# ---- fetch_stall_unit ----
`config.mk`:
```
export PLATFORM = sky130hd
export DESIGN_NAME = fetch_stall_unit
export DESIGN_NICKNAME = d
export VERILOG_FILES = /design/src/rtl/fetch_stall_unit.sv
export SDC_FILE = /design/constraint.sdc
export NUM_CORES = 1
export LEC_CHECK = 0
export ABC_CLOCK_PERIOD_IN_PS = 1430
export CELL_PAD_IN_SITES_DETAIL_PLACEMENT = 2
export CELL_PAD_IN_SITES_GLOBAL_PLACEMENT = 2
export CORE_ASPECT_RATIO = 0.6
export CORE_MARGIN = 2
export CORE_UTILIZATION = 30
export CTS_BUF_LIST = sky130_fd_sc_hd__clkbuf_8
export DETAILED_ROUTE_END_ITERATION = 8
export PLACE_DENSITY = 0.74
export SYNTH_ARGS = -nofsm -noshare
export SYNTH_HDL_FRONTEND = slang
export SYNTH_SLANG_ARGS = --single-unit
```
`constraint.sdc`:
```
create_clock -name clk -period 1.43 [get_ports clk]
set_input_delay 0.143 -clock clk [delete_from_list [all_inputs] [get_ports clk]]
set_output_delay 0.143 -clock clk [all_outputs]
set_load 0.05 [all_outputs]
```
`src/rtl/fetch_stall_unit.sv`:
```
// Purpose : instruction-fetch stage; owns the PC, issues NOP bubbles while stalled and replays the held instruction.
// Latency : pm_addr is the PC register (combinational); ins_out is registered one cycle after its address.
// Backpres: stall freezes the PC and issues bubbles; stall_pm on release selects the held instruction over pm_data.
module fetch_stall_unit #(
    parameter int                 PC_W    = 16,
    parameter int                 INSTR_W = 32,
    parameter logic [INSTR_W-1:0] NOP     = '0,
    parameter int                 CNT_W   = 8
) (
    input  logic               clk,
    input  logic               reset,
    input  logic               stall,
    input  logic               stall_pm,
    input  logic               jump_en,
    input  logic [PC_W-1:0]    jump_addr,
    input  logic [INSTR_W-1:0] pm_data,
    output logic [PC_W-1:0]    pm_addr,
    output logic [INSTR_W-1:0] ins_out,
    output logic               ins_valid,
    output logic [1:0]         state_out,
    output logic [CNT_W-1:0]   bubble_cnt
);

    typedef enum logic [1:0] {
        ST_RUN    = 2'd0,
        ST_BUBBLE = 2'd1,
        ST_REPLAY = 2'd2
    } state_t;

    state_t             state_q, state_d;

    logic [PC_W-1:0]    pc_q, pc_d;
    logic               jump_pend_q, jump_pend_d;
    logic [PC_W-1:0]    jump_tgt_q, jump_tgt_d;

    logic [INSTR_W-1:0] ins_out_q, ins_out_d;
    logic               ins_valid_q, ins_valid_d;
    logic [INSTR_W-1:0] ins_hold_q, ins_hold_d;
    logic [CNT_W-1:0]   bubble_cnt_q, bubble_cnt_d;

    // Set whenever this cycle puts a NOP on ins_out; drives the bubble counter.
    logic               bubble_issue;

    // FSM state register.
    always_ff @(posedge clk or negedge reset) begin
        if (!reset) begin
            state_q <= ST_RUN;
        end else begin
            state_q <= state_d;
        end
    end

    // FSM next state: any stall parks in BUBBLE; leaving BUBBLE replays only
    // when memory data is invalid and no redirect is waiting.
    always_comb begin
        state_d = state_q;
        case (state_q)
            ST_BUBBLE: begin
                if (stall) begin
                    state_d = ST_BUBBLE;
                end else if (jump_pend_q) begin
                    state_d = ST_RUN;
                end else if (stall_pm) begin
                    state_d = ST_REPLAY;
                end else begin
                    state_d = ST_RUN;
                end
            end
            // RUN and REPLAY behave identically; REPLAY just lasts one cycle.
            default: begin
                state_d = stall ? ST_BUBBLE : ST_RUN;
            end
        endcase
    end

    // FSM outputs: select what goes to decode and when the held copy is taken.
    always_comb begin
        ins_out_d    = ins_out_q;
        ins_valid_d  = ins_valid_q;
        ins_hold_d   = ins_hold_q;
        bubble_issue = 1'b0;
        case (state_q)
            ST_BUBBLE: begin
                if (stall || jump_pend_q) begin
                    // Still stalled, or exiting towards a redirect: the held
                    // instruction is stale and must not reach decode.
                    ins_out_d    = NOP;
                    ins_valid_d  = 1'b0;
                    bubble_issue = 1'b1;
                end else if (stall_pm) begin
                    ins_out_d   = ins_hold_q;
                    ins_valid_d = 1'b1;
                end else begin
                    ins_out_d   = pm_data;
                    ins_valid_d = 1'b1;
                end
            end
            default: begin
                if (stall) begin
                    // Entering a stall: keep the word memory is showing now,
                    // since it may be gone by the time the stall releases.
                    ins_hold_d   = pm_data;
                    ins_out_d    = NOP;
                    ins_valid_d  = 1'b0;
                    bubble_issue = 1'b1;
                end else begin
                    ins_out_d   = pm_data;
                    ins_valid_d = 1'b1;
                end
            end
        endcase
    end

    // Saturating bubble counter: sticks at all-ones instead of wrapping.
    always_comb begin
        bubble_cnt_d = bubble_cnt_q;
        if (bubble_issue && (bubble_cnt_q != {CNT_W{1'b1}})) begin
            bubble_cnt_d = bubble_cnt_q + CNT_W'(1);
        end
    end

    // PC / redirect: stall freezes PC and banks the latest jump; a fresh jump
    // beats a banked one; otherwise step sequentially with natural wrap.
    always_comb begin
        pc_d        = pc_q;
        jump_pend_d = jump_pend_q;
        jump_tgt_d  = jump_tgt_q;
        if (stall) begin
            if (jump_en) begin
                jump_pend_d = 1'b1;
                jump_tgt_d  = jump_addr;
            end
        end else if (jump_en) begin
            pc_d        = jump_addr;
            jump_pend_d = 1'b0;
        end else if (jump_pend_q) begin
            pc_d        = jump_tgt_q;
            jump_pend_d = 1'b0;
        end else begin
            pc_d = pc_q + PC_W'(1);
        end
    end

    // Datapath registers; reset also drops any banked redirect.
    always_ff @(posedge clk or negedge reset) begin
        if (!reset) begin
            pc_q         <= '0;
            jump_pend_q  <= 1'b0;
            jump_tgt_q   <= '0;
            ins_out_q    <= NOP;
            ins_valid_q  <= 1'b0;
            ins_hold_q   <= '0;
            bubble_cnt_q <= '0;
        end else begin
            pc_q         <= pc_d;
            jump_pend_q  <= jump_pend_d;
            jump_tgt_q   <= jump_tgt_d;
            ins_out_q    <= ins_out_d;
            ins_valid_q  <= ins_valid_d;
            ins_hold_q   <= ins_hold_d;
            bubble_cnt_q <= bubble_cnt_d;
        end
    end

    assign pm_addr    = pc_q;
    assign ins_out    = ins_out_q;
    assign ins_valid  = ins_valid_q;
    assign state_out  = state_q;
    assign bubble_cnt = bubble_cnt_q;

endmodule

```
# ---- io_button_port_flat ----
File: src/rtl/io_button_port_if.sv
// ---------------------------------------------------------------------------
// io_button_port_if
// CPU-side I/O bus between the data-memory address decoder (master) and the
// button/switch/LED port (slave).
//   p_read   : I/O read strobe (I/O address and a load in progress)
//   p_write  : I/O write strobe
//   addr     : word select, data_addr[3:2]
//   p_wdata  : store data
//   p_rdata  : read data, combinational, zero when p_read is low
// ---------------------------------------------------------------------------
interface io_button_port_if;
  logic        p_read;
  logic        p_write;
  logic [1:0]  addr;
  logic [31:0] p_wdata;
  logic [31:0] p_rdata;

  modport master (
    output p_read,
    output p_write,
    output addr,
    output p_wdata,
    input  p_rdata
  );

  modport slave (
    input  p_read,
    input  p_write,
    input  addr,
    input  p_wdata,
    output p_rdata
  );
endinterface

File: src/rtl/io_button_port.sv
// ---------------------------------------------------------------------------
// io_button_port
// Memory-mapped I/O port: switch snapshot on buttonL, LED hand-off
// acknowledged by buttonR, 12-bit LED register for the display mux.
//
// Optional feature macro: IO_DEBOUNCE_EN
//   defined   : each synchronized button passes a DEBOUNCE_CYCLES debouncer
//   undefined : conditioned level is the synchronized level
//
// Ports
//   clk      : system clock, rising edge
//   rst      : asynchronous active-low reset
//   bus      : CPU I/O bus (slave side)
//   button_l : raw snapshot button (async)
//   button_r : raw LED-acknowledge button (async)
//   switch   : raw switches (async)
//   led      : LED register
//   status   : {sw_ready, led_ready}
//
// Register map (bus.addr)
//   0 : status   RO {30'b0, sw_ready, led_ready}
//   1 : sw_snap  RO {16'b0, sw_snap}, read clears sw_ready
//   2 : led      RW {20'b0, led}, write clears led_ready
//   3 : reserved, reads 0, writes ignored
// ---------------------------------------------------------------------------
module io_button_port #(
  parameter int DEBOUNCE_CYCLES = 16
) (
  input  logic               clk,
  input  logic               rst,
  io_button_port_if.slave    bus,
  input  logic               button_l,
  input  logic               button_r,
  input  logic [15:0]        switch,
  output logic [11:0]        led,
  output logic [1:0]         status
);

  // Button vectors: bit 0 = L, bit 1 = R
  logic [1:0]  r_btn_s1;
  logic [1:0]  r_btn_s2;
  logic [15:0] r_sw_s1;
  logic [15:0] r_sw_s2;
  logic [1:0]  r_lvl_d;
  logic [1:0]  w_lvl;
  logic [1:0]  w_press;

  logic [15:0] r_sw_snap;
  logic [11:0] r_led;
  logic        r_sw_ready;
  logic        r_led_ready;

  logic        w_rd_snap;
  logic        w_wr_led;

  // Only the low 12 bits of store data reach the LED register.
  logic [19:0] w_unused_wdata;
  assign w_unused_wdata = bus.p_wdata[31:12];

  always_ff @(posedge clk or negedge rst) begin
    if (!rst) begin
      r_btn_s1 <= '0;
      r_btn_s2 <= '0;
      r_sw_s1  <= '0;
      r_sw_s2  <= '0;
    end else begin
      r_btn_s1 <= {button_r, button_l};
      r_btn_s2 <= r_btn_s1;
      r_sw_s1  <= switch;
      r_sw_s2  <= r_sw_s1;
    end
  end

`ifdef IO_DEBOUNCE_EN
  localparam int CW = $clog2(DEBOUNCE_CYCLES) + 1;

  logic [1:0]    r_lvl;
  logic [CW-1:0] r_cnt [2];

  // Counter only advances while the synchronized level disagrees with the
  // accepted level; any agreement restarts the qualification window, so
  // glitches shorter than DEBOUNCE_CYCLES never flip the level.
  always_ff @(posedge clk or negedge rst) begin
    if (!rst) begin
      r_lvl <= '0;
      for (int b = 0; b < 2; b++) r_cnt[b] <= '0;
    end else begin
      for (int b = 0; b < 2; b++) begin
        if (r_btn_s2[b] == r_lvl[b]) begin
          r_cnt[b] <= '0;
        end else if (r_cnt[b] == CW'(DEBOUNCE_CYCLES - 1)) begin
          r_lvl[b] <= r_btn_s2[b];
          r_cnt[b] <= '0;
        end else begin
          r_cnt[b] <= r_cnt[b] + 1'b1;
        end
      end
    end
  end

  assign w_lvl = r_lvl;
`else
  logic [31:0] w_unused_deb_cycles;
  assign w_unused_deb_cycles = 32'(DEBOUNCE_CYCLES);

  assign w_lvl = r_btn_s2;
`endif

  // Rising edge of the conditioned level; release edges are ignored.
  always_ff @(posedge clk or negedge rst) begin
    if (!rst) r_lvl_d <= '0;
    else      r_lvl_d <= w_lvl;
  end

  assign w_press  = w_lvl & ~r_lvl_d;
  assign w_rd_snap = bus.p_read  && (bus.addr == 2'd1);
  assign w_wr_led  = bus.p_write && (bus.addr == 2'd2);

  // A press in the same cycle as the clearing access keeps the flag set.
  always_ff @(posedge clk or negedge rst) begin
    if (!rst) begin
      r_sw_snap   <= '0;
      r_led       <= '0;
      r_sw_ready  <= 1'b0;
      r_led_ready <= 1'b0;
    end else begin
      if (w_press[0])     r_sw_snap <= r_sw_s2;
      if (w_wr_led)       r_led     <= bus.p_wdata[11:0];

      if (w_press[0])     r_sw_ready <= 1'b1;
      else if (w_rd_snap) r_sw_ready <= 1'b0;

      if (w_press[1])     r_led_ready <= 1'b1;
      else if (w_wr_led)  r_led_ready <= 1'b0;
    end
  end

  always_comb begin
    bus.p_rdata = '0;
    if (bus.p_read) begin
      case (bus.addr)
        2'd0:    bus.p_rdata = {30'b0, r_sw_ready, r_led_ready};
        2'd1:    bus.p_rdata = {16'b0, r_sw_snap};
        2'd2:    bus.p_rdata = {20'b0, r_led};
        default: bus.p_rdata = '0;
      endcase
    end
  end

  assign led    = r_led;
  assign status = {r_sw_ready, r_led_ready};

endmodule
File: src/flat_wrapper.sv
// flat-port wrapper written by rule: the top's interface ports become plain ports
module io_button_port_flat 
#(
  parameter int DEBOUNCE_CYCLES = 16
)
  (clk, rst, button_l, button_r, switch, led, status, bus_p_read, bus_p_write, bus_addr, bus_p_wdata, bus_p_rdata);
  io_button_port_if bus_i ();
  input  logic clk;
  input  logic rst;
  input  logic button_l;
  input  logic button_r;
  input  logic [15:0] switch;
  output logic [11:0] led;
  output logic [1:0] status;
  input wire logic [$bits(bus_i.p_read)-1:0] bus_p_read;
  input wire logic [$bits(bus_i.p_write)-1:0] bus_p_write;
  input wire logic [$bits(bus_i.addr)-1:0] bus_addr;
  input wire logic [$bits(bus_i.p_wdata)-1:0] bus_p_wdata;
  output wire logic [$bits(bus_i.p_rdata)-1:0] bus_p_rdata;
  assign bus_i.p_read = bus_p_read;
  assign bus_i.p_write = bus_p_write;
  assign bus_i.addr = bus_addr;
  assign bus_i.p_wdata = bus_p_wdata;
  assign bus_p_rdata = bus_i.p_rdata;
  io_button_port #(.DEBOUNCE_CYCLES(DEBOUNCE_CYCLES)) u_core (.clk(clk), .rst(rst), .bus(bus_i), .button_l(button_l), .button_r(button_r), .switch(switch), .led(led), .status(status));
endmodule
File: config.mk
export PLATFORM = sky130hd
export DESIGN_NAME = io_button_port_flat
export DESIGN_NICKNAME = d
export VERILOG_FILES = /design/src/rtl/io_button_port_if.sv /design/src/rtl/io_button_port.sv /design/src/flat_wrapper.sv
export SDC_FILE = /design/constraint.sdc
export NUM_CORES = 1
export LEC_CHECK = 0
export CAP_MARGIN = 20
export CORE_MARGIN = 2
export CORE_UTILIZATION = 40
export CTS_BUF_LIST = sky130_fd_sc_hd__clkbuf_4
export DETAILED_ROUTE_END_ITERATION = 16
export GPL_ROUTABILITY_DRIVEN = 0
export PLACE_DENSITY = 0.74
export SLEW_MARGIN = 20
export SYNTH_ARGS = -nofsm -noshare
export SYNTH_HDL_FRONTEND = slang
export SYNTH_SLANG_ARGS = --single-unit
export TNS_END_PERCENT = 30
File: constraint.sdc
create_clock -name clk -period 2.2 [get_ports clk]
set_clock_uncertainty 0.15 [all_clocks]
set_input_delay 0.55 -clock clk [delete_from_list [all_inputs] [get_ports clk]]
set_output_delay 0.55 -clock clk [all_outputs]
set_load 0.01 [all_outputs]
# ---- adc_spi_receptor ----
$ cat src/rtl/adc_spi_receptor_pkg.sv
// -----------------------------------------------------------------------------
// adc_spi_receptor_pkg
// Shared constants for the AD7476-class serial receiver:
//   - FSM state encoding (IDLE, SHIFT, LATCH, WAIT)
//   - default frame geometry (16-bit frame = 4 leading zeros + 12 data bits)
//   - timing of the upstream frequency divider that generates SClk and CS
// -----------------------------------------------------------------------------
package adc_spi_receptor_pkg;

  // Frame geometry defaults
  localparam int N_BITS_DEF     = 16;
  localparam int DATA_W_DEF     = 12;
  localparam int LEAD_ZEROS_DEF = 4;
  localparam int CNT_W_DEF      = 8;

  // Upstream divider: SClk = MasterClk/32, CS low window = 1024 MasterClk
  // cycles, i.e. 32 SClk rising edges per frame (only the first 16 matter).
  localparam int SCLK_DIV  = 32;
  localparam int CS_WINDOW = 1024;

  // FSM state encoding
  localparam int         ST_W     = 2;
  localparam logic [1:0] ST_IDLE  = 2'd0;
  localparam logic [1:0] ST_SHIFT = 2'd1;
  localparam logic [1:0] ST_LATCH = 2'd2;
  localparam logic [1:0] ST_WAIT  = 2'd3;

endpackage

$ cat src/rtl/adc_spi_receptor_detector_flancos.sv
// -----------------------------------------------------------------------------
// detector_flancos
// Registered edge detector for a level that is already synchronous to clk.
// The level is registered once and compared with its live value, so the edge
// pulse is asserted in the same cycle the new level first appears.
// Ports:
//   clk, rst_n  - clock, asynchronous active-low reset (stored level resets 0)
//   sig_i       - level to watch
//   rise_o      - 1 for one cycle when sig_i goes 0->1
//   fall_o      - 1 for one cycle when sig_i goes 1->0
// -----------------------------------------------------------------------------
module detector_flancos (
  input  logic clk,
  input  logic rst_n,
  input  logic sig_i,
  output logic rise_o,
  output logic fall_o
);

  logic sig_q;

  // NOTE: sequential state is always assigned with <= so every flop samples
  //       the pre-edge values regardless of statement order.
  always_ff @(posedge clk or negedge rst_n) begin
    if (!rst_n) sig_q <= 1'b0;
    else        sig_q <= sig_i;
  end

  assign rise_o = sig_i & ~sig_q;
  assign fall_o = ~sig_i & sig_q;

endmodule

$ cat src/rtl/adc_spi_receptor.sv
// -----------------------------------------------------------------------------
// adc_spi_receptor
// Receives one 16-bit frame per CS-low window from an AD7476-class ADC
// (4 leading zeros + 12 data bits, MSB first) using the SClk/CS levels
// produced by the upstream frequency divider.
// Ports:
//   MasterClk    - system clock (only clock)
//   reset        - asynchronous, active-low reset
//   SClk, CS     - divider levels, synchronous to MasterClk; frame while CS=0
//   SDATA        - ADC serial data, sampled on each detected SClk rise
//   Dato         - last captured sample (updated even on a leading-bit error)
//   Listo        - one-cycle strobe, Dato just updated
//   ErrorTrama   - 1 = last frame had nonzero leading bits or CS rose early
//   NumMuestras  - count of good frames, wraps
// -----------------------------------------------------------------------------
module adc_spi_receptor
  import adc_spi_receptor_pkg::*;
#(
  parameter int N_BITS     = N_BITS_DEF,
  parameter int DATA_W     = DATA_W_DEF,
  parameter int LEAD_ZEROS = LEAD_ZEROS_DEF,
  parameter int CNT_W      = CNT_W_DEF
) (
  input  logic              MasterClk,
  input  logic              reset,
  input  logic              SClk,
  input  logic              CS,
  input  logic              SDATA,
  output logic [DATA_W-1:0] Dato,
  output logic              Listo,
  output logic              ErrorTrama,
  output logic [CNT_W-1:0]  NumMuestras
);

  localparam int              BC_W     = $clog2(N_BITS);
  localparam logic [BC_W-1:0] LAST_BIT = BC_W'(N_BITS - 1);

  logic sclk_rise, cs_fall, cs_rise;
  logic sclk_fall_unused;  // the FSM never needs the falling SClk edge

  detector_flancos u_det_sclk (
    .clk    (MasterClk),
    .rst_n  (reset),
    .sig_i  (SClk),
    .rise_o (sclk_rise),
    .fall_o (sclk_fall_unused)
  );

  // cs_q resets to 0, so a CS already low at reset release gives no cs_fall:
  // the partial frame in progress is skipped.
  detector_flancos u_det_cs (
    .clk    (MasterClk),
    .rst_n  (reset),
    .sig_i  (CS),
    .rise_o (cs_rise),
    .fall_o (cs_fall)
  );

  logic [ST_W-1:0]   state_q, state_d;
  logic [N_BITS-1:0] shift_q, shift_d;
  logic [BC_W-1:0]   bitcnt_q, bitcnt_d;
  logic [DATA_W-1:0] dato_q, dato_d;
  logic              listo_q, listo_d;
  logic              err_q, err_d;
  logic [CNT_W-1:0]  cnt_q, cnt_d;

  // NOTE: every signal written here starts from a default (hold or 0), so no
  //       path leaves it unassigned and no latch is inferred.
  always_comb begin
    state_d  = state_q;
    shift_d  = shift_q;
    bitcnt_d = bitcnt_q;
    dato_d   = dato_q;
    listo_d  = 1'b0;
    err_d    = err_q;
    cnt_d    = cnt_q;

    case (state_q)
      ST_IDLE: begin
        if (cs_fall) begin
          state_d  = ST_SHIFT;
          shift_d  = '0;
          bitcnt_d = '0;
        end
      end

      ST_SHIFT: begin
        // An early CS rise aborts the frame even if SClk rose in this cycle.
        if (cs_rise) begin
          err_d   = 1'b1;
          state_d = ST_IDLE;
        end else if (sclk_rise) begin
          shift_d  = {shift_q[N_BITS-2:0], SDATA};
          bitcnt_d = bitcnt_q + BC_W'(1);
          if (bitcnt_q == LAST_BIT) state_d = ST_LATCH;
        end
      end

      ST_LATCH: begin
        dato_d  = shift_q[DATA_W-1:0];
        listo_d = 1'b1;
        if (shift_q[N_BITS-1 -: LEAD_ZEROS] == '0) begin
          err_d = 1'b0;
          cnt_d = cnt_q + CNT_W'(1);
        end else begin
          err_d = 1'b1;
        end
        state_d = ST_WAIT;
      end

      ST_WAIT: begin
        // The remaining SClk edges of the CS window carry no data.
        if (cs_rise) state_d = ST_IDLE;
      end

      default: state_d = ST_IDLE;
    endcase
  end

  always_ff @(posedge MasterClk or negedge reset) begin
    if (!reset) begin
      state_q  <= ST_IDLE;
      shift_q  <= '0;
      bitcnt_q <= '0;
      dato_q   <= '0;
      listo_q  <= 1'b0;
      err_q    <= 1'b0;
      cnt_q    <= '0;
    end else begin
      state_q  <= state_d;
      shift_q  <= shift_d;
      bitcnt_q <= bitcnt_d;
      dato_q   <= dato_d;
      listo_q  <= listo_d;
      err_q    <= err_d;
      cnt_q    <= cnt_d;
    end
  end

  assign Dato        = dato_q;
  assign Listo       = listo_q;
  assign ErrorTrama  = err_q;
  assign NumMuestras = cnt_q;

endmodule

$ cat config.mk
export PLATFORM = sky130hd
export DESIGN_NAME = adc_spi_receptor
export DESIGN_NICKNAME = d
export VERILOG_FILES = /design/src/rtl/adc_spi_receptor_pkg.sv /design/src/rtl/adc_spi_receptor_detector_flancos.sv /design/src/rtl/adc_spi_receptor.sv
export SDC_FILE = /design/constraint.sdc
export NUM_CORES = 1
export LEC_CHECK = 0
export CAP_MARGIN = 10
export CORE_MARGIN = 10
export CORE_UTILIZATION = 35
export CTS_CLUSTER_SIZE = 25
export DETAILED_ROUTE_END_ITERATION = 10
export PLACE_DENSITY = 0.55
export SLEW_MARGIN = 20
export SYNTH_ARGS = -nofsm -noshare
export SYNTH_HDL_FRONTEND = slang
export SYNTH_SLANG_ARGS = --single-unit
$ cat constraint.sdc
create_clock -name MasterClk -period 3.7 [get_ports MasterClk]
set_clock_uncertainty 0.1 [all_clocks]
set_input_delay 0.37 -clock MasterClk [delete_from_list [all_inputs] [get_ports MasterClk]]
set_output_delay 0.37 -clock MasterClk [all_outputs]
set_load 0.02 [all_outputs]
Fig. 1: io_button_port_flat, clock network drawn from the DEF
Scale bar: 20 um.
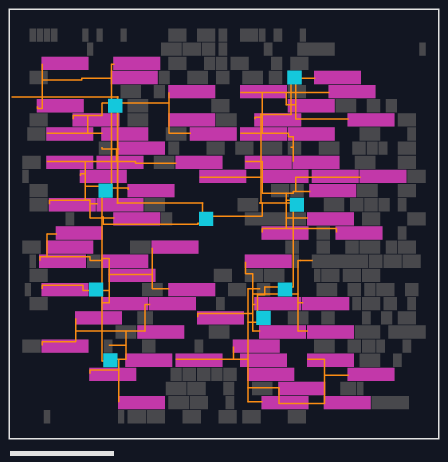
clock drivers -> cyan  # count 9
flip-flops -> magenta  # count 68
clock wires -> orange  # length 756 um
flops lie = widely spread
routed clock nets = 10
total clock network power: 0.801 mW
fraction of power consumed by the clock network: 29.9%
later-pin clock latency in the skew report: 0.38 ns

Fig. 2: io_button_port_flat, routed metal per tile
The die is cut into 16 by 16 equal tiles; dark blue is low, red is high, scaled to the fullest tile. Values are wire area over tile area, all layers added.
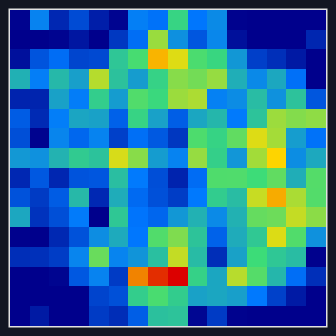
fullest tile = 0.37
emptiest ninth of the die = bottom left
mean over tiles = 0.11
densest ninth of the die = right middle
tiles over half the peak = 20%
nearly empty tiles = 15%
global-route usage over all layers: 15.6%
per-cell routed wire length: 14.9 um
via total after detailed routing: 1453

==> flow_summary.toml, io_button_port_flat <==
# physical design summary
[run_status]
status = "complete, no violations"

[clocking]
cts_hold_buffers = 0
h-tree-depth = 3
clkSinkCount = 68

[critical_path]
critPathCapture = "bus_p_rdata[13]"
critical_path.reg2reg.endpoint = "u_core.r_sw_snap[1]"
crit_path_required_time_ns = 1.50
setup.worst_path.end_class = "output pin"
critical_path_class = "in2out"
cp_top_delay_family = "buffers and inverters"
r2r-start = "u_core.r_lvl_d[0]"
cp.depth = 5

[synth]
synth_compound_gate_area_share_pct = 4.13
dominantRegCellSynth = "sky130_fd_sc_hd__dfrtp_1"
avg_cell_area_syn_um2 = 15.2
syn-instance-count = 161
synth_top_area_share_pct = 69.3
edf_count = 0

[floorplanning]
design.die.area_mm2 = 0.00678
fp-utilization_pct = 41.5

[power_and_ir_drop]
cellPowerDensity_mw_per_mm2 = 806
dominant_power_group = "sequential cells"

[flow_run]
tool_warnings = 46

[layout]
mostFrequentLayoutCells = "68 x sky130_fd_sc_hd__dfrtp_1, 45 x sky130_fd_sc_hd__clkdlybuf4s50_1, 28 x sky130_fd_sc_hd__mux2_2"
number_of_nets_in_the_final_layout = 297
final-clk-cell-share_pct = 4.21
final_cells = 321

[sta]
final_total_negative_setup_slack_ns = 0

[global_routing]
grt_overflow = 0
grt-busiest-layer = "met2"

[routing]
avg_vias_per_cell = 4.53
drt_pre_antenna_iters = 4
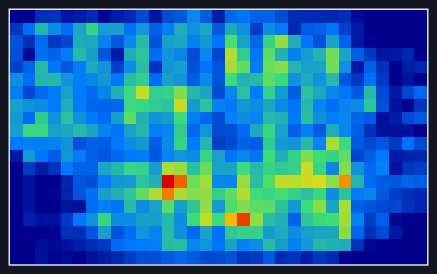
Fig. 3. Routed metal per tile (fetch_stall_unit).
The die is cut into 33 by 20 equal tiles; dark blue is low, red is high, scaled to the fullest tile. Values are wire area over tile area, all layers added.
mean over tiles = 0.20
densest ninth of the die = bottom middle
fullest tile = 0.73
tiles over half the peak = 9.1%
nearly empty tiles = 9.5%
per-cell routed wire length: 26.9 um
DRT Wirelength: 21.0 mm

==> flow_summary.toml, fetch_stall_unit <==
# physical design summary
[sta]
timing.final.setup_violations = 87
final_critical_path_setup_slack_ns = -0.261
finClkSkew_ns = 0.0127

[clocking]
cts_tree = "done"

[run_status]
failed_checks = "setup timing"
status = "finished with violations"

[synth]
syn-instance-count = 375
edf_count = 0
synth_top_cell_by_area = "sky130_fd_sc_hd__dfrtp_1"
synth.mux.area_fraction_pct = 12.9
avg_cell_area_syn_um2 = 12.4

[power_and_ir_drop]
vdd.ir_drop.worst_mv = 0.668
seq-power_mw = 3.98

[layout]
layout.nonclk_buf_share_pct = 29.7
diodes = 0

[critical_path]
crit_chain = "and3b_2 > or2_4 > inv_2 > a21o_1 > buf_4 > buf_6 > xnor2_1"

[floorplanning]
fp-utilization_pct = 30.5
design.die.area_mm2 = 0.0166
Fig. 4: adc_spi_receptor, clock network drawn from the DEF
Scale bar: 20 um.
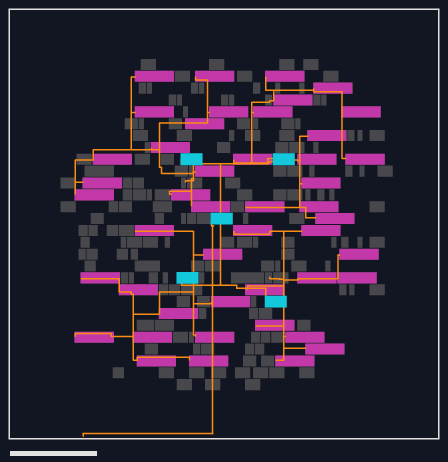
flip-flops -> magenta  # count 46
clock drivers -> cyan  # count 5
clock wires -> orange  # length 604 um
routed clock nets = 6
later-pin clock latency in the skew report: 0.30 ns
fraction of power consumed by the clock network: 17.9%
total clock network power: 0.319 mW

==> flow_summary.toml, adc_spi_receptor <==
# physical design summary
[power_and_ir_drop]
cellPowerDensity_mw_per_mm2 = 707
power.total_mw = 1.78
p_comb_share_pct = 34.1

[sta]
report.final.slew_viol_count = 0
holdWs_ns = -0.0338
number_of_hold_slack_violations_in_the_final_timing_report = 46
finalClockPeriodUsage_pct = 60.8

[critical_path]
cp_top_delay_family = "simple AND/OR/NAND/NOR gates"
cp_num_buf_inv = 0
crit_chain = "nor3b_4 > a311oi_1 > a221o_1"
critical-path-max-stage-delay_ns = 0.85

[synth]
ys_area_mm2 = 0.00214
yosysUniqueCellTypes = 38
area_fraction_in_and_or_nand_and_nor_cells_after_synthesis_pct = 12.9
synth.mux.area_fraction_pct = 0.527
post_synth_xor_area_fraction_pct = 2.87
yosys-top-cells-area = "sky130_fd_sc_hd__dfrtp_1 54%, sky130_fd_sc_hd__a221o_1 8.4%, sky130_fd_sc_hd__a311oi_1 7.0%"
yosys_register_bits = 46
edf_count = 0
synth_adder_area_share_pct = 1.17

[clocking]
cts_tree = "done"
ctsResizeCount = 0

[layout]
num-nonclk-buffers = 28
flow.area_growth_from_synthesis_pct = 17.4
regMostFlops = "shift_q"
finalCoreUtilization_pct = 42.4
dominant_cells = "flip-flops and latches"
largest_register_ffs = 16
number_of_nets_in_the_final_layout = 216

[placement]
place_congestion = 0.791

[run_status]
failed_checks = "hold timing"
status = "finished with violations"

[global_routing]
grt-busiest-layer = "met2"
global_route.usage.met1_pct = 11.7

[routing]
wl_met2_mm = 2.11
detailedRoute.firstIterationViolations = 108
route.antenna.remaining_nets = 0

# ---- array_swap_seq_flat ----
Fig. 5: array_swap_seq_flat, clock network drawn from the DEF
Scale bar: 50 um.
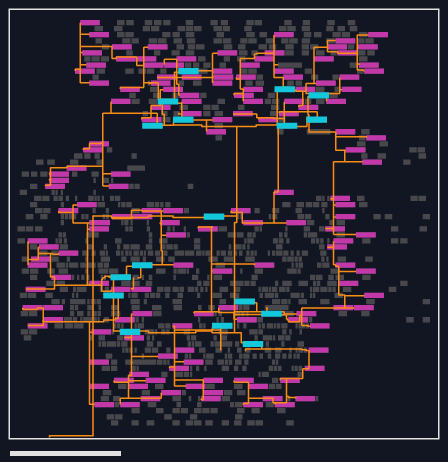

[src/rtl/array_swap_seq_pkg.sv]
`default_nettype none
// ============================================================================
//  Module      : array_swap_seq_pkg
//  Description : Shared types for the word-serial arraySwap executor.
//  Revision    : 1.0  initial release
// ============================================================================
package array_swap_seq_pkg;

    localparam int c_addr_w = 16;
    localparam int c_len_w  = 16;
    localparam int c_data_w = 32;

    typedef struct packed {
        logic [c_addr_w-1:0] addr_a;
        logic [c_addr_w-1:0] addr_b;
        logic [c_len_w-1:0]  len;
    } arraySwapCmd_t;

    typedef enum logic [2:0] {
        ST_IDLE = 3'd0,
        ST_RD_A = 3'd1,
        ST_RD_B = 3'd2,
        ST_WR_A = 3'd3,
        ST_WR_B = 3'd4,
        ST_DONE = 3'd5
    } arraySwapSeqState_e;

endpackage
`default_nettype wire

[src/rtl/array_swap_seq_if.sv]
`default_nettype none
// ============================================================================
//  Module      : array_swap_seq_if
//  Description : Command handshake plus single-port u32 memory bus.
//  Revision    : 1.0  initial release
// ============================================================================
interface array_swap_seq_if #(
    parameter int ADDR_W = 16,
    parameter int LEN_W  = 16,
    parameter int DATA_W = 32
);
    logic              cmd_valid;
    logic              cmd_ready;
    logic [ADDR_W-1:0] cmd_addr_a;
    logic [ADDR_W-1:0] cmd_addr_b;
    logic [LEN_W-1:0]  cmd_len;
    logic              mem_req;
    logic              mem_we;
    logic [ADDR_W-1:0] mem_addr;
    logic [DATA_W-1:0] mem_wdata;
    logic [DATA_W-1:0] mem_rdata;
    logic              busy;
    logic              done;

    // Master is the issuer/memory side, slave is the swap engine.
    modport master (
        output cmd_valid, cmd_addr_a, cmd_addr_b, cmd_len, mem_rdata,
        input  cmd_ready, mem_req, mem_we, mem_addr, mem_wdata, busy, done
    );

    modport slave (
        input  cmd_valid, cmd_addr_a, cmd_addr_b, cmd_len, mem_rdata,
        output cmd_ready, mem_req, mem_we, mem_addr, mem_wdata, busy, done
    );
endinterface
`default_nettype wire

[src/rtl/array_swap_seq.sv]
`default_nettype none
// ============================================================================
//  Module      : array_swap_seq
//  Description : Multi-cycle arraySwap executor, four memory accesses per word.
//  Revision    : 1.0  initial release
// ============================================================================
module array_swap_seq
    import array_swap_seq_pkg::*;
#(
    parameter int ADDR_W = c_addr_w,
    parameter int LEN_W  = c_len_w,
    parameter int DATA_W = c_data_w
) (
    input  wire logic       clk,
    input  wire logic       rst,
    array_swap_seq_if.slave bus
);

    arraySwapSeqState_e r_state;
    logic [ADDR_W-1:0]  r_addr_a;
    logic [ADDR_W-1:0]  r_addr_b;
    logic [LEN_W-1:0]   r_len;
    logic [LEN_W-1:0]   r_index;
    logic [DATA_W-1:0]  r_tmp_a;
    logic [ADDR_W-1:0]  r_mem_addr;
    logic [DATA_W-1:0]  r_mem_wdata;
    logic               r_mem_req;
    logic               r_mem_we;
    logic               r_wdata_pass;
    logic               r_cmd_ready;
    logic               r_busy;
    logic               r_done;

    logic [LEN_W:0]     w_index_inc;
    logic               w_last;
    logic [ADDR_W-1:0]  w_off;
    logic [ADDR_W-1:0]  w_off_inc;

    // One extra bit so len = 2^LEN_W-1 terminates without index overflow.
    assign w_index_inc = {1'b0, r_index} + (LEN_W+1)'(1);
    assign w_last      = (w_index_inc == {1'b0, r_len});
    assign w_off       = ADDR_W'(r_index);
    assign w_off_inc   = ADDR_W'(w_index_inc[LEN_W-1:0]);

    assign bus.cmd_ready = r_cmd_ready;
    assign bus.mem_req   = r_mem_req;
    assign bus.mem_we    = r_mem_we;
    assign bus.mem_addr  = r_mem_addr;
    // Word B arrives in WR_A and is written straight back to address A.
    assign bus.mem_wdata = r_wdata_pass ? bus.mem_rdata : r_mem_wdata;
    assign bus.busy      = r_busy;
    assign bus.done      = r_done;

    always_ff @(posedge clk or posedge rst) begin
        if (rst) begin
            r_state      <= ST_IDLE;
            r_addr_a     <= '0;
            r_addr_b     <= '0;
            r_len        <= '0;
            r_index      <= '0;
            r_tmp_a      <= '0;
            r_mem_addr   <= '0;
            r_mem_wdata  <= '0;
            r_mem_req    <= 1'b0;
            r_mem_we     <= 1'b0;
            r_wdata_pass <= 1'b0;
            r_cmd_ready  <= 1'b1;
            r_busy       <= 1'b0;
            r_done       <= 1'b0;
        end else begin
            r_done <= 1'b0;
            case (r_state)
                ST_IDLE: begin
                    if (bus.cmd_valid && r_cmd_ready) begin
                        r_addr_a    <= bus.cmd_addr_a;
                        r_addr_b    <= bus.cmd_addr_b;
                        r_len       <= bus.cmd_len;
                        r_index     <= '0;
                        r_cmd_ready <= 1'b0;
                        r_busy      <= 1'b1;
                        if (bus.cmd_len == '0) begin
                            r_state <= ST_DONE;
                            r_done  <= 1'b1;
                        end else begin
                            r_state    <= ST_RD_A;
                            r_mem_req  <= 1'b1;
                            r_mem_we   <= 1'b0;
                            r_mem_addr <= bus.cmd_addr_a;
                        end
                    end
                end
                ST_RD_A: begin
                    r_state    <= ST_RD_B;
                    r_mem_addr <= r_addr_b + w_off;
                end
                ST_RD_B: begin
                    r_tmp_a      <= bus.mem_rdata;
                    r_state      <= ST_WR_A;
                    r_mem_we     <= 1'b1;
                    r_mem_addr   <= r_addr_a + w_off;
                    r_wdata_pass <= 1'b1;
                end
                ST_WR_A: begin
                    r_state      <= ST_WR_B;
                    r_wdata_pass <= 1'b0;
                    r_mem_addr   <= r_addr_b + w_off;
                    r_mem_wdata  <= r_tmp_a;
                end
                ST_WR_B: begin
                    r_index     <= w_index_inc[LEN_W-1:0];
                    r_mem_we    <= 1'b0;
                    r_mem_wdata <= '0;
                    if (w_last) begin
                        r_state    <= ST_DONE;
                        r_mem_req  <= 1'b0;
                        r_mem_addr <= '0;
                        r_done     <= 1'b1;
                    end else begin
                        r_state    <= ST_RD_A;
                        r_mem_addr <= r_addr_a + w_off_inc;
                    end
                end
                ST_DONE: begin
                    r_state     <= ST_IDLE;
                    r_busy      <= 1'b0;
                    r_cmd_ready <= 1'b1;
                end
                default: begin
                    r_state      <= ST_IDLE;
                    r_mem_req    <= 1'b0;
                    r_mem_we     <= 1'b0;
                    r_mem_addr   <= '0;
                    r_mem_wdata  <= '0;
                    r_wdata_pass <= 1'b0;
                    r_cmd_ready  <= 1'b1;
                    r_busy       <= 1'b0;
                end
            endcase
        end
    end

endmodule
`default_nettype wire

[src/flat_wrapper.sv]
// flat-port wrapper written by rule: the top's interface ports become plain ports
module array_swap_seq_flat import array_swap_seq_pkg::*;
#(
    parameter int ADDR_W = c_addr_w,
    parameter int LEN_W  = c_len_w,
    parameter int DATA_W = c_data_w
)
  (clk, rst, bus_cmd_valid, bus_cmd_addr_a, bus_cmd_addr_b, bus_cmd_len, bus_mem_rdata, bus_cmd_ready, bus_mem_req, bus_mem_we, bus_mem_addr, bus_mem_wdata, bus_busy, bus_done);
  array_swap_seq_if #(.ADDR_W(ADDR_W), .LEN_W(LEN_W), .DATA_W(DATA_W)) bus_i ();
  input  wire logic clk;
  input  wire logic rst;
  input wire logic [$bits(bus_i.cmd_valid)-1:0] bus_cmd_valid;
  input wire logic [$bits(bus_i.cmd_addr_a)-1:0] bus_cmd_addr_a;
  input wire logic [$bits(bus_i.cmd_addr_b)-1:0] bus_cmd_addr_b;
  input wire logic [$bits(bus_i.cmd_len)-1:0] bus_cmd_len;
  input wire logic [$bits(bus_i.mem_rdata)-1:0] bus_mem_rdata;
  output wire logic [$bits(bus_i.cmd_ready)-1:0] bus_cmd_ready;
  output wire logic [$bits(bus_i.mem_req)-1:0] bus_mem_req;
  output wire logic [$bits(bus_i.mem_we)-1:0] bus_mem_we;
  output wire logic [$bits(bus_i.mem_addr)-1:0] bus_mem_addr;
  output wire logic [$bits(bus_i.mem_wdata)-1:0] bus_mem_wdata;
  output wire logic [$bits(bus_i.busy)-1:0] bus_busy;
  output wire logic [$bits(bus_i.done)-1:0] bus_done;
  assign bus_i.cmd_valid = bus_cmd_valid;
  assign bus_i.cmd_addr_a = bus_cmd_addr_a;
  assign bus_i.cmd_addr_b = bus_cmd_addr_b;
  assign bus_i.cmd_len = bus_cmd_len;
  assign bus_i.mem_rdata = bus_mem_rdata;
  assign bus_cmd_ready = bus_i.cmd_ready;
  assign bus_mem_req = bus_i.mem_req;
  assign bus_mem_we = bus_i.mem_we;
  assign bus_mem_addr = bus_i.mem_addr;
  assign bus_mem_wdata = bus_i.mem_wdata;
  assign bus_busy = bus_i.busy;
  assign bus_done = bus_i.done;
  array_swap_seq #(.ADDR_W(ADDR_W), .LEN_W(LEN_W), .DATA_W(DATA_W)) u_core (.clk(clk), .rst(rst), .bus(bus_i));
endmodule
[config.mk]
export PLATFORM = sky130hd
export DESIGN_NAME = array_swap_seq_flat
export DESIGN_NICKNAME = d
export VERILOG_FILES = /design/src/rtl/array_swap_seq_pkg.sv /design/src/rtl/array_swap_seq_if.sv /design/src/rtl/array_swap_seq.sv /design/src/flat_wrapper.sv
export SDC_FILE = /design/constraint.sdc
export NUM_CORES = 1
export LEC_CHECK = 0
export CAP_MARGIN = 15
export CORE_MARGIN = 3
export CORE_UTILIZATION = 25
export CTS_BUF_LIST = sky130_fd_sc_hd__clkbuf_16
export DETAILED_ROUTE_END_ITERATION = 8
export GPL_ROUTABILITY_DRIVEN = 0
export PLACE_DENSITY = 0.51
export SLEW_MARGIN = 10
export SYNTH_ARGS = -nofsm -noshare
export SYNTH_HDL_FRONTEND = slang
export SYNTH_SLANG_ARGS = --single-unit
export TNS_END_PERCENT = 100
[constraint.sdc]
create_clock -name clk -period 11.9 [get_ports clk]
set_clock_uncertainty 0.15 [all_clocks]
set_input_delay 2.38 -clock clk [delete_from_list [all_inputs] [get_ports clk]]
set_output_delay 2.38 -clock clk [all_outputs]
set_load 0.02 [all_outputs]
# ---- fht_unload_flat ----
<file path="src/rtl/fht_unload_if.sv">
`default_nettype none
// ============================================================================
// Module      : fht_unload_if
// Description : Bundle of the unload engine's control, bank-read and sample
//               stream signals. The slave modport is the unload engine. The
//               master modport is its environment: controller, bank RAMs and
//               downstream consumer.
// Revision    : 1.0 - initial release
// ----------------------------------------------------------------------------
// Signals (directions as seen by the slave):
//   iSTART    in   one-cycle pulse, results ready, begin unload
//   iBANK_SEL in   result set to read (0 = set A, 1 = set B)
//   oBANK_SEL out  registered bank-set select for the RAM read mux
//   oADDR_RD  out  row address shared by all four banks
//   oRD_EN    out  bank read strobe
//   iDATA_0..3 in  bank read data, RD_LAT cycles after oRD_EN
//   oDATA     out  serialized output sample
//   oINDEX    out  point index of oDATA
//   oVALID    out  oDATA/oINDEX valid
//   iREADY    in   downstream accepts the sample
//   oBUSY     out  unload in progress
//   oDONE     out  one-cycle pulse after the last sample has transferred
// ============================================================================
interface fht_unload_if #(
  parameter int A_BIT = 8,
  parameter int D_BIT = 16
) ();
  logic               iSTART;
  logic               iBANK_SEL;
  logic               oBANK_SEL;
  logic [A_BIT-1:0]   oADDR_RD;
  logic               oRD_EN;
  logic [D_BIT-1:0]   iDATA_0;
  logic [D_BIT-1:0]   iDATA_1;
  logic [D_BIT-1:0]   iDATA_2;
  logic [D_BIT-1:0]   iDATA_3;
  logic [D_BIT-1:0]   oDATA;
  logic [A_BIT+1:0]   oINDEX;
  logic               oVALID;
  logic               iREADY;
  logic               oBUSY;
  logic               oDONE;

  modport master (
    output iSTART, iBANK_SEL, iDATA_0, iDATA_1, iDATA_2, iDATA_3, iREADY,
    input  oBANK_SEL, oADDR_RD, oRD_EN, oDATA, oINDEX, oVALID, oBUSY, oDONE
  );

  modport slave (
    input  iSTART, iBANK_SEL, iDATA_0, iDATA_1, iDATA_2, iDATA_3, iREADY,
    output oBANK_SEL, oADDR_RD, oRD_EN, oDATA, oINDEX, oVALID, oBUSY, oDONE
  );
endinterface
`default_nettype wire

</file>
<file path="src/rtl/fht_unload.sv">
`default_nettype none
// ============================================================================
// Module      : fht_unload
// Description : FHT result read-out engine. Reads the four result banks row
//               by row in natural point order (point k lives in bank k[1:0],
//               row k[A_BIT+1:2]) and serializes them onto one valid/ready
//               sample stream. A two-entry row buffer with credit-based read
//               issue absorbs RAM latency and downstream backpressure.
// Revision    : 1.0 - initial release
// ----------------------------------------------------------------------------
// Ports:
//   iCLK    in  clock
//   iRESET  in  asynchronous active-high reset, aborts an unload at once
//   bus     fht_unload_if.slave, see the interface header for its signals
// Parameters:
//   A_BIT   bank row-address width, N = 2^(A_BIT+2) points (A_BIT >= 1)
//   D_BIT   signed sample width
//   RD_LAT  bank read latency in cycles (1..3)
//   SCALE   output right-shift with round-half-up
// Optional feature macro:
//   FHT_UNLOAD_SCALE_EN  enables the SCALE rounding stage on oDATA. When it
//                        is undefined oDATA is the raw bank sample.
// ============================================================================
module fht_unload #(
  parameter int A_BIT  = 8,
  parameter int D_BIT  = 16,
  parameter int RD_LAT = 1,
  parameter int SCALE  = 0
) (
  input  logic        iCLK,
  input  logic        iRESET,
  fht_unload_if.slave bus
);

  localparam int             IW       = A_BIT + 2;
  localparam logic [A_BIT-1:0] LAST_ROW = '1;
  localparam logic [IW-1:0]  LAST_IDX = '1;

`ifdef FHT_UNLOAD_SCALE_EN
  localparam int SHIFT = SCALE;
`else
  // Raw samples: a zero shift turns the rounding path into a pass-through.
  localparam int SHIFT = SCALE * 0;
`endif

  localparam int               RND_POS = (SHIFT > 0) ? SHIFT - 1 : 0;
  localparam logic signed [D_BIT:0] RND = (SHIFT > 0) ? ((D_BIT+1)'(1) << RND_POS) : '0;

  // Round-half-up arithmetic shift at D_BIT+1 bits, saturated to D_BIT.
  function automatic logic [D_BIT-1:0] round_sample(input logic [D_BIT-1:0] s);
    logic signed [D_BIT:0] sum;
    logic signed [D_BIT:0] shr;
    sum = $signed({s[D_BIT-1], s}) + RND;
    shr = sum >>> SHIFT;
    if (shr[D_BIT] != shr[D_BIT-1])
      round_sample = shr[D_BIT] ? {1'b1, {(D_BIT-1){1'b0}}} : {1'b0, {(D_BIT-1){1'b1}}};
    else
      round_sample = shr[D_BIT-1:0];
  endfunction

  typedef enum logic [1:0] {
    IDLE  = 2'd0,
    RUN   = 2'd1,
    DRAIN = 2'd2
  } state_t;

  state_t                       state;
  logic                         bank_sel;
  logic [A_BIT-1:0]             row_cnt;
  logic [A_BIT-1:0]             addr_rd;
  logic                         rd_en;
  logic [RD_LAT-1:0]            rd_pipe;
  logic [1:0]                   used;       // rows in flight + rows buffered
  logic [1:0][3:0][D_BIT-1:0]   buf_data;
  logic [1:0]                   buf_full;
  logic                         head;
  logic                         tail;
  logic [1:0]                   lane;
  logic                         valid;
  logic [D_BIT-1:0]             data;
  logic [IW-1:0]                index;
  logic                         busy;
  logic                         done;

  logic                         xfer;
  logic                         free_row;
  logic                         cap;
  logic                         issue;
  logic [1:0]                   used_eff;
  logic [RD_LAT-1:0]            rd_pipe_n;
  logic [1:0][3:0][D_BIT-1:0]   buf_n;
  logic [1:0]                   full_n;
  logic                         head_n;
  logic                         tail_n;
  logic [1:0]                   lane_n;
  logic [D_BIT-1:0]             head_sample;

  assign xfer     = valid & bus.iREADY;
  assign free_row = xfer & (lane == 2'd3);
  assign cap      = rd_pipe[RD_LAT-1];
  // A row freed this cycle hands its credit straight to the next read.
  assign used_eff = used - {1'b0, free_row};
  assign issue    = ((state == IDLE) && bus.iSTART) ||
                    ((state == RUN) && (used_eff < 2'd2));

  // Next buffer state. The registered output stage is loaded from it so
  // oVALID/oDATA reflect the head entry with no extra latency.
  always_comb begin
    full_n    = buf_full;
    head_n    = head;
    tail_n    = tail;
    lane_n    = lane;
    buf_n     = buf_data;
    rd_pipe_n = rd_pipe << 1;
    rd_pipe_n[0] = rd_en;
    if (free_row) begin
      full_n[head] = 1'b0;
      head_n       = ~head;
    end
    if (xfer)
      lane_n = lane + 2'd1;
    // The credit rule guarantees the tail entry is free whenever data returns.
    if (cap) begin
      buf_n[tail]  = {bus.iDATA_3, bus.iDATA_2, bus.iDATA_1, bus.iDATA_0};
      full_n[tail] = 1'b1;
      tail_n       = ~tail;
    end
    head_sample = buf_n[head_n][lane_n];
  end

  always_ff @(posedge iCLK or posedge iRESET) begin
    if (iRESET) begin
      state    <= IDLE;
      bank_sel <= 1'b0;
      row_cnt  <= '0;
      addr_rd  <= '0;
      rd_en    <= 1'b0;
      rd_pipe  <= '0;
      used     <= 2'd0;
      buf_data <= '0;
      buf_full <= 2'b00;
      head     <= 1'b0;
      tail     <= 1'b0;
      lane     <= 2'd0;
      valid    <= 1'b0;
      data     <= '0;
      index    <= '0;
      busy     <= 1'b0;
      done     <= 1'b0;
    end else begin
      rd_pipe  <= rd_pipe_n;
      buf_data <= buf_n;
      buf_full <= full_n;
      head     <= head_n;
      tail     <= tail_n;
      lane     <= lane_n;
      valid    <= full_n[head_n];
      data     <= round_sample(head_sample);
      used     <= used_eff + {1'b0, issue};
      if (xfer)
        index <= (index == LAST_IDX) ? '0 : index + 1'b1;
      done  <= 1'b0;
      rd_en <= 1'b0;

      case (state)
        IDLE: begin
          if (bus.iSTART) begin
            bank_sel <= bus.iBANK_SEL;
            rd_en    <= 1'b1;
            addr_rd  <= '0;
            row_cnt  <= {{(A_BIT-1){1'b0}}, 1'b1};
            index    <= '0;
            busy     <= 1'b1;
            state    <= RUN;
          end
        end
        RUN: begin
          if (issue) begin
            rd_en   <= 1'b1;
            addr_rd <= row_cnt;
            // The counter holds on the last row; it is cleared on the next start.
            if (row_cnt == LAST_ROW)
              state <= DRAIN;
            else
              row_cnt <= row_cnt + 1'b1;
          end
        end
        DRAIN: begin
          if (xfer && (index == LAST_IDX)) begin
            busy  <= 1'b0;
            done  <= 1'b1;
            state <= IDLE;
          end
        end
        default: state <= IDLE;
      endcase
    end
  end

  assign bus.oBANK_SEL = bank_sel;
  assign bus.oADDR_RD  = addr_rd;
  assign bus.oRD_EN    = rd_en;
  assign bus.oDATA     = data;
  assign bus.oINDEX    = index;
  assign bus.oVALID    = valid;
  assign bus.oBUSY     = busy;
  assign bus.oDONE     = done;

endmodule
`default_nettype wire

</file>
<file path="src/flat_wrapper.sv">
// flat-port wrapper written by rule: the top's interface ports become plain ports
module fht_unload_flat 
#(
  parameter int A_BIT  = 8,
  parameter int D_BIT  = 16,
  parameter int RD_LAT = 1,
  parameter int SCALE  = 0
)
  (iCLK, iRESET, bus_iSTART, bus_iBANK_SEL, bus_iDATA_0, bus_iDATA_1, bus_iDATA_2, bus_iDATA_3, bus_iREADY, bus_oBANK_SEL, bus_oADDR_RD, bus_oRD_EN, bus_oDATA, bus_oINDEX, bus_oVALID, bus_oBUSY, bus_oDONE);
  fht_unload_if #(.A_BIT(A_BIT), .D_BIT(D_BIT)) bus_i ();
  input  logic iCLK;
  input  logic iRESET;
  input wire logic [$bits(bus_i.iSTART)-1:0] bus_iSTART;
  input wire logic [$bits(bus_i.iBANK_SEL)-1:0] bus_iBANK_SEL;
  input wire logic [$bits(bus_i.iDATA_0)-1:0] bus_iDATA_0;
  input wire logic [$bits(bus_i.iDATA_1)-1:0] bus_iDATA_1;
  input wire logic [$bits(bus_i.iDATA_2)-1:0] bus_iDATA_2;
  input wire logic [$bits(bus_i.iDATA_3)-1:0] bus_iDATA_3;
  input wire logic [$bits(bus_i.iREADY)-1:0] bus_iREADY;
  output wire logic [$bits(bus_i.oBANK_SEL)-1:0] bus_oBANK_SEL;
  output wire logic [$bits(bus_i.oADDR_RD)-1:0] bus_oADDR_RD;
  output wire logic [$bits(bus_i.oRD_EN)-1:0] bus_oRD_EN;
  output wire logic [$bits(bus_i.oDATA)-1:0] bus_oDATA;
  output wire logic [$bits(bus_i.oINDEX)-1:0] bus_oINDEX;
  output wire logic [$bits(bus_i.oVALID)-1:0] bus_oVALID;
  output wire logic [$bits(bus_i.oBUSY)-1:0] bus_oBUSY;
  output wire logic [$bits(bus_i.oDONE)-1:0] bus_oDONE;
  assign bus_i.iSTART = bus_iSTART;
  assign bus_i.iBANK_SEL = bus_iBANK_SEL;
  assign bus_i.iDATA_0 = bus_iDATA_0;
  assign bus_i.iDATA_1 = bus_iDATA_1;
  assign bus_i.iDATA_2 = bus_iDATA_2;
  assign bus_i.iDATA_3 = bus_iDATA_3;
  assign bus_i.iREADY = bus_iREADY;
  assign bus_oBANK_SEL = bus_i.oBANK_SEL;
  assign bus_oADDR_RD = bus_i.oADDR_RD;
  assign bus_oRD_EN = bus_i.oRD_EN;
  assign bus_oDATA = bus_i.oDATA;
  assign bus_oINDEX = bus_i.oINDEX;
  assign bus_oVALID = bus_i.oVALID;
  assign bus_oBUSY = bus_i.oBUSY;
  assign bus_oDONE = bus_i.oDONE;
  fht_unload #(.A_BIT(A_BIT), .D_BIT(D_BIT), .RD_LAT(RD_LAT), .SCALE(SCALE)) u_core (.iCLK(iCLK), .iRESET(iRESET), .bus(bus_i));
endmodule
</file>
<file path="config.mk">
export PLATFORM = sky130hd
export DESIGN_NAME = fht_unload_flat
export DESIGN_NICKNAME = d
export VERILOG_FILES = /design/src/rtl/fht_unload_if.sv /design/src/rtl/fht_unload.sv /design/src/flat_wrapper.sv
export SDC_FILE = /design/constraint.sdc
export NUM_CORES = 1
export LEC_CHECK = 0
export CORE_UTILIZATION = 40
export CTS_CLUSTER_SIZE = 8
export DETAILED_ROUTE_END_ITERATION = 7
export GPL_TIMING_DRIVEN = 0
export PLACE_DENSITY_LB_ADDON = 0.2
export REMOVE_ABC_BUFFERS = 1
export SLEW_MARGIN = 10
export SYNTH_ARGS = -nofsm -noshare
export SYNTH_HDL_FRONTEND = slang
export SYNTH_SLANG_ARGS = --single-unit
</file>
<file path="constraint.sdc">
create_clock -name iCLK -period 7.1 [get_ports iCLK]
set_input_delay 2.13 -clock iCLK [delete_from_list [all_inputs] [get_ports iCLK]]
set_output_delay 2.13 -clock iCLK [all_outputs]
set_load 0.02 [all_outputs]
</file>
Fig. 6: fht_unload_flat, the clock network
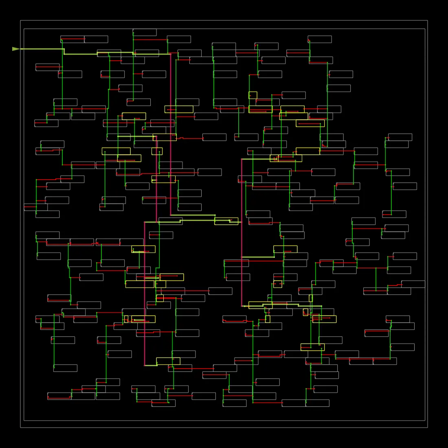
number of clock buffers inserted by TritonCTS: 17
total clock network power: 1.06 mW
later-pin clock latency in the skew report: 0.43 ns
number of clock buffers in the layout: 19
flop count: 186

Fig. 7: fht_unload_flat, routed metal per tile
The die is cut into 32 by 32 equal tiles; dark blue is low, red is high, scaled to the fullest tile. Values are wire area over tile area, all layers added.
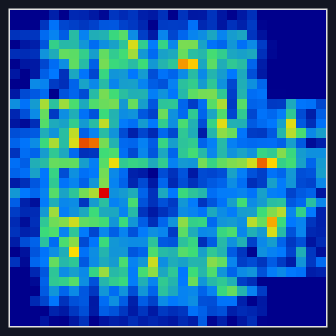
emptiest ninth of the die = top right
nearly empty tiles = 13%
tiles over half the peak = 11%
mean over tiles = 0.14
fullest tile = 0.55
per-cell routed wire length: 17.7 um
via total after detailed routing: 6916
global-route usage over all layers: 19.4%
DRT Wirelength: 22.7 mm

==> flow_summary.toml, fht_unload_flat <==
# physical design summary
[synth]
avg_cell_area_syn_um2 = 11.0
synth_adder_area_share_pct = 0.640
yosys-top-cells-area = "sky130_fd_sc_hd__dfrtp_1 48%, sky130_fd_sc_hd__mux2_2 9.1%, sky130_fd_sc_hd__mux2i_1 6.8%"
ys_area_mm2 = 0.00977
syn-instance-count = 885
synth_top_area_share_pct = 47.6
synth_compound_gate_area_share_pct = 10.5

[critical_path]
ff2ff_setup_slack_ns = 4.07
setup.worst_path.end_class = "flip-flop"
worst_r2r_path_depth = 7
cp_top_delay_family = "buffers and inverters"
critical_path_class = "in2reg"
cp-startpoint = "bus_iREADY"
crit_path_required_time_ns = 7.43

[layout]
post-route-cell-area_mm2 = 0.0119
combinational_gate_area_mm2 = 0.00468
final_layout_top_logic_cell = "sky130_fd_sc_hd__dfrtp_1"
filler_cell_count = 2125
flow.area_growth_from_synthesis_pct = 21.8
mostFrequentLayoutCells = "184 x sky130_fd_sc_hd__dfrtp_1, 131 x sky130_fd_sc_hd__nand2_1, 107 x sky130_fd_sc_hd__clkdlybuf4s50_1"
finalCoreUtilization_pct = 50.1
ff_latch_area_mm2 = 0.00466
inv_count = 13
diodes = 0
largest_register_ffs = 128
number_of_nets_in_the_final_layout = 1026
comb-cell-share_pct = 39.3
final-clk-cell-share_pct = 5.45

[placement]
count_of_input_and_output_buffers = 107

[power_and_ir_drop]
dominant_power_group = "combinational cells"
power.total_mw = 6.33
netSwitchingFraction_pct = 39.0
seq-power_mw = 1.85
pwr-share-clk_pct = 16.7

[sta]
relSlewSlack_pct = 41.6
achievable_frequency_ghz = 0.229
number_of_hold_slack_violations_in_the_final_timing_report = 0
holdWs_ns = 0.392
timing.final.setup_violations = 0

[run_status]
status = "complete, no violations"

[floorplanning]
design.die.area_mm2 = 0.0251
fp-utilization_pct = 41.2

[global_routing]
antenna_found_initial = 2

[routing]
detail_route.drc_violations = 0
route.antenna.remaining_nets = 0
drt_pre_antenna_iters = 4
topRoutingLayerUsed = "met5"
wl_met2_mm = 10.6

[clocking]
clkSinkCount = 186
ctsResizeCount = 0
clockBufferDepth = 2
h-tree-depth = 4

[flow_run]
tool_warnings = 27

[min_path]
min_path_type = "reg2reg"
Fig. 8: array_swap_seq_flat, the clock network
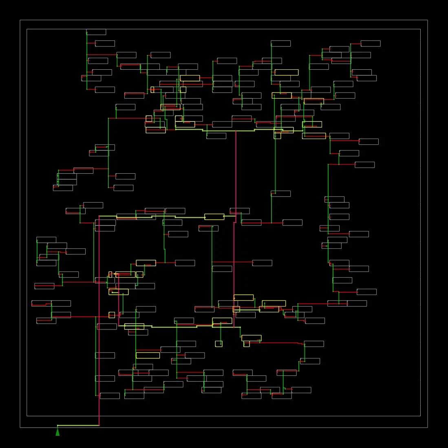
number of clock buffers in the layout: 17
later-pin clock latency in the skew report: 0.43 ns

Notes on Fig. 5 above:
flip-flops -> magenta  # count 153
clock drivers -> cyan  # count 17
clock wires -> orange  # length 2270 um
routed clock nets = 18
flops lie = widely spread
total clock network power: 0.583 mW
fraction of power consumed by the clock network: 50.3%

==> flow_summary.toml, array_swap_seq_flat <==
# physical design summary
[power_and_ir_drop]
dominant_power_group = "the clock network"

[run_status]
status = "complete, no violations"

[routing]
routedWlPerCell_um = 18.3
route.antenna.remaining_nets = 0
wl_met3_mm = 1.13
drt_pre_antenna_iters = 5

[synth]
yosysUniqueCellTypes = 59
postSynthSeqShare_pct = 44.3
ys_cells = 806
synth_top_area_share_pct = 44.0

[clocking]
h-tree-depth = 4
ctsResizeCount = 0
post-cts-setup-buffer-count = 0
clkSinkCount = 153

[layout]
layout.sequential_cells = 153
finalCoreUtilization_pct = 32.9

[min_path]
min_path_type = "reg2reg"

[critical_path]
cp_num_buf_inv = 2
crit_chain = "clkdlybuf4s50_1 > mux2_2 > clkdlybuf4s50_1"
critical_path.reg2reg.endpoint = "u_core.bus.mem_addr[15]"

[global_routing]
track_usage_pct = 14.0
antenna_found_initial = 0
globalRouteMet3Util_pct = 2.81

[floorplanning]
die_width_um = 192

[sta]
relSlewSlack_pct = 32.0
final_total_negative_setup_slack_ns = 0

==> notes/layouts.md <==
Pictures saved along the way, in no particular order.

Placed cells, one colour a class.
picture 1
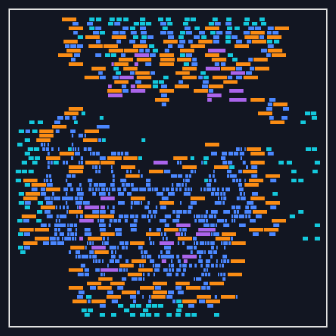
picture 2
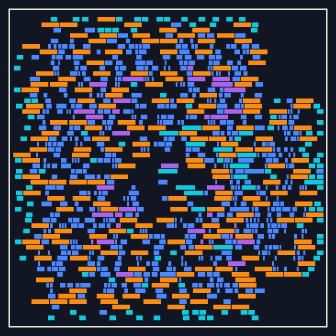
array_swap_seq_flat: picture 1
fht_unload_flat: picture 2
The one with the most sequential cells is picture 2.

Key to picture 1:
remaining buffers and delay cells -> cyan  # cells 145
combinational and other logic -> blue  # cells 607
clock drivers and dummy loads -> purple  # cells 32
sequential cells -> orange  # cells 153


# ---- ysyx_25020047_lsu_mc ----
Fig. 9: ysyx_25020047_lsu_mc, the clock network
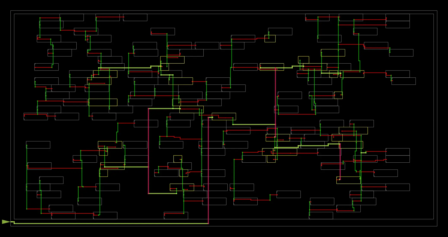

$ cat config.mk
export PLATFORM = sky130hd
export DESIGN_NAME = ysyx_25020047_lsu_mc
export DESIGN_NICKNAME = d
export VERILOG_FILES = /design/src/rtl/ysyx_25020047_lsu_mc.sv
export SDC_FILE = /design/constraint.sdc
export NUM_CORES = 1
export LEC_CHECK = 0
export ABC_AREA = 1
export ABC_CLOCK_PERIOD_IN_PS = 2750
export CORE_ASPECT_RATIO = 0.5
export CORE_MARGIN = 1
export CORE_UTILIZATION = 45
export CTS_CLUSTER_DIAMETER = 50
export CTS_CLUSTER_SIZE = 24
export DETAILED_ROUTE_END_ITERATION = 16
export PLACE_DENSITY_LB_ADDON = 0.08
export SLEW_MARGIN = 20
export SYNTH_ARGS = -nofsm -noshare
export SYNTH_HDL_FRONTEND = slang
export SYNTH_SLANG_ARGS = --single-unit
$ cat constraint.sdc
create_clock -name clk -period 2.75 [get_ports clk]
set_clock_uncertainty 0.2 [all_clocks]
set_input_delay 0.275 -clock clk [delete_from_list [all_inputs] [get_ports clk]]
set_output_delay 0.275 -clock clk [all_outputs]
set_load 0.05 [all_outputs]
$ cat src/rtl/ysyx_25020047_lsu_mc.sv
`default_nettype none
// ============================================================================
// Module   : ysyx_25020047_lsu_mc
// Brief    : Multi-cycle load/store unit. Takes one EXU op per handshake, runs
//            a valid/ready data-bus transaction with byte strobes, and returns
//            extended load data or a fault code.
// Revision : 1.0
// ============================================================================
module ysyx_25020047_lsu_mc #(
    parameter int XLEN    = 32,
    parameter int TIMEOUT = 255,
    parameter int CNT_W   = 8
) (
    input  logic                clk,
    input  logic                rst_n,

    input  logic                in_valid,
    output logic                in_ready,
    input  logic                in_wen,
    input  logic [1:0]          in_size,
    input  logic                in_unsigned,
    input  logic [XLEN-1:0]     in_addr,
    input  logic [XLEN-1:0]     in_wdata,

    output logic                mem_req_valid,
    input  logic                mem_req_ready,
    output logic [XLEN-1:0]     mem_addr,
    output logic                mem_wen,
    output logic [XLEN-1:0]     mem_wdata,
    output logic [XLEN/8-1:0]   mem_wstrb,
    input  logic                mem_resp_valid,
    input  logic [XLEN-1:0]     mem_rdata,
    input  logic                mem_resp_err,

    output logic                out_valid,
    input  logic                out_ready,
    output logic [XLEN-1:0]     out_rdata,
    output logic [1:0]          out_fault
);

    localparam int STRB_W = XLEN / 8;
    localparam int OFF_W  = $clog2(STRB_W);
    localparam logic [CNT_W-1:0] WDOG_LAST = CNT_W'((TIMEOUT > 0) ? TIMEOUT - 1 : 0);

    localparam logic [1:0] FLT_NONE     = 2'd0;
    localparam logic [1:0] FLT_MISALIGN = 2'd1;
    localparam logic [1:0] FLT_BUS      = 2'd2;
    localparam logic [1:0] FLT_TIMEOUT  = 2'd3;

    typedef enum logic [1:0] {
        S_IDLE = 2'd0,
        S_REQ  = 2'd1,
        S_WAIT = 2'd2,
        S_DONE = 2'd3
    } state_t;

    state_t              state_q, state_d;
    logic                wen_q, wen_d;
    logic [1:0]          size_q, size_d;
    logic                unsigned_q, unsigned_d;
    logic [OFF_W-1:0]    off_q, off_d;
    logic [XLEN-1:0]     addr_q, addr_d;
    logic [XLEN-1:0]     wdata_q, wdata_d;
    logic [STRB_W-1:0]   wstrb_q, wstrb_d;
    logic [XLEN-1:0]     rdata_q, rdata_d;
    logic [1:0]          fault_q, fault_d;
    logic [CNT_W-1:0]    wdog_q, wdog_d;

    logic [OFF_W-1:0]    in_off;
    logic                misaligned;
    logic [STRB_W-1:0]   strb_base;
    logic [STRB_W-1:0]   strb_lane;
    logic [XLEN-1:0]     wdata_shift;
    logic [XLEN-1:0]     wdata_lane;

    // Request-side decode straight from the EXU fields, latched on accept.
    always_comb begin
        in_off      = in_addr[OFF_W-1:0];
        strb_base   = '0;
        wdata_lane  = '0;
        case (in_size)
            2'd0:    misaligned = 1'b0;
            2'd1:    misaligned = in_addr[0];
            2'd2:    misaligned = |in_addr[1:0];
            default: misaligned = (XLEN == 32) ? 1'b1 : |in_addr[2:0];
        endcase
        for (int i = 0; i < STRB_W; i++) begin
            strb_base[i] = (i < (1 << in_size));
        end
        strb_lane   = strb_base << in_off;
        wdata_shift = in_wdata << {in_off, 3'b000};
        // Lanes outside the strobe are driven to zero rather than left as shifted junk.
        for (int i = 0; i < STRB_W; i++) begin
            wdata_lane[8*i +: 8] = strb_lane[i] ? wdata_shift[8*i +: 8] : 8'h00;
        end
    end

    logic [XLEN-1:0]     ld_field;
    logic [XLEN-1:0]     ld_mask;
    logic [XLEN-1:0]     ld_ext;
    logic                ld_msb;

    always_comb begin
        ld_field = mem_rdata >> {off_q, 3'b000};
        ld_mask  = '0;
        ld_msb   = 1'b0;
        for (int i = 0; i < XLEN; i++) begin
            ld_mask[i] = (i < (8 << size_q));
            if (i == (8 << size_q) - 1) begin
                ld_msb = ld_field[i];
            end
        end
        ld_ext = ld_field & ld_mask;
        // A full-width field has an all-ones mask, so extension is a no-op there.
        if (!unsigned_q && ld_msb) begin
            ld_ext = ld_ext | ~ld_mask;
        end
    end

    always_comb begin
        state_d    = state_q;
        wen_d      = wen_q;
        size_d     = size_q;
        unsigned_d = unsigned_q;
        off_d      = off_q;
        addr_d     = addr_q;
        wdata_d    = wdata_q;
        wstrb_d    = wstrb_q;
        rdata_d    = rdata_q;
        fault_d    = fault_q;
        wdog_d     = wdog_q;

        case (state_q)
            S_IDLE: begin
                if (in_valid) begin
                    wen_d      = in_wen;
                    size_d     = in_size;
                    unsigned_d = in_unsigned;
                    off_d      = in_off;
                    addr_d     = {in_addr[XLEN-1:OFF_W], {OFF_W{1'b0}}};
                    wdata_d    = in_wen ? wdata_lane : '0;
                    wstrb_d    = in_wen ? strb_lane : '0;
                    rdata_d    = '0;
                    if (misaligned) begin
                        fault_d = FLT_MISALIGN;
                        state_d = S_DONE;
                    end else begin
                        fault_d = FLT_NONE;
                        state_d = S_REQ;
                    end
                end
            end
            S_REQ: begin
                if (mem_req_ready) begin
                    wdog_d  = '0;
                    state_d = S_WAIT;
                end
            end
            S_WAIT: begin
                if (mem_resp_valid) begin
                    state_d = S_DONE;
                    if (mem_resp_err) begin
                        fault_d = FLT_BUS;
                        rdata_d = '0;
                    end else begin
                        fault_d = FLT_NONE;
                        rdata_d = wen_q ? '0 : ld_ext;
                    end
                end else if ((TIMEOUT != 0) && (wdog_q == WDOG_LAST)) begin
                    fault_d = FLT_TIMEOUT;
                    rdata_d = '0;
                    state_d = S_DONE;
                end else begin
                    wdog_d = wdog_q + 1'b1;
                end
            end
            S_DONE: begin
                if (out_ready) begin
                    state_d = S_IDLE;
                end
            end
            default: state_d = S_IDLE;
        endcase
    end

    always_ff @(posedge clk or negedge rst_n) begin
        if (!rst_n) begin
            state_q    <= S_IDLE;
            wen_q      <= 1'b0;
            size_q     <= 2'd0;
            unsigned_q <= 1'b0;
            off_q      <= '0;
            addr_q     <= '0;
            wdata_q    <= '0;
            wstrb_q    <= '0;
            rdata_q    <= '0;
            fault_q    <= FLT_NONE;
            wdog_q     <= '0;
        end else begin
            state_q    <= state_d;
            wen_q      <= wen_d;
            size_q     <= size_d;
            unsigned_q <= unsigned_d;
            off_q      <= off_d;
            addr_q     <= addr_d;
            wdata_q    <= wdata_d;
            wstrb_q    <= wstrb_d;
            rdata_q    <= rdata_d;
            fault_q    <= fault_d;
            wdog_q     <= wdog_d;
        end
    end

    assign in_ready      = (state_q == S_IDLE);
    assign mem_req_valid = (state_q == S_REQ);
    assign mem_addr      = addr_q;
    assign mem_wen       = wen_q;
    assign mem_wdata     = wdata_q;
    assign mem_wstrb     = wstrb_q;
    assign out_valid     = (state_q == S_DONE);
    assign out_rdata     = rdata_q;
    assign out_fault     = fault_q;

endmodule
`default_nettype wire

# ---- instr_fetch_unit ----
===== config.mk =====
export PLATFORM = sky130hd
export DESIGN_NAME = instr_fetch_unit
export DESIGN_NICKNAME = d
export VERILOG_FILES = /design/src/rtl/instr_fetch_unit.sv
export SDC_FILE = /design/constraint.sdc
export NUM_CORES = 1
export LEC_CHECK = 0
export CAP_MARGIN = 20
export CORE_MARGIN = 4
export CORE_UTILIZATION = 40
export DETAILED_ROUTE_END_ITERATION = 6
export GPL_TIMING_DRIVEN = 0
export HOLD_SLACK_MARGIN = 0.02
export PLACE_DENSITY = 0.84
export SLEW_MARGIN = 15
export SYNTH_ARGS = -nofsm -noshare
export SYNTH_HDL_FRONTEND = slang
export SYNTH_SLANG_ARGS = --single-unit

===== constraint.sdc =====
create_clock -name CLOCK_50 -period 4.03 [get_ports CLOCK_50]
set_input_delay 1.0075 -clock CLOCK_50 [delete_from_list [all_inputs] [get_ports CLOCK_50]]
set_output_delay 1.0075 -clock CLOCK_50 [all_outputs]
set_load 0.02 [all_outputs]

===== src/rtl/instr_fetch_unit.sv =====
// -----------------------------------------------------------------------------
// instr_fetch_unit
//
// Purpose:
//   Word-addressed instruction fetch stage. The PC drives program memory
//   directly; the returned word is latched into IR on each fetch edge. A stall
//   freezes fetch, an external redirect (Branch_Taken) overrides the next PC,
//   and fetching the all-zero word halts the unit until reset.
//
// Optional feature (macro IFETCH_LOCAL_BRANCH_EN):
//   When defined, a fetched nonzero word with bits[31:30] == 2'b00 is a local
//   branch: next PC = PC + sign-extended bits[21:0]. An external redirect
//   still has priority. When undefined, such words advance the PC by one.
//
// Parameters:
//   DATAWIDTH_BUS  width of address, instruction and target buses (>= 32)
//   RESET_VECTOR   first fetch address after reset
//
// Ports:
//   CLOCK_50        in   clock, all state changes on rising edge
//   RESET_InHigh    in   asynchronous active-high reset
//   BusDirecciones  out  word address to program memory (registered PC)
//   BusDatos        in   instruction word from program memory (combinational)
//   Fetch_Stall     in   freezes fetch while high
//   Branch_Taken    in   external redirect request
//   Branch_Target   in   redirect address, used when Branch_Taken is high
//   IR              out  latched instruction
//   IR_Valid        out  IR holds a newly fetched, non-halt instruction
//   Halt            out  the halt word was fetched
// -----------------------------------------------------------------------------
module instr_fetch_unit #(
  parameter int unsigned                DATAWIDTH_BUS = 32,
  parameter logic [DATAWIDTH_BUS-1:0]   RESET_VECTOR  = 32'h0000_0800
) (
  input  logic                     CLOCK_50,
  input  logic                     RESET_InHigh,
  output logic [DATAWIDTH_BUS-1:0] BusDirecciones,
  input  logic [DATAWIDTH_BUS-1:0] BusDatos,
  input  logic                     Fetch_Stall,
  input  logic                     Branch_Taken,
  input  logic [DATAWIDTH_BUS-1:0] Branch_Target,
  output logic [DATAWIDTH_BUS-1:0] IR,
  output logic                     IR_Valid,
  output logic                     Halt
);

  localparam logic [DATAWIDTH_BUS-1:0] PC_ONE = {{(DATAWIDTH_BUS-1){1'b0}}, 1'b1};

  typedef enum logic [1:0] {
    FETCH  = 2'd0,
    STALL  = 2'd1,
    HALTED = 2'd2
  } state_e;

  state_e                   state_q;
  logic [DATAWIDTH_BUS-1:0] pc_q;
  logic [DATAWIDTH_BUS-1:0] ir_q;
  logic                     ir_valid_q;
  logic                     halt_q;
  logic [DATAWIDTH_BUS-1:0] next_pc_d;
  logic                     is_halt_word;

  assign is_halt_word = (BusDatos == '0);

`ifdef IFETCH_LOCAL_BRANCH_EN
  logic                     is_local_branch;
  logic [DATAWIDTH_BUS-1:0] local_offset;

  // The halt word also has bits[31:30] == 0, so it is excluded explicitly.
  assign is_local_branch = (BusDatos[31:30] == 2'b00) && !is_halt_word;
  assign local_offset    = {{(DATAWIDTH_BUS-22){BusDatos[21]}}, BusDatos[21:0]};
`endif

  // Next-PC selection. Addition wraps naturally modulo 2^DATAWIDTH_BUS.
  always_comb begin
    // NOTE: assign a default first so every path drives next_pc_d; a missing
    // branch in combinational logic would otherwise infer a latch.
    next_pc_d = pc_q + PC_ONE;
`ifdef IFETCH_LOCAL_BRANCH_EN
    if (is_local_branch) begin
      next_pc_d = pc_q + local_offset;
    end
`endif
    if (Branch_Taken) begin
      next_pc_d = Branch_Target;
    end
  end

  // Fetch FSM with registered outputs.
  // NOTE: sequential state uses non-blocking assignments so every register
  // samples pre-edge values regardless of statement order.
  always_ff @(posedge CLOCK_50 or posedge RESET_InHigh) begin
    if (RESET_InHigh) begin
      state_q    <= FETCH;
      pc_q       <= RESET_VECTOR;
      ir_q       <= '0;
      ir_valid_q <= 1'b0;
      halt_q     <= 1'b0;
    end else begin
      case (state_q)
        FETCH: begin
          if (Fetch_Stall) begin
            // PC and IR hold; a redirect must be re-presented after release.
            state_q    <= STALL;
            ir_valid_q <= 1'b0;
          end else begin
            // The PC advances even on the halt word, including a redirect.
            pc_q <= next_pc_d;
            if (is_halt_word) begin
              state_q    <= HALTED;
              ir_q       <= '0;
              ir_valid_q <= 1'b0;
              halt_q     <= 1'b1;
            end else begin
              ir_q       <= BusDatos;
              ir_valid_q <= 1'b1;
            end
          end
        end

        STALL: begin
          // Release edge only returns to FETCH; the fetch happens one edge later.
          if (!Fetch_Stall) begin
            state_q <= FETCH;
          end
        end

        HALTED: begin
          // Frozen until reset.
        end

        default: begin
          state_q <= FETCH;
        end
      endcase
    end
  end

  assign BusDirecciones = pc_q;
  assign IR             = ir_q;
  assign IR_Valid       = ir_valid_q;
  assign Halt           = halt_q;

endmodule



==> layout pictures side by side <==
Placed cells, one colour a class.
shot_01.png
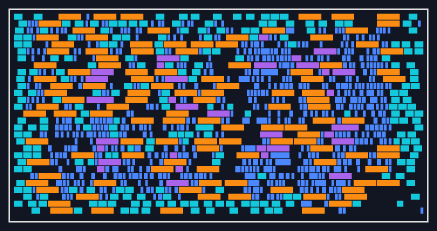
shot_02.png
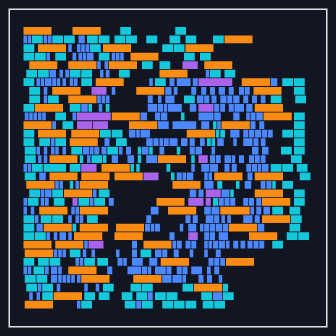
- shot_02.png = instr_fetch_unit
- shot_01.png = ysyx_25020047_lsu_mc
The one with the most cells is shot_01.png.
The one with the most sequential cells is shot_01.png.

Key to shot_01.png:
clock drivers and dummy loads -> purple  # cells 32
sequential cells -> orange  # cells 116
combinational and other logic -> blue  # cells 625
remaining buffers and delay cells -> cyan  # cells 224

Fig. 10: ysyx_25020047_lsu_mc, routed metal per tile
The die is cut into 33 by 17 equal tiles; dark blue is low, red is high, scaled to the fullest tile. Values are wire area over tile area, all layers added.
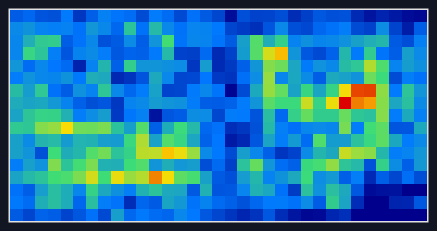
tiles over half the peak = 13%
mean over tiles = 0.22
fullest tile = 0.69
nearly empty tiles = 2.3%
global-route usage over all layers: 26.7%
DRT Wirelength: 17.7 mm
via total after detailed routing: 5932

## Picture notes: Fig. 9
later-pin clock latency in the skew report: 0.42 ns
flop count: 116

==> flow_summary.toml, ysyx_25020047_lsu_mc <==
# physical design summary
[power_and_ir_drop]
cellPowerDensity_mw_per_mm2 = 1160
dominant_power_group = "combinational cells"

[critical_path]
critical_path_class = "reg2out"
cp-startpoint = "state_q[0]"
start_kind = "flip-flop"
critPathCapture = "in_ready"
cp_top_delay_family = "buffers and inverters"
crit_path_required_time_ns = 2.28
critical-path-max-stage-delay_ns = 0.82
crit_chain = "inv_1 > ha_1 > clkdlybuf4s50_1"
critical_path.slowest_cell = "sky130_fd_sc_hd__clkdlybuf4s50_1"
worst_r2r_path_depth = 8
cp.depth = 3
critical_path_peak_fanout = 3

[floorplanning]
die_width_um = 164
std_cell_rows = 29
ios = 213
design.die.area_mm2 = 0.0136
fp-utilization_pct = 46.3
tapCellCount = 170

[global_routing]
vias_in_the_first_global_route = 5595
global_route.usage.met1_pct = 36.2

[sta]
achievable_frequency_ghz = 0.406
final_critical_path_setup_slack_ns = 0.287
holdWs_ns = 0.148
timing.final.setup_violations = 0
unrepaired_setup_endpoints_after_global_routing = "false"
finalClockPeriodUsage_pct = 89.6
relSlewSlack_pct = 50.1

[placement]
place_hpwl_mm = 12.7
place_area_mm2 = 0.00811
numPlacedInstances = 1134

[routing]
topRoutingLayerUsed = "met4"
route.antenna.remaining_nets = 0
wl_met2_mm = 7.95
detailedRoute.firstIterationViolations = 462
routedWlPerCell_um = 15.1
avg_vias_per_cell = 5.08

[layout]
final-clk-cell-share_pct = 6.98
inv_count = 54
multi_input_comb_cells = 571
filler_cell_count = 1080
post-route-cell-area_mm2 = 0.00873
final_layout_size_suffix_gt1_share_pct = 6.02
sh_seq_area_pct = 33.2
flow.area_growth_from_synthesis_pct = 48.4
clockBufferCount = 17
layout.nonclk_buf_share_pct = 25.4
ff_latch_area_mm2 = 0.00290

[synth]
edf_count = 0
ys_area_mm2 = 0.00589
post_synth_xor_area_fraction_pct = 0.149
synthTopLogicFamily = "simple AND/OR/NAND/NOR gates"
avg_cell_area_syn_um2 = 7.56
yosysUniqueCellTypes = 38
synth_async_sr_flop_share_pct = 100
commonest_cells_post_synth = "333 x sky130_fd_sc_hd__nand2_1, 116 x sky130_fd_sc_hd__dfrtp_1, 83 x sky130_fd_sc_hd__o21ai_0, 51 x sky130_fd_sc_hd__inv_1, 42 x sky130_fd_sc_hd__nor2_1"
synth_top_area_share_pct = 49.3
synth_compound_gate_area_share_pct = 12.6
synth_top_cell_by_area = "sky130_fd_sc_hd__dfrtp_1"

[clocking]
cts-buffers-inserted = 17
clockBufferDepth = 2
clkSinkCount = 116
h-tree-depth = 4
ctsResizeCount = 0

[run_status]
status = "complete, no violations"

[min_path]
min_path_type = "in2async"
Fig. 11: instr_fetch_unit, clock network drawn from the DEF
Scale bar: 20 um.
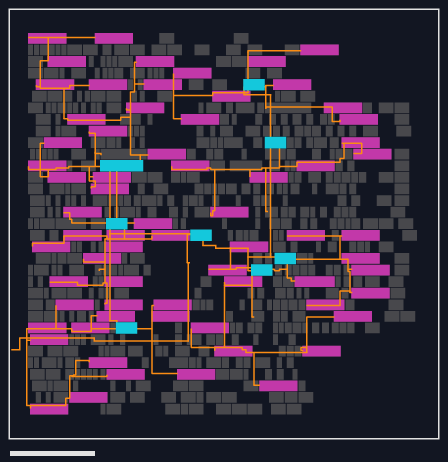
clock drivers -> cyan  # count 9
flip-flops -> magenta  # count 68
clock wires -> orange  # length 949 um
routed clock nets = 10
flops lie = widely spread
total clock network power: 0.646 mW
later-pin clock latency in the skew report: 0.34 ns
clock tree skew after final layout: 0.00806 ns
fraction of power consumed by the clock network: 29.4%

==> flow_summary.toml, instr_fetch_unit <==
# physical design summary
[synth]
ys_area_mm2 = 0.00342
syn-instance-count = 411
synth.mux.area_fraction_pct = 0.585
dominantRegCellSynth = "sky130_fd_sc_hd__dfrtp_1"
commonest_cells_post_synth = "121 x sky130_fd_sc_hd__nand2_1, 67 x sky130_fd_sc_hd__dfrtp_1, 43 x sky130_fd_sc_hd__a21oi_1, 36 x sky130_fd_sc_hd__o21ai_0, 19 x sky130_fd_sc_hd__clkbuf_1"
ys.warnings.count = 0
yosys-top-cells-area = "sky130_fd_sc_hd__dfrtp_1 49%, sky130_fd_sc_hd__nand2_1 13%, sky130_fd_sc_hd__a21oi_1 6.3%"
edf_count = 0

[critical_path]
ff2ff_setup_slack_ns = 1.51
critical_path.slowest_cell = "sky130_fd_sc_hd__clkdlybuf4s50_1"
cp_top_delay_family = "buffers and inverters"
critical_path_class = "in2reg"
cp.depth = 6
crit_path_frequent_cell = "sky130_fd_sc_hd__clkbuf_1"
start_kind = "primary input"
critical_path.reg2reg.endpoint = "BusDirecciones[30]"

[min_path]
hold_path_depth = 2
min-delay-start = "IR[0]"

[power_and_ir_drop]
power.leakage_nw = 2.12
p_comb_share_pct = 29.8
netSwitchingFraction_pct = 33.5
comb-power_mw = 0.654

[run_status]
status = "complete, no violations"

[sta]
tightestPinTransition_ns = 0.622
report.final.slew_viol_count = 0
final_critical_path_setup_slack_ns = 1.22

[clocking]
ctsResizeCount = 0
clockBufferDepth = 2
worst_setup_hold_path_clk_slew_ns = 0.08

[floorplanning]
tapCellCount = 105

[global_routing]
grt_first_pass_wirelength_mm = 18.9
grt-busiest-layer = "met2"

[layout]
post-route-cell-area_mm2 = 0.00512
dominant_cells = "flip-flops and latches"
layout.sequential_cells = 68
final_layout_size_suffix_gt1_share_pct = 5.54
clockBufferCount = 10

[placement]
place_congestion = 0.885
place_area_mm2 = 0.00490

[routing]
route.antenna.remaining_nets = 0
routedWlPerCell_um = 17.6

# ---- reg_share_arbiter ----
`src/rtl/reg_share_pkg.sv`:
```
`default_nettype none
// ============================================================================
//  Module      : reg_share_pkg
//  Description : Shared types and default constants for the register-sharing
//                arbiter: FSM state encoding, default sizing parameters and
//                the hold-counter width.
//  Revision    : 1.0 - initial release
// ============================================================================
package reg_share_pkg;

  typedef enum logic [1:0] {
    ST_IDLE    = 2'd0,
    ST_GRANT   = 2'd1,
    ST_RELEASE = 2'd2
  } state_e;

  localparam int DEF_N_REQ    = 4;
  localparam int DEF_WIDTH    = 8;
  localparam int DEF_MAX_HOLD = 4;

  // Wide enough for MAX_HOLD up to 255.
  localparam int HOLD_W = 8;

endpackage : reg_share_pkg
`default_nettype wire

```
`src/rtl/reg_share_arbiter_rr_picker.sv`:
```
`default_nettype none
// ============================================================================
//  Module      : rr_picker
//  Description : Combinational round-robin selector. Scans req starting at
//                index ptr and wrapping modulo N_REQ; the first set bit wins.
//  Ports       : req   [N_REQ-1:0]  request vector
//                ptr   [PTR_W-1:0]  index where the scan starts
//                pick  [N_REQ-1:0]  one-hot winner (zero when none)
//                valid              at least one request present
//  Revision    : 1.0 - initial release
// ============================================================================
module rr_picker #(
  parameter int N_REQ = 4,
  parameter int PTR_W = $clog2(N_REQ)
) (
  input  logic [N_REQ-1:0] req,
  input  logic [PTR_W-1:0] ptr,
  output logic [N_REQ-1:0] pick,
  output logic             valid
);

  logic [PTR_W-1:0] idx;

  always_comb begin
    pick  = '0;
    valid = 1'b0;
    idx   = '0;
    for (int k = 0; k < N_REQ; k++) begin
      idx = PTR_W'((int'(ptr) + k) % N_REQ);
      if (!valid && req[idx]) begin
        pick[idx] = 1'b1;
        valid     = 1'b1;
      end
    end
  end

endmodule : rr_picker
`default_nettype wire

```
`src/rtl/reg_share_arbiter.sv`:
```
`default_nettype none
// ============================================================================
//  Module      : reg_share_arbiter
//  Description : Round-robin arbiter granting one requester at a time write
//                access to a shared WIDTH-bit register. Each ownership lasts
//                until the owner drops req or MAX_HOLD cycles elapse, then a
//                one-cycle RELEASE and a one-cycle IDLE separate grants.
//  Ports       : clk    clock, rising edge
//                rst_n  synchronous active-low reset
//                req    [N_REQ-1:0]        level requests
//                wr_en  [N_REQ-1:0]        per-requester write strobes
//                D      [N_REQ*WIDTH-1:0]  write data, slice i = requester i
//                gnt    [N_REQ-1:0]        registered one-hot grant
//                Q      [WIDTH-1:0]        shared register
//                owner  index of current grantee (0 in IDLE)
//                busy   high whenever the FSM is not IDLE
//  Revision    : 1.0 - initial release
// ============================================================================
module reg_share_arbiter
  import reg_share_pkg::*;
#(
  parameter int N_REQ    = DEF_N_REQ,
  parameter int WIDTH    = DEF_WIDTH,
  parameter int MAX_HOLD = DEF_MAX_HOLD
) (
  input  logic                       clk,
  input  logic                       rst_n,
  input  logic [N_REQ-1:0]           req,
  input  logic [N_REQ-1:0]           wr_en,
  input  logic [N_REQ*WIDTH-1:0]     D,
  output logic [N_REQ-1:0]           gnt,
  output logic [WIDTH-1:0]           Q,
  output logic [$clog2(N_REQ)-1:0]   owner,
  output logic                       busy
);

  localparam int OWN_W = $clog2(N_REQ);

  state_e             state_q, state_d;
  logic [N_REQ-1:0]   gnt_q,   gnt_d;
  logic [OWN_W-1:0]   owner_q, owner_d;
  logic [OWN_W-1:0]   ptr_q,   ptr_d;
  logic [HOLD_W-1:0]  hold_q,  hold_d;
  logic [WIDTH-1:0]   q_q,     q_d;

  logic [N_REQ-1:0]   pick;
  logic               pick_vld;
  logic [OWN_W-1:0]   pick_idx;
  logic               owner_req;
  logic               hold_done;
  logic               wr_accept;
  logic [WIDTH-1:0]   wr_data;

  rr_picker #(
    .N_REQ (N_REQ),
    .PTR_W (OWN_W)
  ) u_picker (
    .req   (req),
    .ptr   (ptr_q),
    .pick  (pick),
    .valid (pick_vld)
  );

  // Encode the one-hot pick into an owner index.
  always_comb begin
    pick_idx = '0;
    for (int i = 0; i < N_REQ; i++) begin
      if (pick[i]) pick_idx = OWN_W'(i);
    end
  end

  // gnt_q is non-zero only in GRANT, so masking with it selects the owner.
  always_comb begin
    wr_data = '0;
    for (int i = 0; i < N_REQ; i++) begin
      if (gnt_q[i]) wr_data = wr_data | D[i*WIDTH +: WIDTH];
    end
  end

  assign owner_req = req[owner_q];
  assign hold_done = (hold_q == HOLD_W'(MAX_HOLD - 1));
  assign wr_accept = (state_q == ST_GRANT) && (|(gnt_q & req & wr_en));

  // State register
  always_ff @(posedge clk) begin
    if (!rst_n) state_q <= ST_IDLE;
    else        state_q <= state_d;
  end

  // Next-state logic
  always_comb begin
    state_d = state_q;
    case (state_q)
      ST_IDLE:    if (pick_vld) state_d = ST_GRANT;
      ST_GRANT:   if (!owner_req || hold_done) state_d = ST_RELEASE;
      ST_RELEASE: state_d = ST_IDLE;
      default:    state_d = ST_IDLE;
    endcase
  end

  // Output / datapath next values
  always_comb begin
    gnt_d   = gnt_q;
    owner_d = owner_q;
    ptr_d   = ptr_q;
    hold_d  = hold_q;
    q_d     = q_q;
    case (state_q)
      ST_IDLE: begin
        if (pick_vld) begin
          gnt_d   = pick;
          owner_d = pick_idx;
          hold_d  = '0;
        end
      end
      ST_GRANT: begin
        if (!owner_req || hold_done) gnt_d  = '0;
        else                         hold_d = hold_q + 1'b1;
      end
      ST_RELEASE: begin
        // Rotate priority past the owner that just finished.
        ptr_d   = (owner_q == OWN_W'(N_REQ - 1)) ? '0 : owner_q + 1'b1;
        owner_d = '0;
      end
      default: ;
    endcase
    if (wr_accept) q_d = wr_data;
  end

  always_ff @(posedge clk) begin
    if (!rst_n) begin
      gnt_q   <= '0;
      owner_q <= '0;
      ptr_q   <= '0;
      hold_q  <= '0;
      q_q     <= '0;
    end else begin
      gnt_q   <= gnt_d;
      owner_q <= owner_d;
      ptr_q   <= ptr_d;
      hold_q  <= hold_d;
      q_q     <= q_d;
    end
  end

  assign gnt   = gnt_q;
  assign Q     = q_q;
  assign owner = owner_q;
  assign busy  = (state_q != ST_IDLE);

endmodule : reg_share_arbiter
`default_nettype wire
```
`config.mk`:
```
export PLATFORM = sky130hd
export DESIGN_NAME = reg_share_arbiter
export DESIGN_NICKNAME = d
export VERILOG_FILES = /design/src/rtl/reg_share_pkg.sv /design/src/rtl/reg_share_arbiter_rr_picker.sv /design/src/rtl/reg_share_arbiter.sv
export SDC_FILE = /design/constraint.sdc
export NUM_CORES = 1
export LEC_CHECK = 0
export CORE_MARGIN = 2
export CORE_UTILIZATION = 48
export DETAILED_ROUTE_END_ITERATION = 7
export PLACE_DENSITY = 0.91
export SLEW_MARGIN = 10
export SYNTH_ARGS = -nofsm -noshare
export SYNTH_HDL_FRONTEND = slang
export SYNTH_HIERARCHICAL = 1
export SYNTH_SLANG_ARGS = --single-unit
```
`constraint.sdc`:
```
create_clock -name clk -period 2.89 [get_ports clk]
set_input_delay 0.4335 -clock clk [delete_from_list [all_inputs] [get_ports clk]]
set_output_delay 0.4335 -clock clk [all_outputs]
set_load 0.1 [all_outputs]
```
# ---- fp_sqrt ----
<file path="src/rtl/fp_sqrt.sv">
// ---------------------------------------------------------------------------
// fp_sqrt_pkg / fp_sqrt
//
// Iterative IEEE-754 square root with a restoring digit recurrence, one result
// bit per cycle. Produces an unrounded result that is handed to fp_rnd.
// Sequence: IDLE -> PREP -> ITER (M+3 cycles) -> DONE -> IDLE.
//
// Ports
//   clk_i          clock
//   reset_i        asynchronous reset, active-high
//   a_i            radicand, sampled only when start_i is accepted in IDLE
//   start_i        request, accepted only in IDLE
//   busy_o         high from the cycle after acceptance until done_o
//   urnd_result_o  unrounded result (sign, biased exponent, significand with
//                  guard/round/sticky, flags, special-result pass-through)
//   done_o         single-cycle pulse, urnd_result_o valid in this cycle
// ---------------------------------------------------------------------------
package fp_sqrt_pkg;

   typedef enum logic {FP32} fp_format_e;

   function automatic int exp_w(fp_format_e f);
      case (f)
         FP32:    return 8;
         default: return 8;
      endcase
   endfunction

   function automatic int man_w(fp_format_e f);
      case (f)
         FP32:    return 23;
         default: return 23;
      endcase
   endfunction

   localparam int EXP_W = exp_w(FP32);
   localparam int MAN_W = man_w(FP32);
   localparam int FP_W  = 1 + EXP_W + MAN_W;

   // sig = {hidden, fraction, guard, round, sticky}; exp is biased with two
   // spare bits so fp_rnd can detect range problems without wrapping.
   typedef struct packed {
      logic                sign;
      logic [EXP_W+1:0]    exp;
      logic [MAN_W+3:0]    sig;
      logic                invalid;
      logic                overflow;
      logic                underflow;
      logic                special;      // fp_rnd passes special_val through unchanged
      logic [FP_W-1:0]     special_val;
   } uround_res_t;

endpackage

module fp_sqrt
   import fp_sqrt_pkg::*;
#(
   parameter fp_format_e FP_FORMAT = FP32
) (
   input  logic              clk_i,
   input  logic              reset_i,
   input  logic [FP_W-1:0]   a_i,
   input  logic              start_i,
   output logic              busy_o,
   output uround_res_t       urnd_result_o,
   output logic              done_o
);

   localparam int E      = exp_w(FP_FORMAT);
   localparam int M      = man_w(FP_FORMAT);
   localparam int W      = 1 + E + M;
   localparam int ROOT_W = M + 3;
   localparam int REM_W  = M + 6;
   localparam int RAD_W  = 2 * M + 6;
   localparam int XW     = E + 2;
   localparam int LZ_W   = $clog2(M);
   localparam int CNT_W  = $clog2(M + 4);

   localparam logic signed [XW-1:0] BIAS  = XW'((1 << (E - 1)) - 1);
   localparam logic [CNT_W-1:0]     ITERS = CNT_W'(M + 3);
   localparam logic [W-1:0]         QNAN  = {1'b0, {E{1'b1}}, 1'b1, {(M-1){1'b0}}};

   typedef enum logic [1:0] {IDLE, PREP, ITER, DONE} state_e;

   state_e                    state_q, state_d;
   logic [W-1:0]              a_q, a_d;
   logic [RAD_W-1:0]          rad_q, rad_d;
   logic signed [REM_W-1:0]   rem_q, rem_d;
   logic [ROOT_W-1:0]         root_q, root_d;
   logic [CNT_W-1:0]          cnt_q, cnt_d;
   logic [XW-1:0]             exp_q, exp_d;
   uround_res_t               res_q, res_d;

   // ---------------- operand classification ----------------
   logic          sgn, ex_max, ex_zero, fr_zero;
   logic          is_nan, is_snan, is_inf, is_zero, is_special, spec_inv;
   logic [E-1:0]  ex;
   logic [M-1:0]  fr;
   logic [W-1:0]  spec_val;

   assign sgn        = a_q[W-1];
   assign ex         = a_q[W-2:M];
   assign fr         = a_q[M-1:0];
   assign ex_max     = &ex;
   assign ex_zero    = ~|ex;
   assign fr_zero    = ~|fr;
   assign is_nan     = ex_max & ~fr_zero;
   assign is_snan    = is_nan & ~fr[M-1];
   assign is_inf     = ex_max & fr_zero;
   assign is_zero    = ex_zero & fr_zero;
   assign is_special = is_nan | is_inf | is_zero | sgn;
   // A NaN is only invalid when signalling; any other negative non-zero is.
   assign spec_inv   = is_snan | (sgn & ~is_zero & ~is_nan);
   // +inf and both zeros return the operand itself; everything else is qNaN.
   assign spec_val   = (is_nan | (sgn & ~is_zero)) ? QNAN : a_q;

   // ---------------- normalisation ----------------
   logic [LZ_W-1:0]         lz;
   logic [M:0]              sig_n;
   logic signed [XW-1:0]    e_unb, exp_res;
   logic [RAD_W-1:0]        rad_init;

   // NOTE: every always_comb output gets a default before any branch so that
   // no path leaves it unassigned and a latch is never inferred.
   always_comb begin
      lz = '0;
      for (int i = 0; i < M; i++) begin
         if (fr[i]) lz = LZ_W'(M - 1 - i);   // last hit is the leading one
      end
      if (ex_zero) begin
         sig_n = ({1'b0, fr} << lz) << 1;
         e_unb = -BIAS - $signed({{(XW-LZ_W){1'b0}}, lz});
      end else begin
         sig_n = {1'b1, fr};
         e_unb = $signed({2'b00, ex}) - BIAS;
      end
      // Odd exponent: move one factor of 2 into the significand so the
      // radicand lies in [1,4); arithmetic shift then floors e to e/2 exactly.
      rad_init = e_unb[0] ? {sig_n, {(M+5){1'b0}}}
                          : {1'b0, sig_n, {(M+4){1'b0}}};
      exp_res  = (e_unb >>> 1) + BIAS;
   end

   // ---------------- recurrence step ----------------
   logic [REM_W+1:0]   rem_sh, sub_val;
   logic               trial_ok, last_iter;
   logic [REM_W-1:0]   rem_nxt;
   logic [ROOT_W-1:0]  root_nxt;

   assign rem_sh    = {rem_q, rad_q[RAD_W-1 -: 2]};        // bring down 2 bits
   assign sub_val   = {3'b000, root_q, 2'b01};              // 4*root + 1
   assign trial_ok  = rem_sh >= sub_val;
   assign rem_nxt   = trial_ok ? REM_W'(rem_sh - sub_val) : REM_W'(rem_sh);
   assign root_nxt  = {root_q[ROOT_W-2:0], trial_ok};
   assign last_iter = (cnt_q == CNT_W'(1));

   // ---------------- FSM: next state ----------------
   always_comb begin
      state_d = state_q;
      unique case (state_q)
         IDLE:    if (start_i) state_d = PREP;
         PREP:    state_d = is_special ? DONE : ITER;
         ITER:    if (last_iter) state_d = DONE;
         DONE:    state_d = IDLE;
         default: state_d = IDLE;
      endcase
   end

   // ---------------- FSM: state register ----------------
   // NOTE: sequential state is updated with non-blocking assignments so all
   // registers sample the same pre-edge values.
   always_ff @(posedge clk_i or posedge reset_i) begin
      if (reset_i) state_q <= IDLE;
      else         state_q <= state_d;
   end

   // ---------------- FSM: outputs ----------------
   always_comb begin
      busy_o = (state_q == PREP) || (state_q == ITER);
      done_o = (state_q == DONE);
   end

   assign urnd_result_o = res_q;

   // ---------------- datapath next state ----------------
   always_comb begin
      a_d    = a_q;
      rad_d  = rad_q;
      rem_d  = rem_q;
      root_d = root_q;
      cnt_d  = cnt_q;
      exp_d  = exp_q;
      res_d  = res_q;
      unique case (state_q)
         IDLE: if (start_i) a_d = a_i;
         PREP: begin
            if (is_special) begin
               res_d             = '0;
               res_d.sign        = is_zero & sgn;
               res_d.invalid     = spec_inv;
               res_d.special     = 1'b1;
               res_d.special_val = spec_val;
            end else begin
               rad_d  = rad_init;
               rem_d  = '0;
               root_d = '0;
               cnt_d  = ITERS;
               exp_d  = exp_res;
            end
         end
         ITER: begin
            rad_d  = {rad_q[RAD_W-3:0], 2'b00};
            rem_d  = rem_nxt;
            root_d = root_nxt;
            cnt_d  = cnt_q - CNT_W'(1);
            // Radicand in [1,4) keeps the root's top bit at 1: no renormalising.
            if (last_iter) begin
               res_d     = '0;
               res_d.exp = exp_q;
               res_d.sig = {root_nxt, |rem_nxt};
            end
         end
         default: ;
      endcase
   end

   always_ff @(posedge clk_i or posedge reset_i) begin
      if (reset_i) begin
         a_q    <= '0;
         rad_q  <= '0;
         rem_q  <= '0;
         root_q <= '0;
         cnt_q  <= '0;
         exp_q  <= '0;
         res_q  <= '0;
      end else begin
         a_q    <= a_d;
         rad_q  <= rad_d;
         rem_q  <= rem_d;
         root_q <= root_d;
         cnt_q  <= cnt_d;
         exp_q  <= exp_d;
         res_q  <= res_d;
      end
   end

endmodule
</file>
<file path="config.mk">
export PLATFORM = sky130hd
export DESIGN_NAME = fp_sqrt
export DESIGN_NICKNAME = d
export VERILOG_FILES = /design/src/rtl/fp_sqrt.sv
export SDC_FILE = /design/constraint.sdc
export NUM_CORES = 1
export LEC_CHECK = 0
export ABC_AREA = 1
export CAP_MARGIN = 0
export CORE_ASPECT_RATIO = 1.2
export CORE_MARGIN = 1.5
export CORE_UTILIZATION = 40
export DETAILED_ROUTE_END_ITERATION = 7
export DONT_BUFFER_PORTS = 1
export PLACE_DENSITY_LB_ADDON = 0.2
export SLEW_MARGIN = 15
export SYNTH_ARGS = -nofsm -noshare
export SYNTH_HDL_FRONTEND = slang
export SYNTH_SLANG_ARGS = --single-unit
export TNS_END_PERCENT = 5
</file>
<file path="constraint.sdc">
create_clock -name clk_i -period 9.8 [get_ports clk_i]
set_clock_uncertainty 0.15 [all_clocks]
set_input_delay 1.96 -clock clk_i [delete_from_list [all_inputs] [get_ports clk_i]]
set_output_delay 1.96 -clock clk_i [all_outputs]
set_load 0.01 [all_outputs]
</file>
# ---- sim_result_uart_tx ----
**src/rtl/sim_result_uart_tx.sv**
```systemverilog
// sim_result_uart_tx: captures one result snapshot and streams it as a 13-byte 8N1 UART frame
module sim_result_uart_tx #(
  parameter int CLKS_PER_BIT = 1250,
  parameter logic [7:0] SYNC_BYTE = 8'hA5
) (
  input  logic        clock,
  input  logic        reset,
  input  logic        capture,
  input  logic        flag,
  input  logic [15:0] word_a,
  input  logic [31:0] word_b,
  input  logic [15:0] word_c,
  input  logic [15:0] word_d,
  output logic        tx,
  output logic        busy,
  output logic        done,
  output logic        overrun
);
  typedef enum logic [2:0] {IDLE, START, DATA, STOP, DONE} state_t;
  localparam int CW = $clog2(CLKS_PER_BIT);
  localparam logic [CW-1:0] LAST = CW'(CLKS_PER_BIT - 1);
  state_t state;
  logic [79:0] words, shadow;
  logic flag_q;
  logic [7:0] csum, cs_in, shift, nxt;
  logic [3:0] idx;
  logic [2:0] bits;
  logic [CW-1:0] cnt;
  logic accept;
  assign words = {word_a, word_b, word_c, word_d};
  assign accept = capture && (state == IDLE || state == DONE);
  always_comb begin
    cs_in = {7'b0, flag};
    for (int i = 0; i < 10; i++) cs_in = cs_in ^ words[8*i +: 8];
  end
  // nxt is the byte following idx; shadow bytes occupy frame positions 2..11
  always_comb nxt = idx == 4'd0  ? {7'b0, flag_q} :
                    idx == 4'd11 ? csum :
                    8'(shadow >> (8 * (10 - int'(idx))));
  always_ff @(posedge clock) begin
    if (reset) begin
      state   <= IDLE;
      tx      <= 1'b1;
      busy    <= 1'b0;
      done    <= 1'b0;
      overrun <= 1'b0;
      shadow  <= '0;
      flag_q  <= 1'b0;
      csum    <= '0;
      shift   <= '0;
      idx     <= '0;
      bits    <= '0;
      cnt     <= '0;
    end else begin
      done <= 1'b0;
      if (capture && busy) overrun <= 1'b1;
      if (accept) begin
        shadow <= words;
        flag_q <= flag;
        csum   <= cs_in;
        shift  <= SYNC_BYTE;
        idx    <= '0;
        bits   <= '0;
        cnt    <= '0;
        tx     <= 1'b0;
        busy   <= 1'b1;
        state  <= START;
      end else if (state == DONE) begin
        state <= IDLE;
      end else if (state != IDLE) begin
        cnt <= cnt == LAST ? '0 : cnt + CW'(1);
        if (cnt == LAST) begin
          case (state)
            START: begin
              state <= DATA;
              tx    <= shift[0];
            end
            DATA: begin
              bits  <= bits + 3'd1;
              shift <= shift >> 1;
              state <= bits == 3'd7 ? STOP : DATA;
              tx    <= bits == 3'd7 ? 1'b1 : shift[1];
            end
            STOP: begin
              if (idx == 4'd12) begin
                state <= DONE;
                done  <= 1'b1;
                busy  <= 1'b0;
              end else begin
                idx   <= idx + 4'd1;
                shift <= nxt;
                tx    <= 1'b0;
                state <= START;
              end
            end
            default: ;
          endcase
        end
      end
    end
  end
endmodule

```
**config.mk**
```make
export PLATFORM = sky130hd
export DESIGN_NAME = sim_result_uart_tx
export DESIGN_NICKNAME = d
export VERILOG_FILES = /design/src/rtl/sim_result_uart_tx.sv
export SDC_FILE = /design/constraint.sdc
export NUM_CORES = 1
export LEC_CHECK = 0
export CORE_MARGIN = 5
export CORE_UTILIZATION = 67
export CTS_CLUSTER_DIAMETER = 40
export CTS_CLUSTER_SIZE = 8
export DETAILED_ROUTE_END_ITERATION = 10
export DONT_BUFFER_PORTS = 1
export GPL_TIMING_DRIVEN = 1
export PLACE_DENSITY = 0.84
export SLEW_MARGIN = 20
export SYNTH_ARGS = -nofsm -noshare
export SYNTH_HDL_FRONTEND = slang
export SYNTH_SLANG_ARGS = --single-unit
```
**constraint.sdc**
```tcl
create_clock -name clock -period 6.32 [get_ports clock]
set_input_delay 0.948 -clock clock [delete_from_list [all_inputs] [get_ports clock]]
set_output_delay 0.948 -clock clock [all_outputs]
set_load 0.1 [all_outputs]
```
Fig. 12: reg_share_arbiter, register map, names as in the netlist
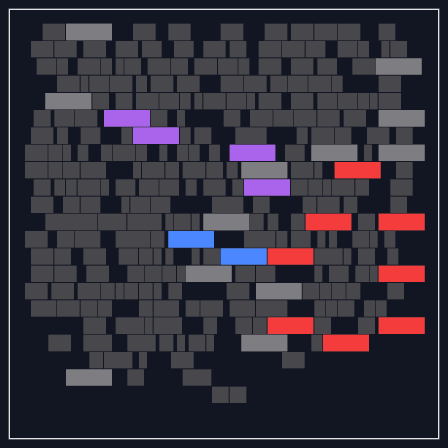
hold_q -> red  # sequential cells 8
gnt -> purple  # sequential cells 4
owner -> blue  # sequential cells 2
power consumed by sequential cells: 0.429 mW
Core Util, Final: 64.9%
Storage cell area: 520 um^2
Seq area share: 20.3%

==> flow_summary.toml, reg_share_arbiter <==
# physical design summary
[routing]
avg_vias_per_cell = 5.93
postRouteWirelength_mm = 5.22

[sta]
number_of_hold_slack_violations_in_the_final_timing_report = 0
timing.final.setup_violations = 0
achievable_frequency_ghz = 0.392
finalClockPeriodUsage_pct = 88.3
final_critical_path_setup_slack_ns = 0.338

[run_status]
status = "complete, no violations"

[layout]
final_cells = 328
filler_cell_count = 316
diodes = 0
inv_count = 4
clockBufferCount = 4
mostFrequentLayoutCells = "41 x sky130_fd_sc_hd__clkdlybuf4s50_1, 26 x sky130_fd_sc_hd__dfxtp_1, 23 x sky130_fd_sc_hd__buf_4"

[floorplanning]
core-area_mm2 = 0.00394
tapCellCount = 50

[synth]
commonest_cells_post_synth = "26 x sky130_fd_sc_hd__dfxtp_1, 21 x sky130_fd_sc_hd__nand2_1, 20 x sky130_fd_sc_hd__mux2i_1, 18 x sky130_fd_sc_hd__o21ai_0, 16 x sky130_fd_sc_hd__a22o_1"
synth_top_cell_by_area = "sky130_fd_sc_hd__dfxtp_1"
yosys-top-cells-area = "sky130_fd_sc_hd__dfxtp_1 27%, sky130_fd_sc_hd__mux2i_1 10%, sky130_fd_sc_hd__a22o_1 7.3%"
edf_count = 0
post_synth_xor_area_fraction_pct = 0
yosys_register_bits = 26
synthTopLogicFamily = "AND-OR/OR-AND gates"
yosysUniqueCellTypes = 48

[critical_path]
critical_path_peak_fanout = 5
cp-startpoint = "ptr_q[0]"
start_kind = "flip-flop"
cp_num_buf_inv = 1

[global_routing]
grt_start_max_net_pins = 31
grt_overflow = 0
global_route.usage.met1_pct = 31.3
antenna_found_initial = 0
vias_in_the_first_global_route = 1686
grt_first_pass_wirelength_mm = 7.98

[clocking]
h-tree-depth = 1
cts_tree = "done"

[min_path]
min_path_type = "reg2reg"

[power_and_ir_drop]
comb-power_mw = 0.450
p_comb_share_pct = 39.9
dominant_power_group = "combinational cells"
cell_internal_pwr_mw = 0.691

[flow_run]
drv.max_cap_violation_count = 0
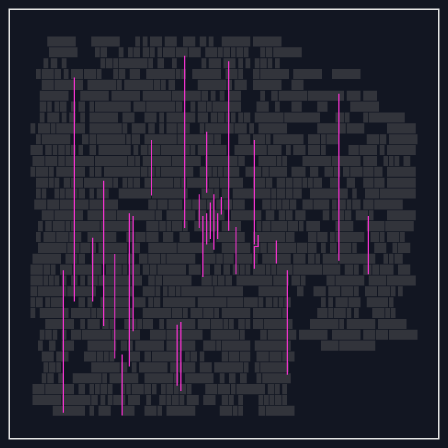
Fig. 13. Met4 routing (sim_result_uart_tx).
Cells faint in the background.
main direction = vertical
nets with wire on the layer = 25
via total after detailed routing: 5358
DRT Wirelength: 15.9 mm

Fig. 14: sim_result_uart_tx, the clock network
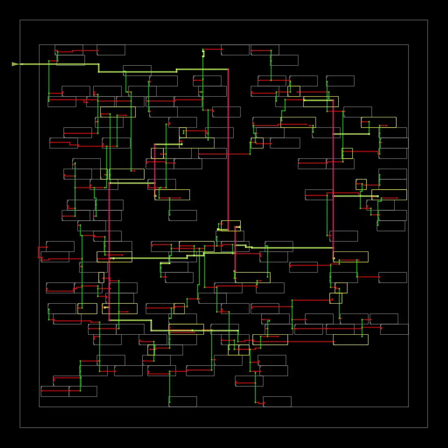
flop count: 122
clock tree skew after final layout: 0.00825 ns
number of clock buffers inserted by TritonCTS: 17

==> flow_summary.toml, sim_result_uart_tx <==
# physical design summary
[synth]
ys_cells = 751
synth_compound_gate_area_share_pct = 14.8
synth_async_sr_flop_share_pct = 0
postSynthSeqShare_pct = 38.6
yosysUniqueCellTypes = 62
synth_top_cell_by_area = "sky130_fd_sc_hd__dfxtp_1"
synth_dominant_cell_count = "sky130_fd_sc_hd__nand2_1"
ys_area_mm2 = 0.00632
synth.mux.area_fraction_pct = 8.19

[layout]
flow.area_growth_from_synthesis_pct = 7.10
final_layout_top_logic_cell = "sky130_fd_sc_hd__nand2_1"
final_layout_size_suffix_gt1_share_pct = 9.43
num-nonclk-buffers = 1
dominant_cells = "logic gates"
final_cells = 862
regMostFlops = "shadow"
sh_seq_area_pct = 36.1
ff_latch_area_mm2 = 0.00244
multi_input_comb_cells = 569

[power_and_ir_drop]
power.leakage_nw = 2.28
cell_internal_pwr_mw = 1.41
comb-power_mw = 0.219
pwr.group.clock_mw = 0.855
seq-power_mw = 0.858
vdd.ir_drop.worst_mv = 0.217
cellPowerDensity_mw_per_mm2 = 285

[routing]
topRoutingLayerUsed = "met4"
avg_vias_per_cell = 6.22

[clocking]
cts_tree = "done"
worstSkewPairLatency_ns = 0.53
post-cts-setup-buffer-count = 0
cts_hold_buffers = 0

[placement]
place_area_mm2 = 0.00624
placement.setup.worst_slack_ns = 3.16
count_of_input_and_output_buffers = 0

[critical_path]
start_kind = "flip-flop"
critical_path_class = "reg2reg"
crit_chain = "inv_1 > ha_1 > mux4_2 > a221oi_2 > o221ai_1 > a21o_1"
cp_num_buf_inv = 1
critical_path_peak_fanout = 34
critical-path-max-stage-delay_ns = 1.00
setup.worst_path.end_class = "flip-flop"

[floorplanning]
tapCellCount = 129
die-height_um = 107
ios = 88
fp-utilization_pct = 68.4

[global_routing]
grt-busiest-layer = "met2"
grt_overflow = 0
grt_start_max_net_pins = 105

[min_path]
min-delay-start = "shadow[15]"
hold_path_depth = 2

[run_status]
status = "complete, no violations"
Fig. 15: fp_sqrt, clock network drawn from the DEF
Scale bar: 50 um.
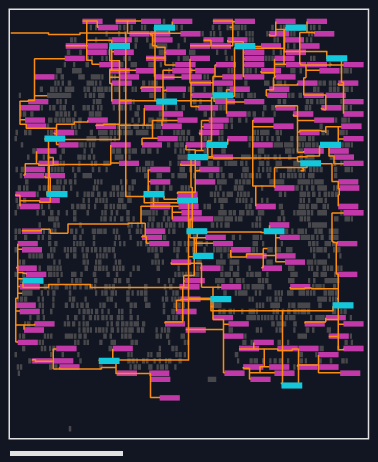
flip-flops -> magenta  # count 201
clock wires -> orange  # length 2860 um
clock drivers -> cyan  # count 23
flops lie = widely spread
fraction of power consumed by the clock network: 17.9%
total clock network power: 0.872 mW
later-pin clock latency in the skew report: 0.52 ns

==> flow_summary.toml, fp_sqrt <==
# physical design summary
[run_status]
status = "complete, no violations"

[min_path]
timing.hold.worst_endpoint = "exp_q[8]"
min_path_type = "reg2reg"

[critical_path]
r2r-start = "a_q[23]"
critical_path_class = "reg2reg"
critical_path.slowest_cell = "sky130_fd_sc_hd__inv_2"
cp_top_delay_family = "buffers and inverters"
worst_r2r_path_depth = 16
crit_chain = "inv_1 > ha_1 > nand4_1 > buf_4 > nor2_1 > nor2_1 > nand2_1 > nor2_2 > inv_2 > o21ai_4 > buf_4 > inv_2 > a21oi_1 > nand3_1 > o21ai_1 > inv_1"

[sta]
timing.final.setup_violations = 0
period_minus_slack_ns = 4.13

[clocking]
clockBufferDepth = 3

[synth]
yosys_register_bits = 201
ys_cells = 1510
synth_top_area_share_pct = 43.8

[routing]
postRouteWirelength_mm = 30.6
wl_met2_mm = 15.4

[layout]
largest_register_ffs = 72
layout.nonclk_buf_share_pct = 0.420
finalCoreUtilization_pct = 44.6
final_layout_size_suffix_gt1_share_pct = 6.07
inv_count = 170

[flow_run]
tool_warnings = 35

[power_and_ir_drop]
power.total_mw = 4.86
pwr-share-seq_pct = 26.8

[floorplanning]
die-height_um = 189

[placement]
place_hpwl_mm = 21.8

[global_routing]
grt_start_max_net_pins = 132

# ---- bchecc_seq ----
Fig. 16: bchecc_seq, placed cells, one colour a class
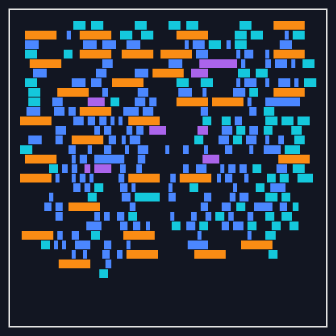
Fig. 17: bchecc_seq, routed metal per tile
The die is cut into 18 by 18 equal tiles; dark blue is low, red is high, scaled to the fullest tile. Values are wire area over tile area, all layers added.
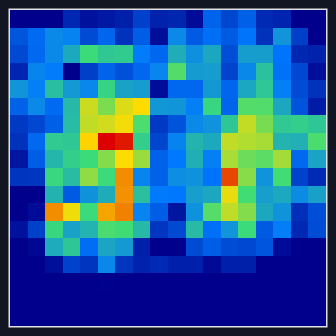
### src/rtl/bchecc_seq.sv
`default_nettype none
// ============================================================================
// Module   : bchecc_seq
// Purpose  : Sector sequencer for the BCH ECC engine. One encode or decode
//            pass per start edge: counts data and parity bytes, starts the
//            decode calculation, waits for it and reports status.
// Options  : BCHECC_TIMEOUT_EN - bounds the wait in CALC to TIMEOUT_CYC
//            cycles; on expiry the sector is reported as uncorrectable.
// Revision : 1.0 - initial release
// ============================================================================
module bchecc_seq #(
   parameter int PAR_BYTES   = 13,
   parameter int TIMEOUT_CYC = 4095
) (
   input  logic       clk,
   input  logic       rst,
   input  logic [3:0] ecc_ctrl_i,
   input  logic [9:0] ecc_cfg_i,
   input  logic       nfc_vld_i,
   output logic       nfc_rdy_o,
   output logic       par_vld_o,
   input  logic       par_rdy_i,
   output logic       core_clr_o,
   output logic       core_dat_en_o,
   output logic       core_par_en_o,
   output logic       core_calc_o,
   input  logic       core_done_i,
   input  logic [3:0] core_errn_i,
   input  logic       core_fail_i,
   output logic       change_stat_o,
   output logic       ecc_busy_o,
   output logic       ecc_block_o,
   output logic       ecc_error_o,
   output logic       correct_fail_o,
   output logic [3:0] error_cnt_o
);

   typedef enum logic [2:0] {
      S_IDLE = 3'd0,
      S_CLR  = 3'd1,
      S_DATA = 3'd2,
      S_PAR  = 3'd3,
      S_CALC = 3'd4,
      S_RPT  = 3'd5,
      S_DONE = 3'd6
   } state_t;

   localparam logic [9:0]  c_par_last = 10'(PAR_BYTES - 1);
   localparam logic [11:0] c_tmo_last = 12'(TIMEOUT_CYC - 1);

   state_t      state_q, state_d;
   logic        start_q;
   logic        mode_q, mode_d;
   logic [9:0]  cfg_q, cfg_d;
   logic [9:0]  cnt_q, cnt_d;
   logic        err_q, err_d;
   logic        fail_q, fail_d;
   logic [3:0]  errcnt_q, errcnt_d;

   logic        w_start_edge;
   logic        w_abort;
   logic        w_busy;
   logic        w_tmo_hit;
   logic [12:0] w_unused_bits;

   assign w_start_edge = ecc_ctrl_i[0] & ~start_q;
   assign w_abort      = ecc_ctrl_i[2];
   assign w_busy       = (state_q != S_IDLE) && (state_q != S_DONE);

   // Bit 3 of the control word is reserved; the constant is only live in the timeout build.
   assign w_unused_bits = {ecc_ctrl_i[3], c_tmo_last};

`ifdef BCHECC_TIMEOUT_EN
   logic [11:0] tmo_q;

   // Cycle counter for the CALC wait; restarts from zero on every CALC entry.
   always_ff @(posedge clk or posedge rst) begin
      if (rst) begin
         tmo_q <= 12'd0;
      end else if (state_q == S_CALC) begin
         tmo_q <= tmo_q + 12'd1;
      end else begin
         tmo_q <= 12'd0;
      end
   end

   assign w_tmo_hit = (tmo_q == c_tmo_last);
`else
   assign w_tmo_hit = 1'b0;
`endif

   // State, counters, latched command and reported status.
   always_ff @(posedge clk or posedge rst) begin
      if (rst) begin
         state_q  <= S_IDLE;
         start_q  <= 1'b0;
         mode_q   <= 1'b0;
         cfg_q    <= 10'd0;
         cnt_q    <= 10'd0;
         err_q    <= 1'b0;
         fail_q   <= 1'b0;
         errcnt_q <= 4'd0;
      end else begin
         state_q  <= state_d;
         start_q  <= ecc_ctrl_i[0];
         mode_q   <= mode_d;
         cfg_q    <= cfg_d;
         cnt_q    <= cnt_d;
         err_q    <= err_d;
         fail_q   <= fail_d;
         errcnt_q <= errcnt_d;
      end
   end

   // Next-state logic and per-state handshake/strobe outputs.
   always_comb begin
      state_d       = state_q;
      mode_d        = mode_q;
      cfg_d         = cfg_q;
      cnt_d         = cnt_q;
      err_d         = err_q;
      fail_d        = fail_q;
      errcnt_d      = errcnt_q;
      nfc_rdy_o     = 1'b0;
      par_vld_o     = 1'b0;
      core_clr_o    = 1'b0;
      core_dat_en_o = 1'b0;
      core_par_en_o = 1'b0;
      core_calc_o   = 1'b0;
      change_stat_o = 1'b0;

      case (state_q)
         S_IDLE, S_DONE: begin
            // Abort in the same cycle as a start edge suppresses the start.
            if (w_start_edge && !w_abort) begin
               mode_d  = ecc_ctrl_i[1];
               cfg_d   = ecc_cfg_i;
               state_d = S_CLR;
            end
         end
         S_CLR: begin
            core_clr_o = 1'b1;
            cnt_d      = 10'd0;
            state_d    = S_DATA;
         end
         S_DATA: begin
            nfc_rdy_o = 1'b1;
            if (nfc_vld_i) begin
               core_dat_en_o = 1'b1;
               if (cnt_q == cfg_q) begin
                  cnt_d   = 10'd0;
                  state_d = S_PAR;
               end else begin
                  cnt_d = cnt_q + 10'd1;
               end
            end
         end
         S_PAR: begin
            if (!mode_q) begin
               // Encode: core shifts parity out toward the NFC.
               par_vld_o = 1'b1;
               if (par_rdy_i) begin
                  core_par_en_o = 1'b1;
                  if (cnt_q == c_par_last) begin
                     cnt_d    = 10'd0;
                     err_d    = 1'b0;
                     fail_d   = 1'b0;
                     errcnt_d = 4'd0;
                     state_d  = S_RPT;
                  end else begin
                     cnt_d = cnt_q + 10'd1;
                  end
               end
            end else begin
               // Decode: stored parity comes in from the NFC.
               nfc_rdy_o = 1'b1;
               if (nfc_vld_i) begin
                  core_par_en_o = 1'b1;
                  if (cnt_q == c_par_last) begin
                     cnt_d       = 10'd0;
                     core_calc_o = 1'b1;
                     state_d     = S_CALC;
                  end else begin
                     cnt_d = cnt_q + 10'd1;
                  end
               end
            end
         end
         S_CALC: begin
            if (core_done_i) begin
               err_d    = (core_errn_i != 4'd0) | core_fail_i;
               fail_d   = core_fail_i;
               errcnt_d = core_errn_i;
               state_d  = S_RPT;
            end else if (w_tmo_hit) begin
               err_d    = 1'b1;
               fail_d   = 1'b1;
               errcnt_d = 4'd0;
               state_d  = S_RPT;
            end
         end
         S_RPT: begin
            change_stat_o = 1'b1;
            state_d       = S_DONE;
         end
         default: begin
            state_d = S_IDLE;
         end
      endcase

      // Abort drops every handshake and strobe of the current cycle and
      // leaves the previously reported status untouched.
      if (w_abort && w_busy) begin
         state_d       = S_IDLE;
         cnt_d         = 10'd0;
         err_d         = err_q;
         fail_d        = fail_q;
         errcnt_d      = errcnt_q;
         nfc_rdy_o     = 1'b0;
         par_vld_o     = 1'b0;
         core_clr_o    = 1'b0;
         core_dat_en_o = 1'b0;
         core_par_en_o = 1'b0;
         core_calc_o   = 1'b0;
         change_stat_o = 1'b0;
      end
   end

   assign ecc_busy_o     = w_busy;
   assign ecc_block_o    = (state_q == S_DONE);
   assign ecc_error_o    = err_q;
   assign correct_fail_o = fail_q;
   assign error_cnt_o    = errcnt_q;

endmodule
`default_nettype wire

### config.mk
export PLATFORM = sky130hd
export DESIGN_NAME = bchecc_seq
export DESIGN_NICKNAME = d
export VERILOG_FILES = /design/src/rtl/bchecc_seq.sv
export SDC_FILE = /design/constraint.sdc
export NUM_CORES = 1
export LEC_CHECK = 0
export ABC_CLOCK_PERIOD_IN_PS = 2400
export CELL_PAD_IN_SITES_DETAIL_PLACEMENT = 1
export CELL_PAD_IN_SITES_GLOBAL_PLACEMENT = 1
export CORE_MARGIN = 2
export CORE_UTILIZATION = 25
export DETAILED_ROUTE_END_ITERATION = 10
export PLACE_DENSITY = 0.54
export SLEW_MARGIN = 20
export SYNTH_ARGS = -nofsm -noshare
export SYNTH_HDL_FRONTEND = slang
export SYNTH_SLANG_ARGS = --single-unit
### constraint.sdc
create_clock -name clk -period 2.4 [get_ports clk]
set_input_delay 0.48 -clock clk [delete_from_list [all_inputs] [get_ports clk]]
set_output_delay 0.48 -clock clk [all_outputs]
set_load 0.005 [all_outputs]
==> flow_summary.toml <==
# physical design summary
[global_routing]
grt_util_met2_pct = 22.9
grt_overflow = 0
global_route.usage.met1_pct = 18.1
antenna_found_initial = 0
vias_in_the_first_global_route = 1720

[routing]
detail_route.drc_violations = 0
wl_met2_mm = 2.69
avg_vias_per_cell = 4.71
wl_met1_mm = 2.49
postRouteWirelength_mm = 5.42

[synth]
syn-instance-count = 195
yosysUniqueCellTypes = 46
synth_async_sr_flop_share_pct = 100
yosys_register_bits = 31
post_synth_xor_area_fraction_pct = 5.60
synth_top_cell_by_area = "sky130_fd_sc_hd__dfrtp_1"
ys.warnings.count = 0
synth_adder_area_share_pct = 1.35
commonest_cells_post_synth = "31 x sky130_fd_sc_hd__dfrtp_1, 19 x sky130_fd_sc_hd__nand2_1, 15 x sky130_fd_sc_hd__inv_1, 11 x sky130_fd_sc_hd__mux2_2"
ys_cells = 195
synthTopLogicFamily = "simple AND/OR/NAND/NOR gates"

[layout]
final_layout_size_suffix_gt1_share_pct = 24.4
multi_input_comb_cells = 139
final_cells = 361
diodes = 0
layout.sequential_cells = 31
num-nonclk-buffers = 69
combinational_gate_area_um2 = 993
clockBufferCount = 5

[floorplanning]
die-height_um = 90.1
design.die.area_mm2 = 0.00812
ios = 39

[power_and_ir_drop]
netSwitchingFraction_pct = 36.4
cell_internal_pwr_mw = 1.79
pwr-share-seq_pct = 29.3
pwr-share-clk_pct = 18.9
vdd.ir_drop.worst_mv = 0.302
p_comb_share_pct = 51.8

[clocking]
worst_setup_hold_path_clk_slew_ns = 0.07
cts_tree = "done"
worstSkewPairLatency_ns = 0.29
clockBufferDepth = 2
ctsResizeCount = 10
h-tree-depth = 2
cts_root_buf = "sky130_fd_sc_hd__clkbuf_8"

[critical_path]
setup.worst_path.end_class = "output pin"
worst_r2r_path_depth = 8
cp.depth = 7
critical_path.reg2reg.endpoint = "cnt_q[6]"
ff2ff_setup_slack_ns = 0.23
cp_data_arrival_time_ns = 1.83

[sta]
number_of_hold_slack_violations_in_the_final_timing_report = 0
achievable_frequency_ghz = 0.433
unrepaired_setup_endpoints_after_global_routing = "false"
period_minus_slack_ns = 2.31
timing.final.setup_violations = 0
final_total_negative_setup_slack_ns = 0
tightestPinTransition_ns = 0.558
report.final.slew_viol_count = 0

[run_status]
status = "complete, no violations"

[placement]
count_of_input_and_output_buffers = 37
numPlacedInstances = 350
place_area_mm2 = 0.00251

[min_path]
min-delay-start = "ecc_ctrl_i[0]"
min_path_type = "in2reg"
hold_path_depth = 1

[flow_run]
drv.max_cap_violation_count = 0
## Picture notes: Fig. 16
clock drivers and dummy loads -> purple  # cells 8
combinational and other logic -> blue  # cells 154
sequential cells -> orange  # cells 31
remaining buffers and delay cells -> cyan  # cells 69
standard cell core area: 0.00721 mm^2
Core Util, Final: 37.1%
std cell rows: 31
Seq area share: 29.0%

## Picture notes: Fig. 17
fullest tile = 0.41
nearly empty tiles = 24%
emptiest ninth of the die = bottom right
tiles over half the peak = 14%
mean over tiles = 0.10
per-cell routed wire length: 15.0 um
via total after detailed routing: 1701
global-route usage over all layers: 13.8%



## Gallery

Met4 routing.
Cells faint in the background.
Plate I
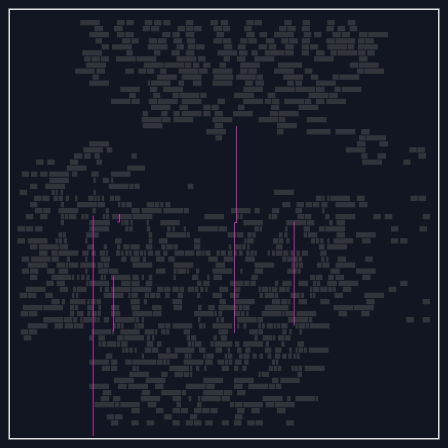
Plate II
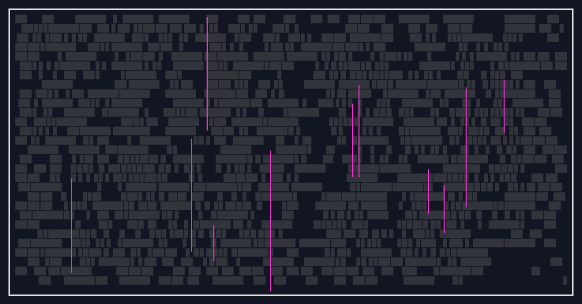
Plate III
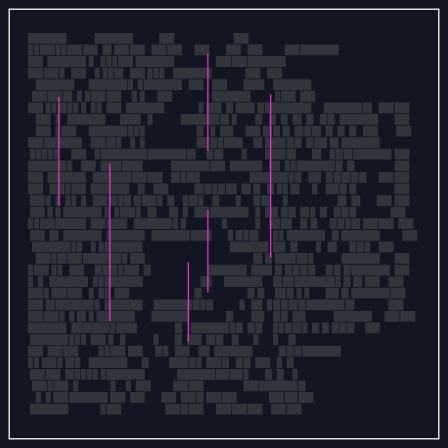
Plate IV
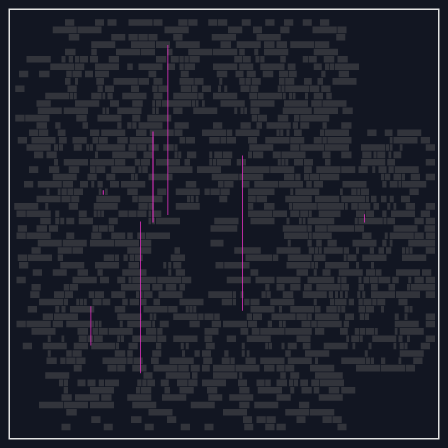
Plate V
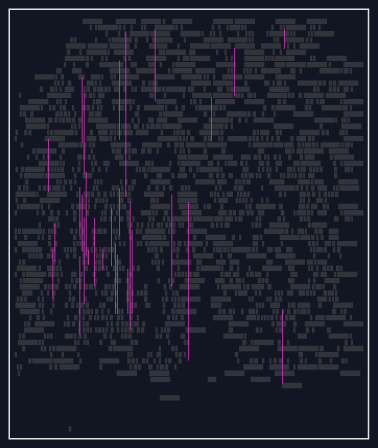
Plate VI
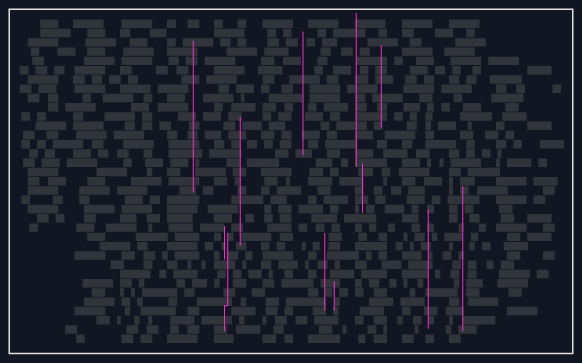
array_swap_seq_flat: Plate I
fetch_stall_unit: Plate VI
fht_unload_flat: Plate IV
ysyx_25020047_lsu_mc: Plate II
instr_fetch_unit: Plate III
fp_sqrt: Plate V


==> gallery <==
Placed cells, one colour a class.
panel A
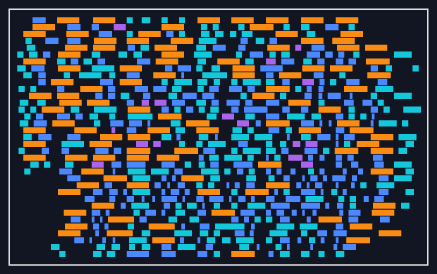
panel B
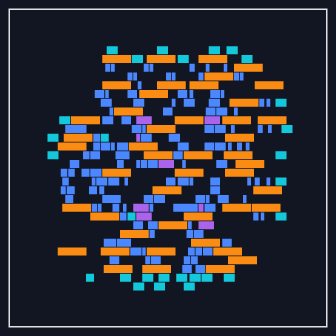
panel C
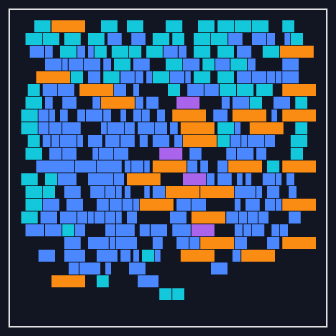
panel D
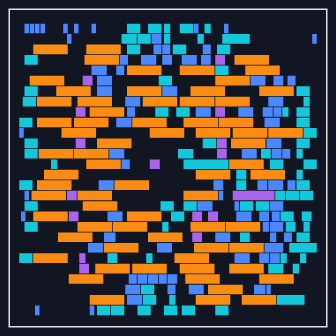
panel E
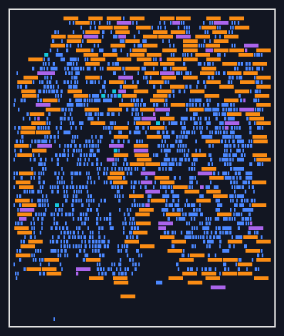
panel F
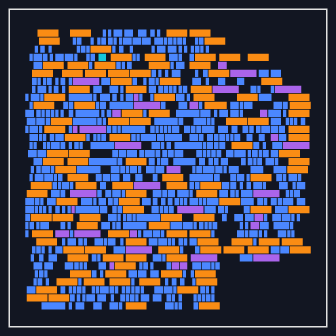
For reg_share_arbiter, see panel C.
For fp_sqrt, see panel E.
For sim_result_uart_tx, see panel F.
For io_button_port_flat, see panel D.
For fetch_stall_unit, see panel A.
For adc_spi_receptor, see panel B.
The one with the most cells is panel E.

Key to panel F:
remaining buffers and delay cells -> cyan  # cells 1
sequential cells -> orange  # cells 122
combinational and other logic -> blue  # cells 577
clock drivers and dummy loads -> purple  # cells 32

Power figures rest on the tool's default switching activity, not on a simulated workload.
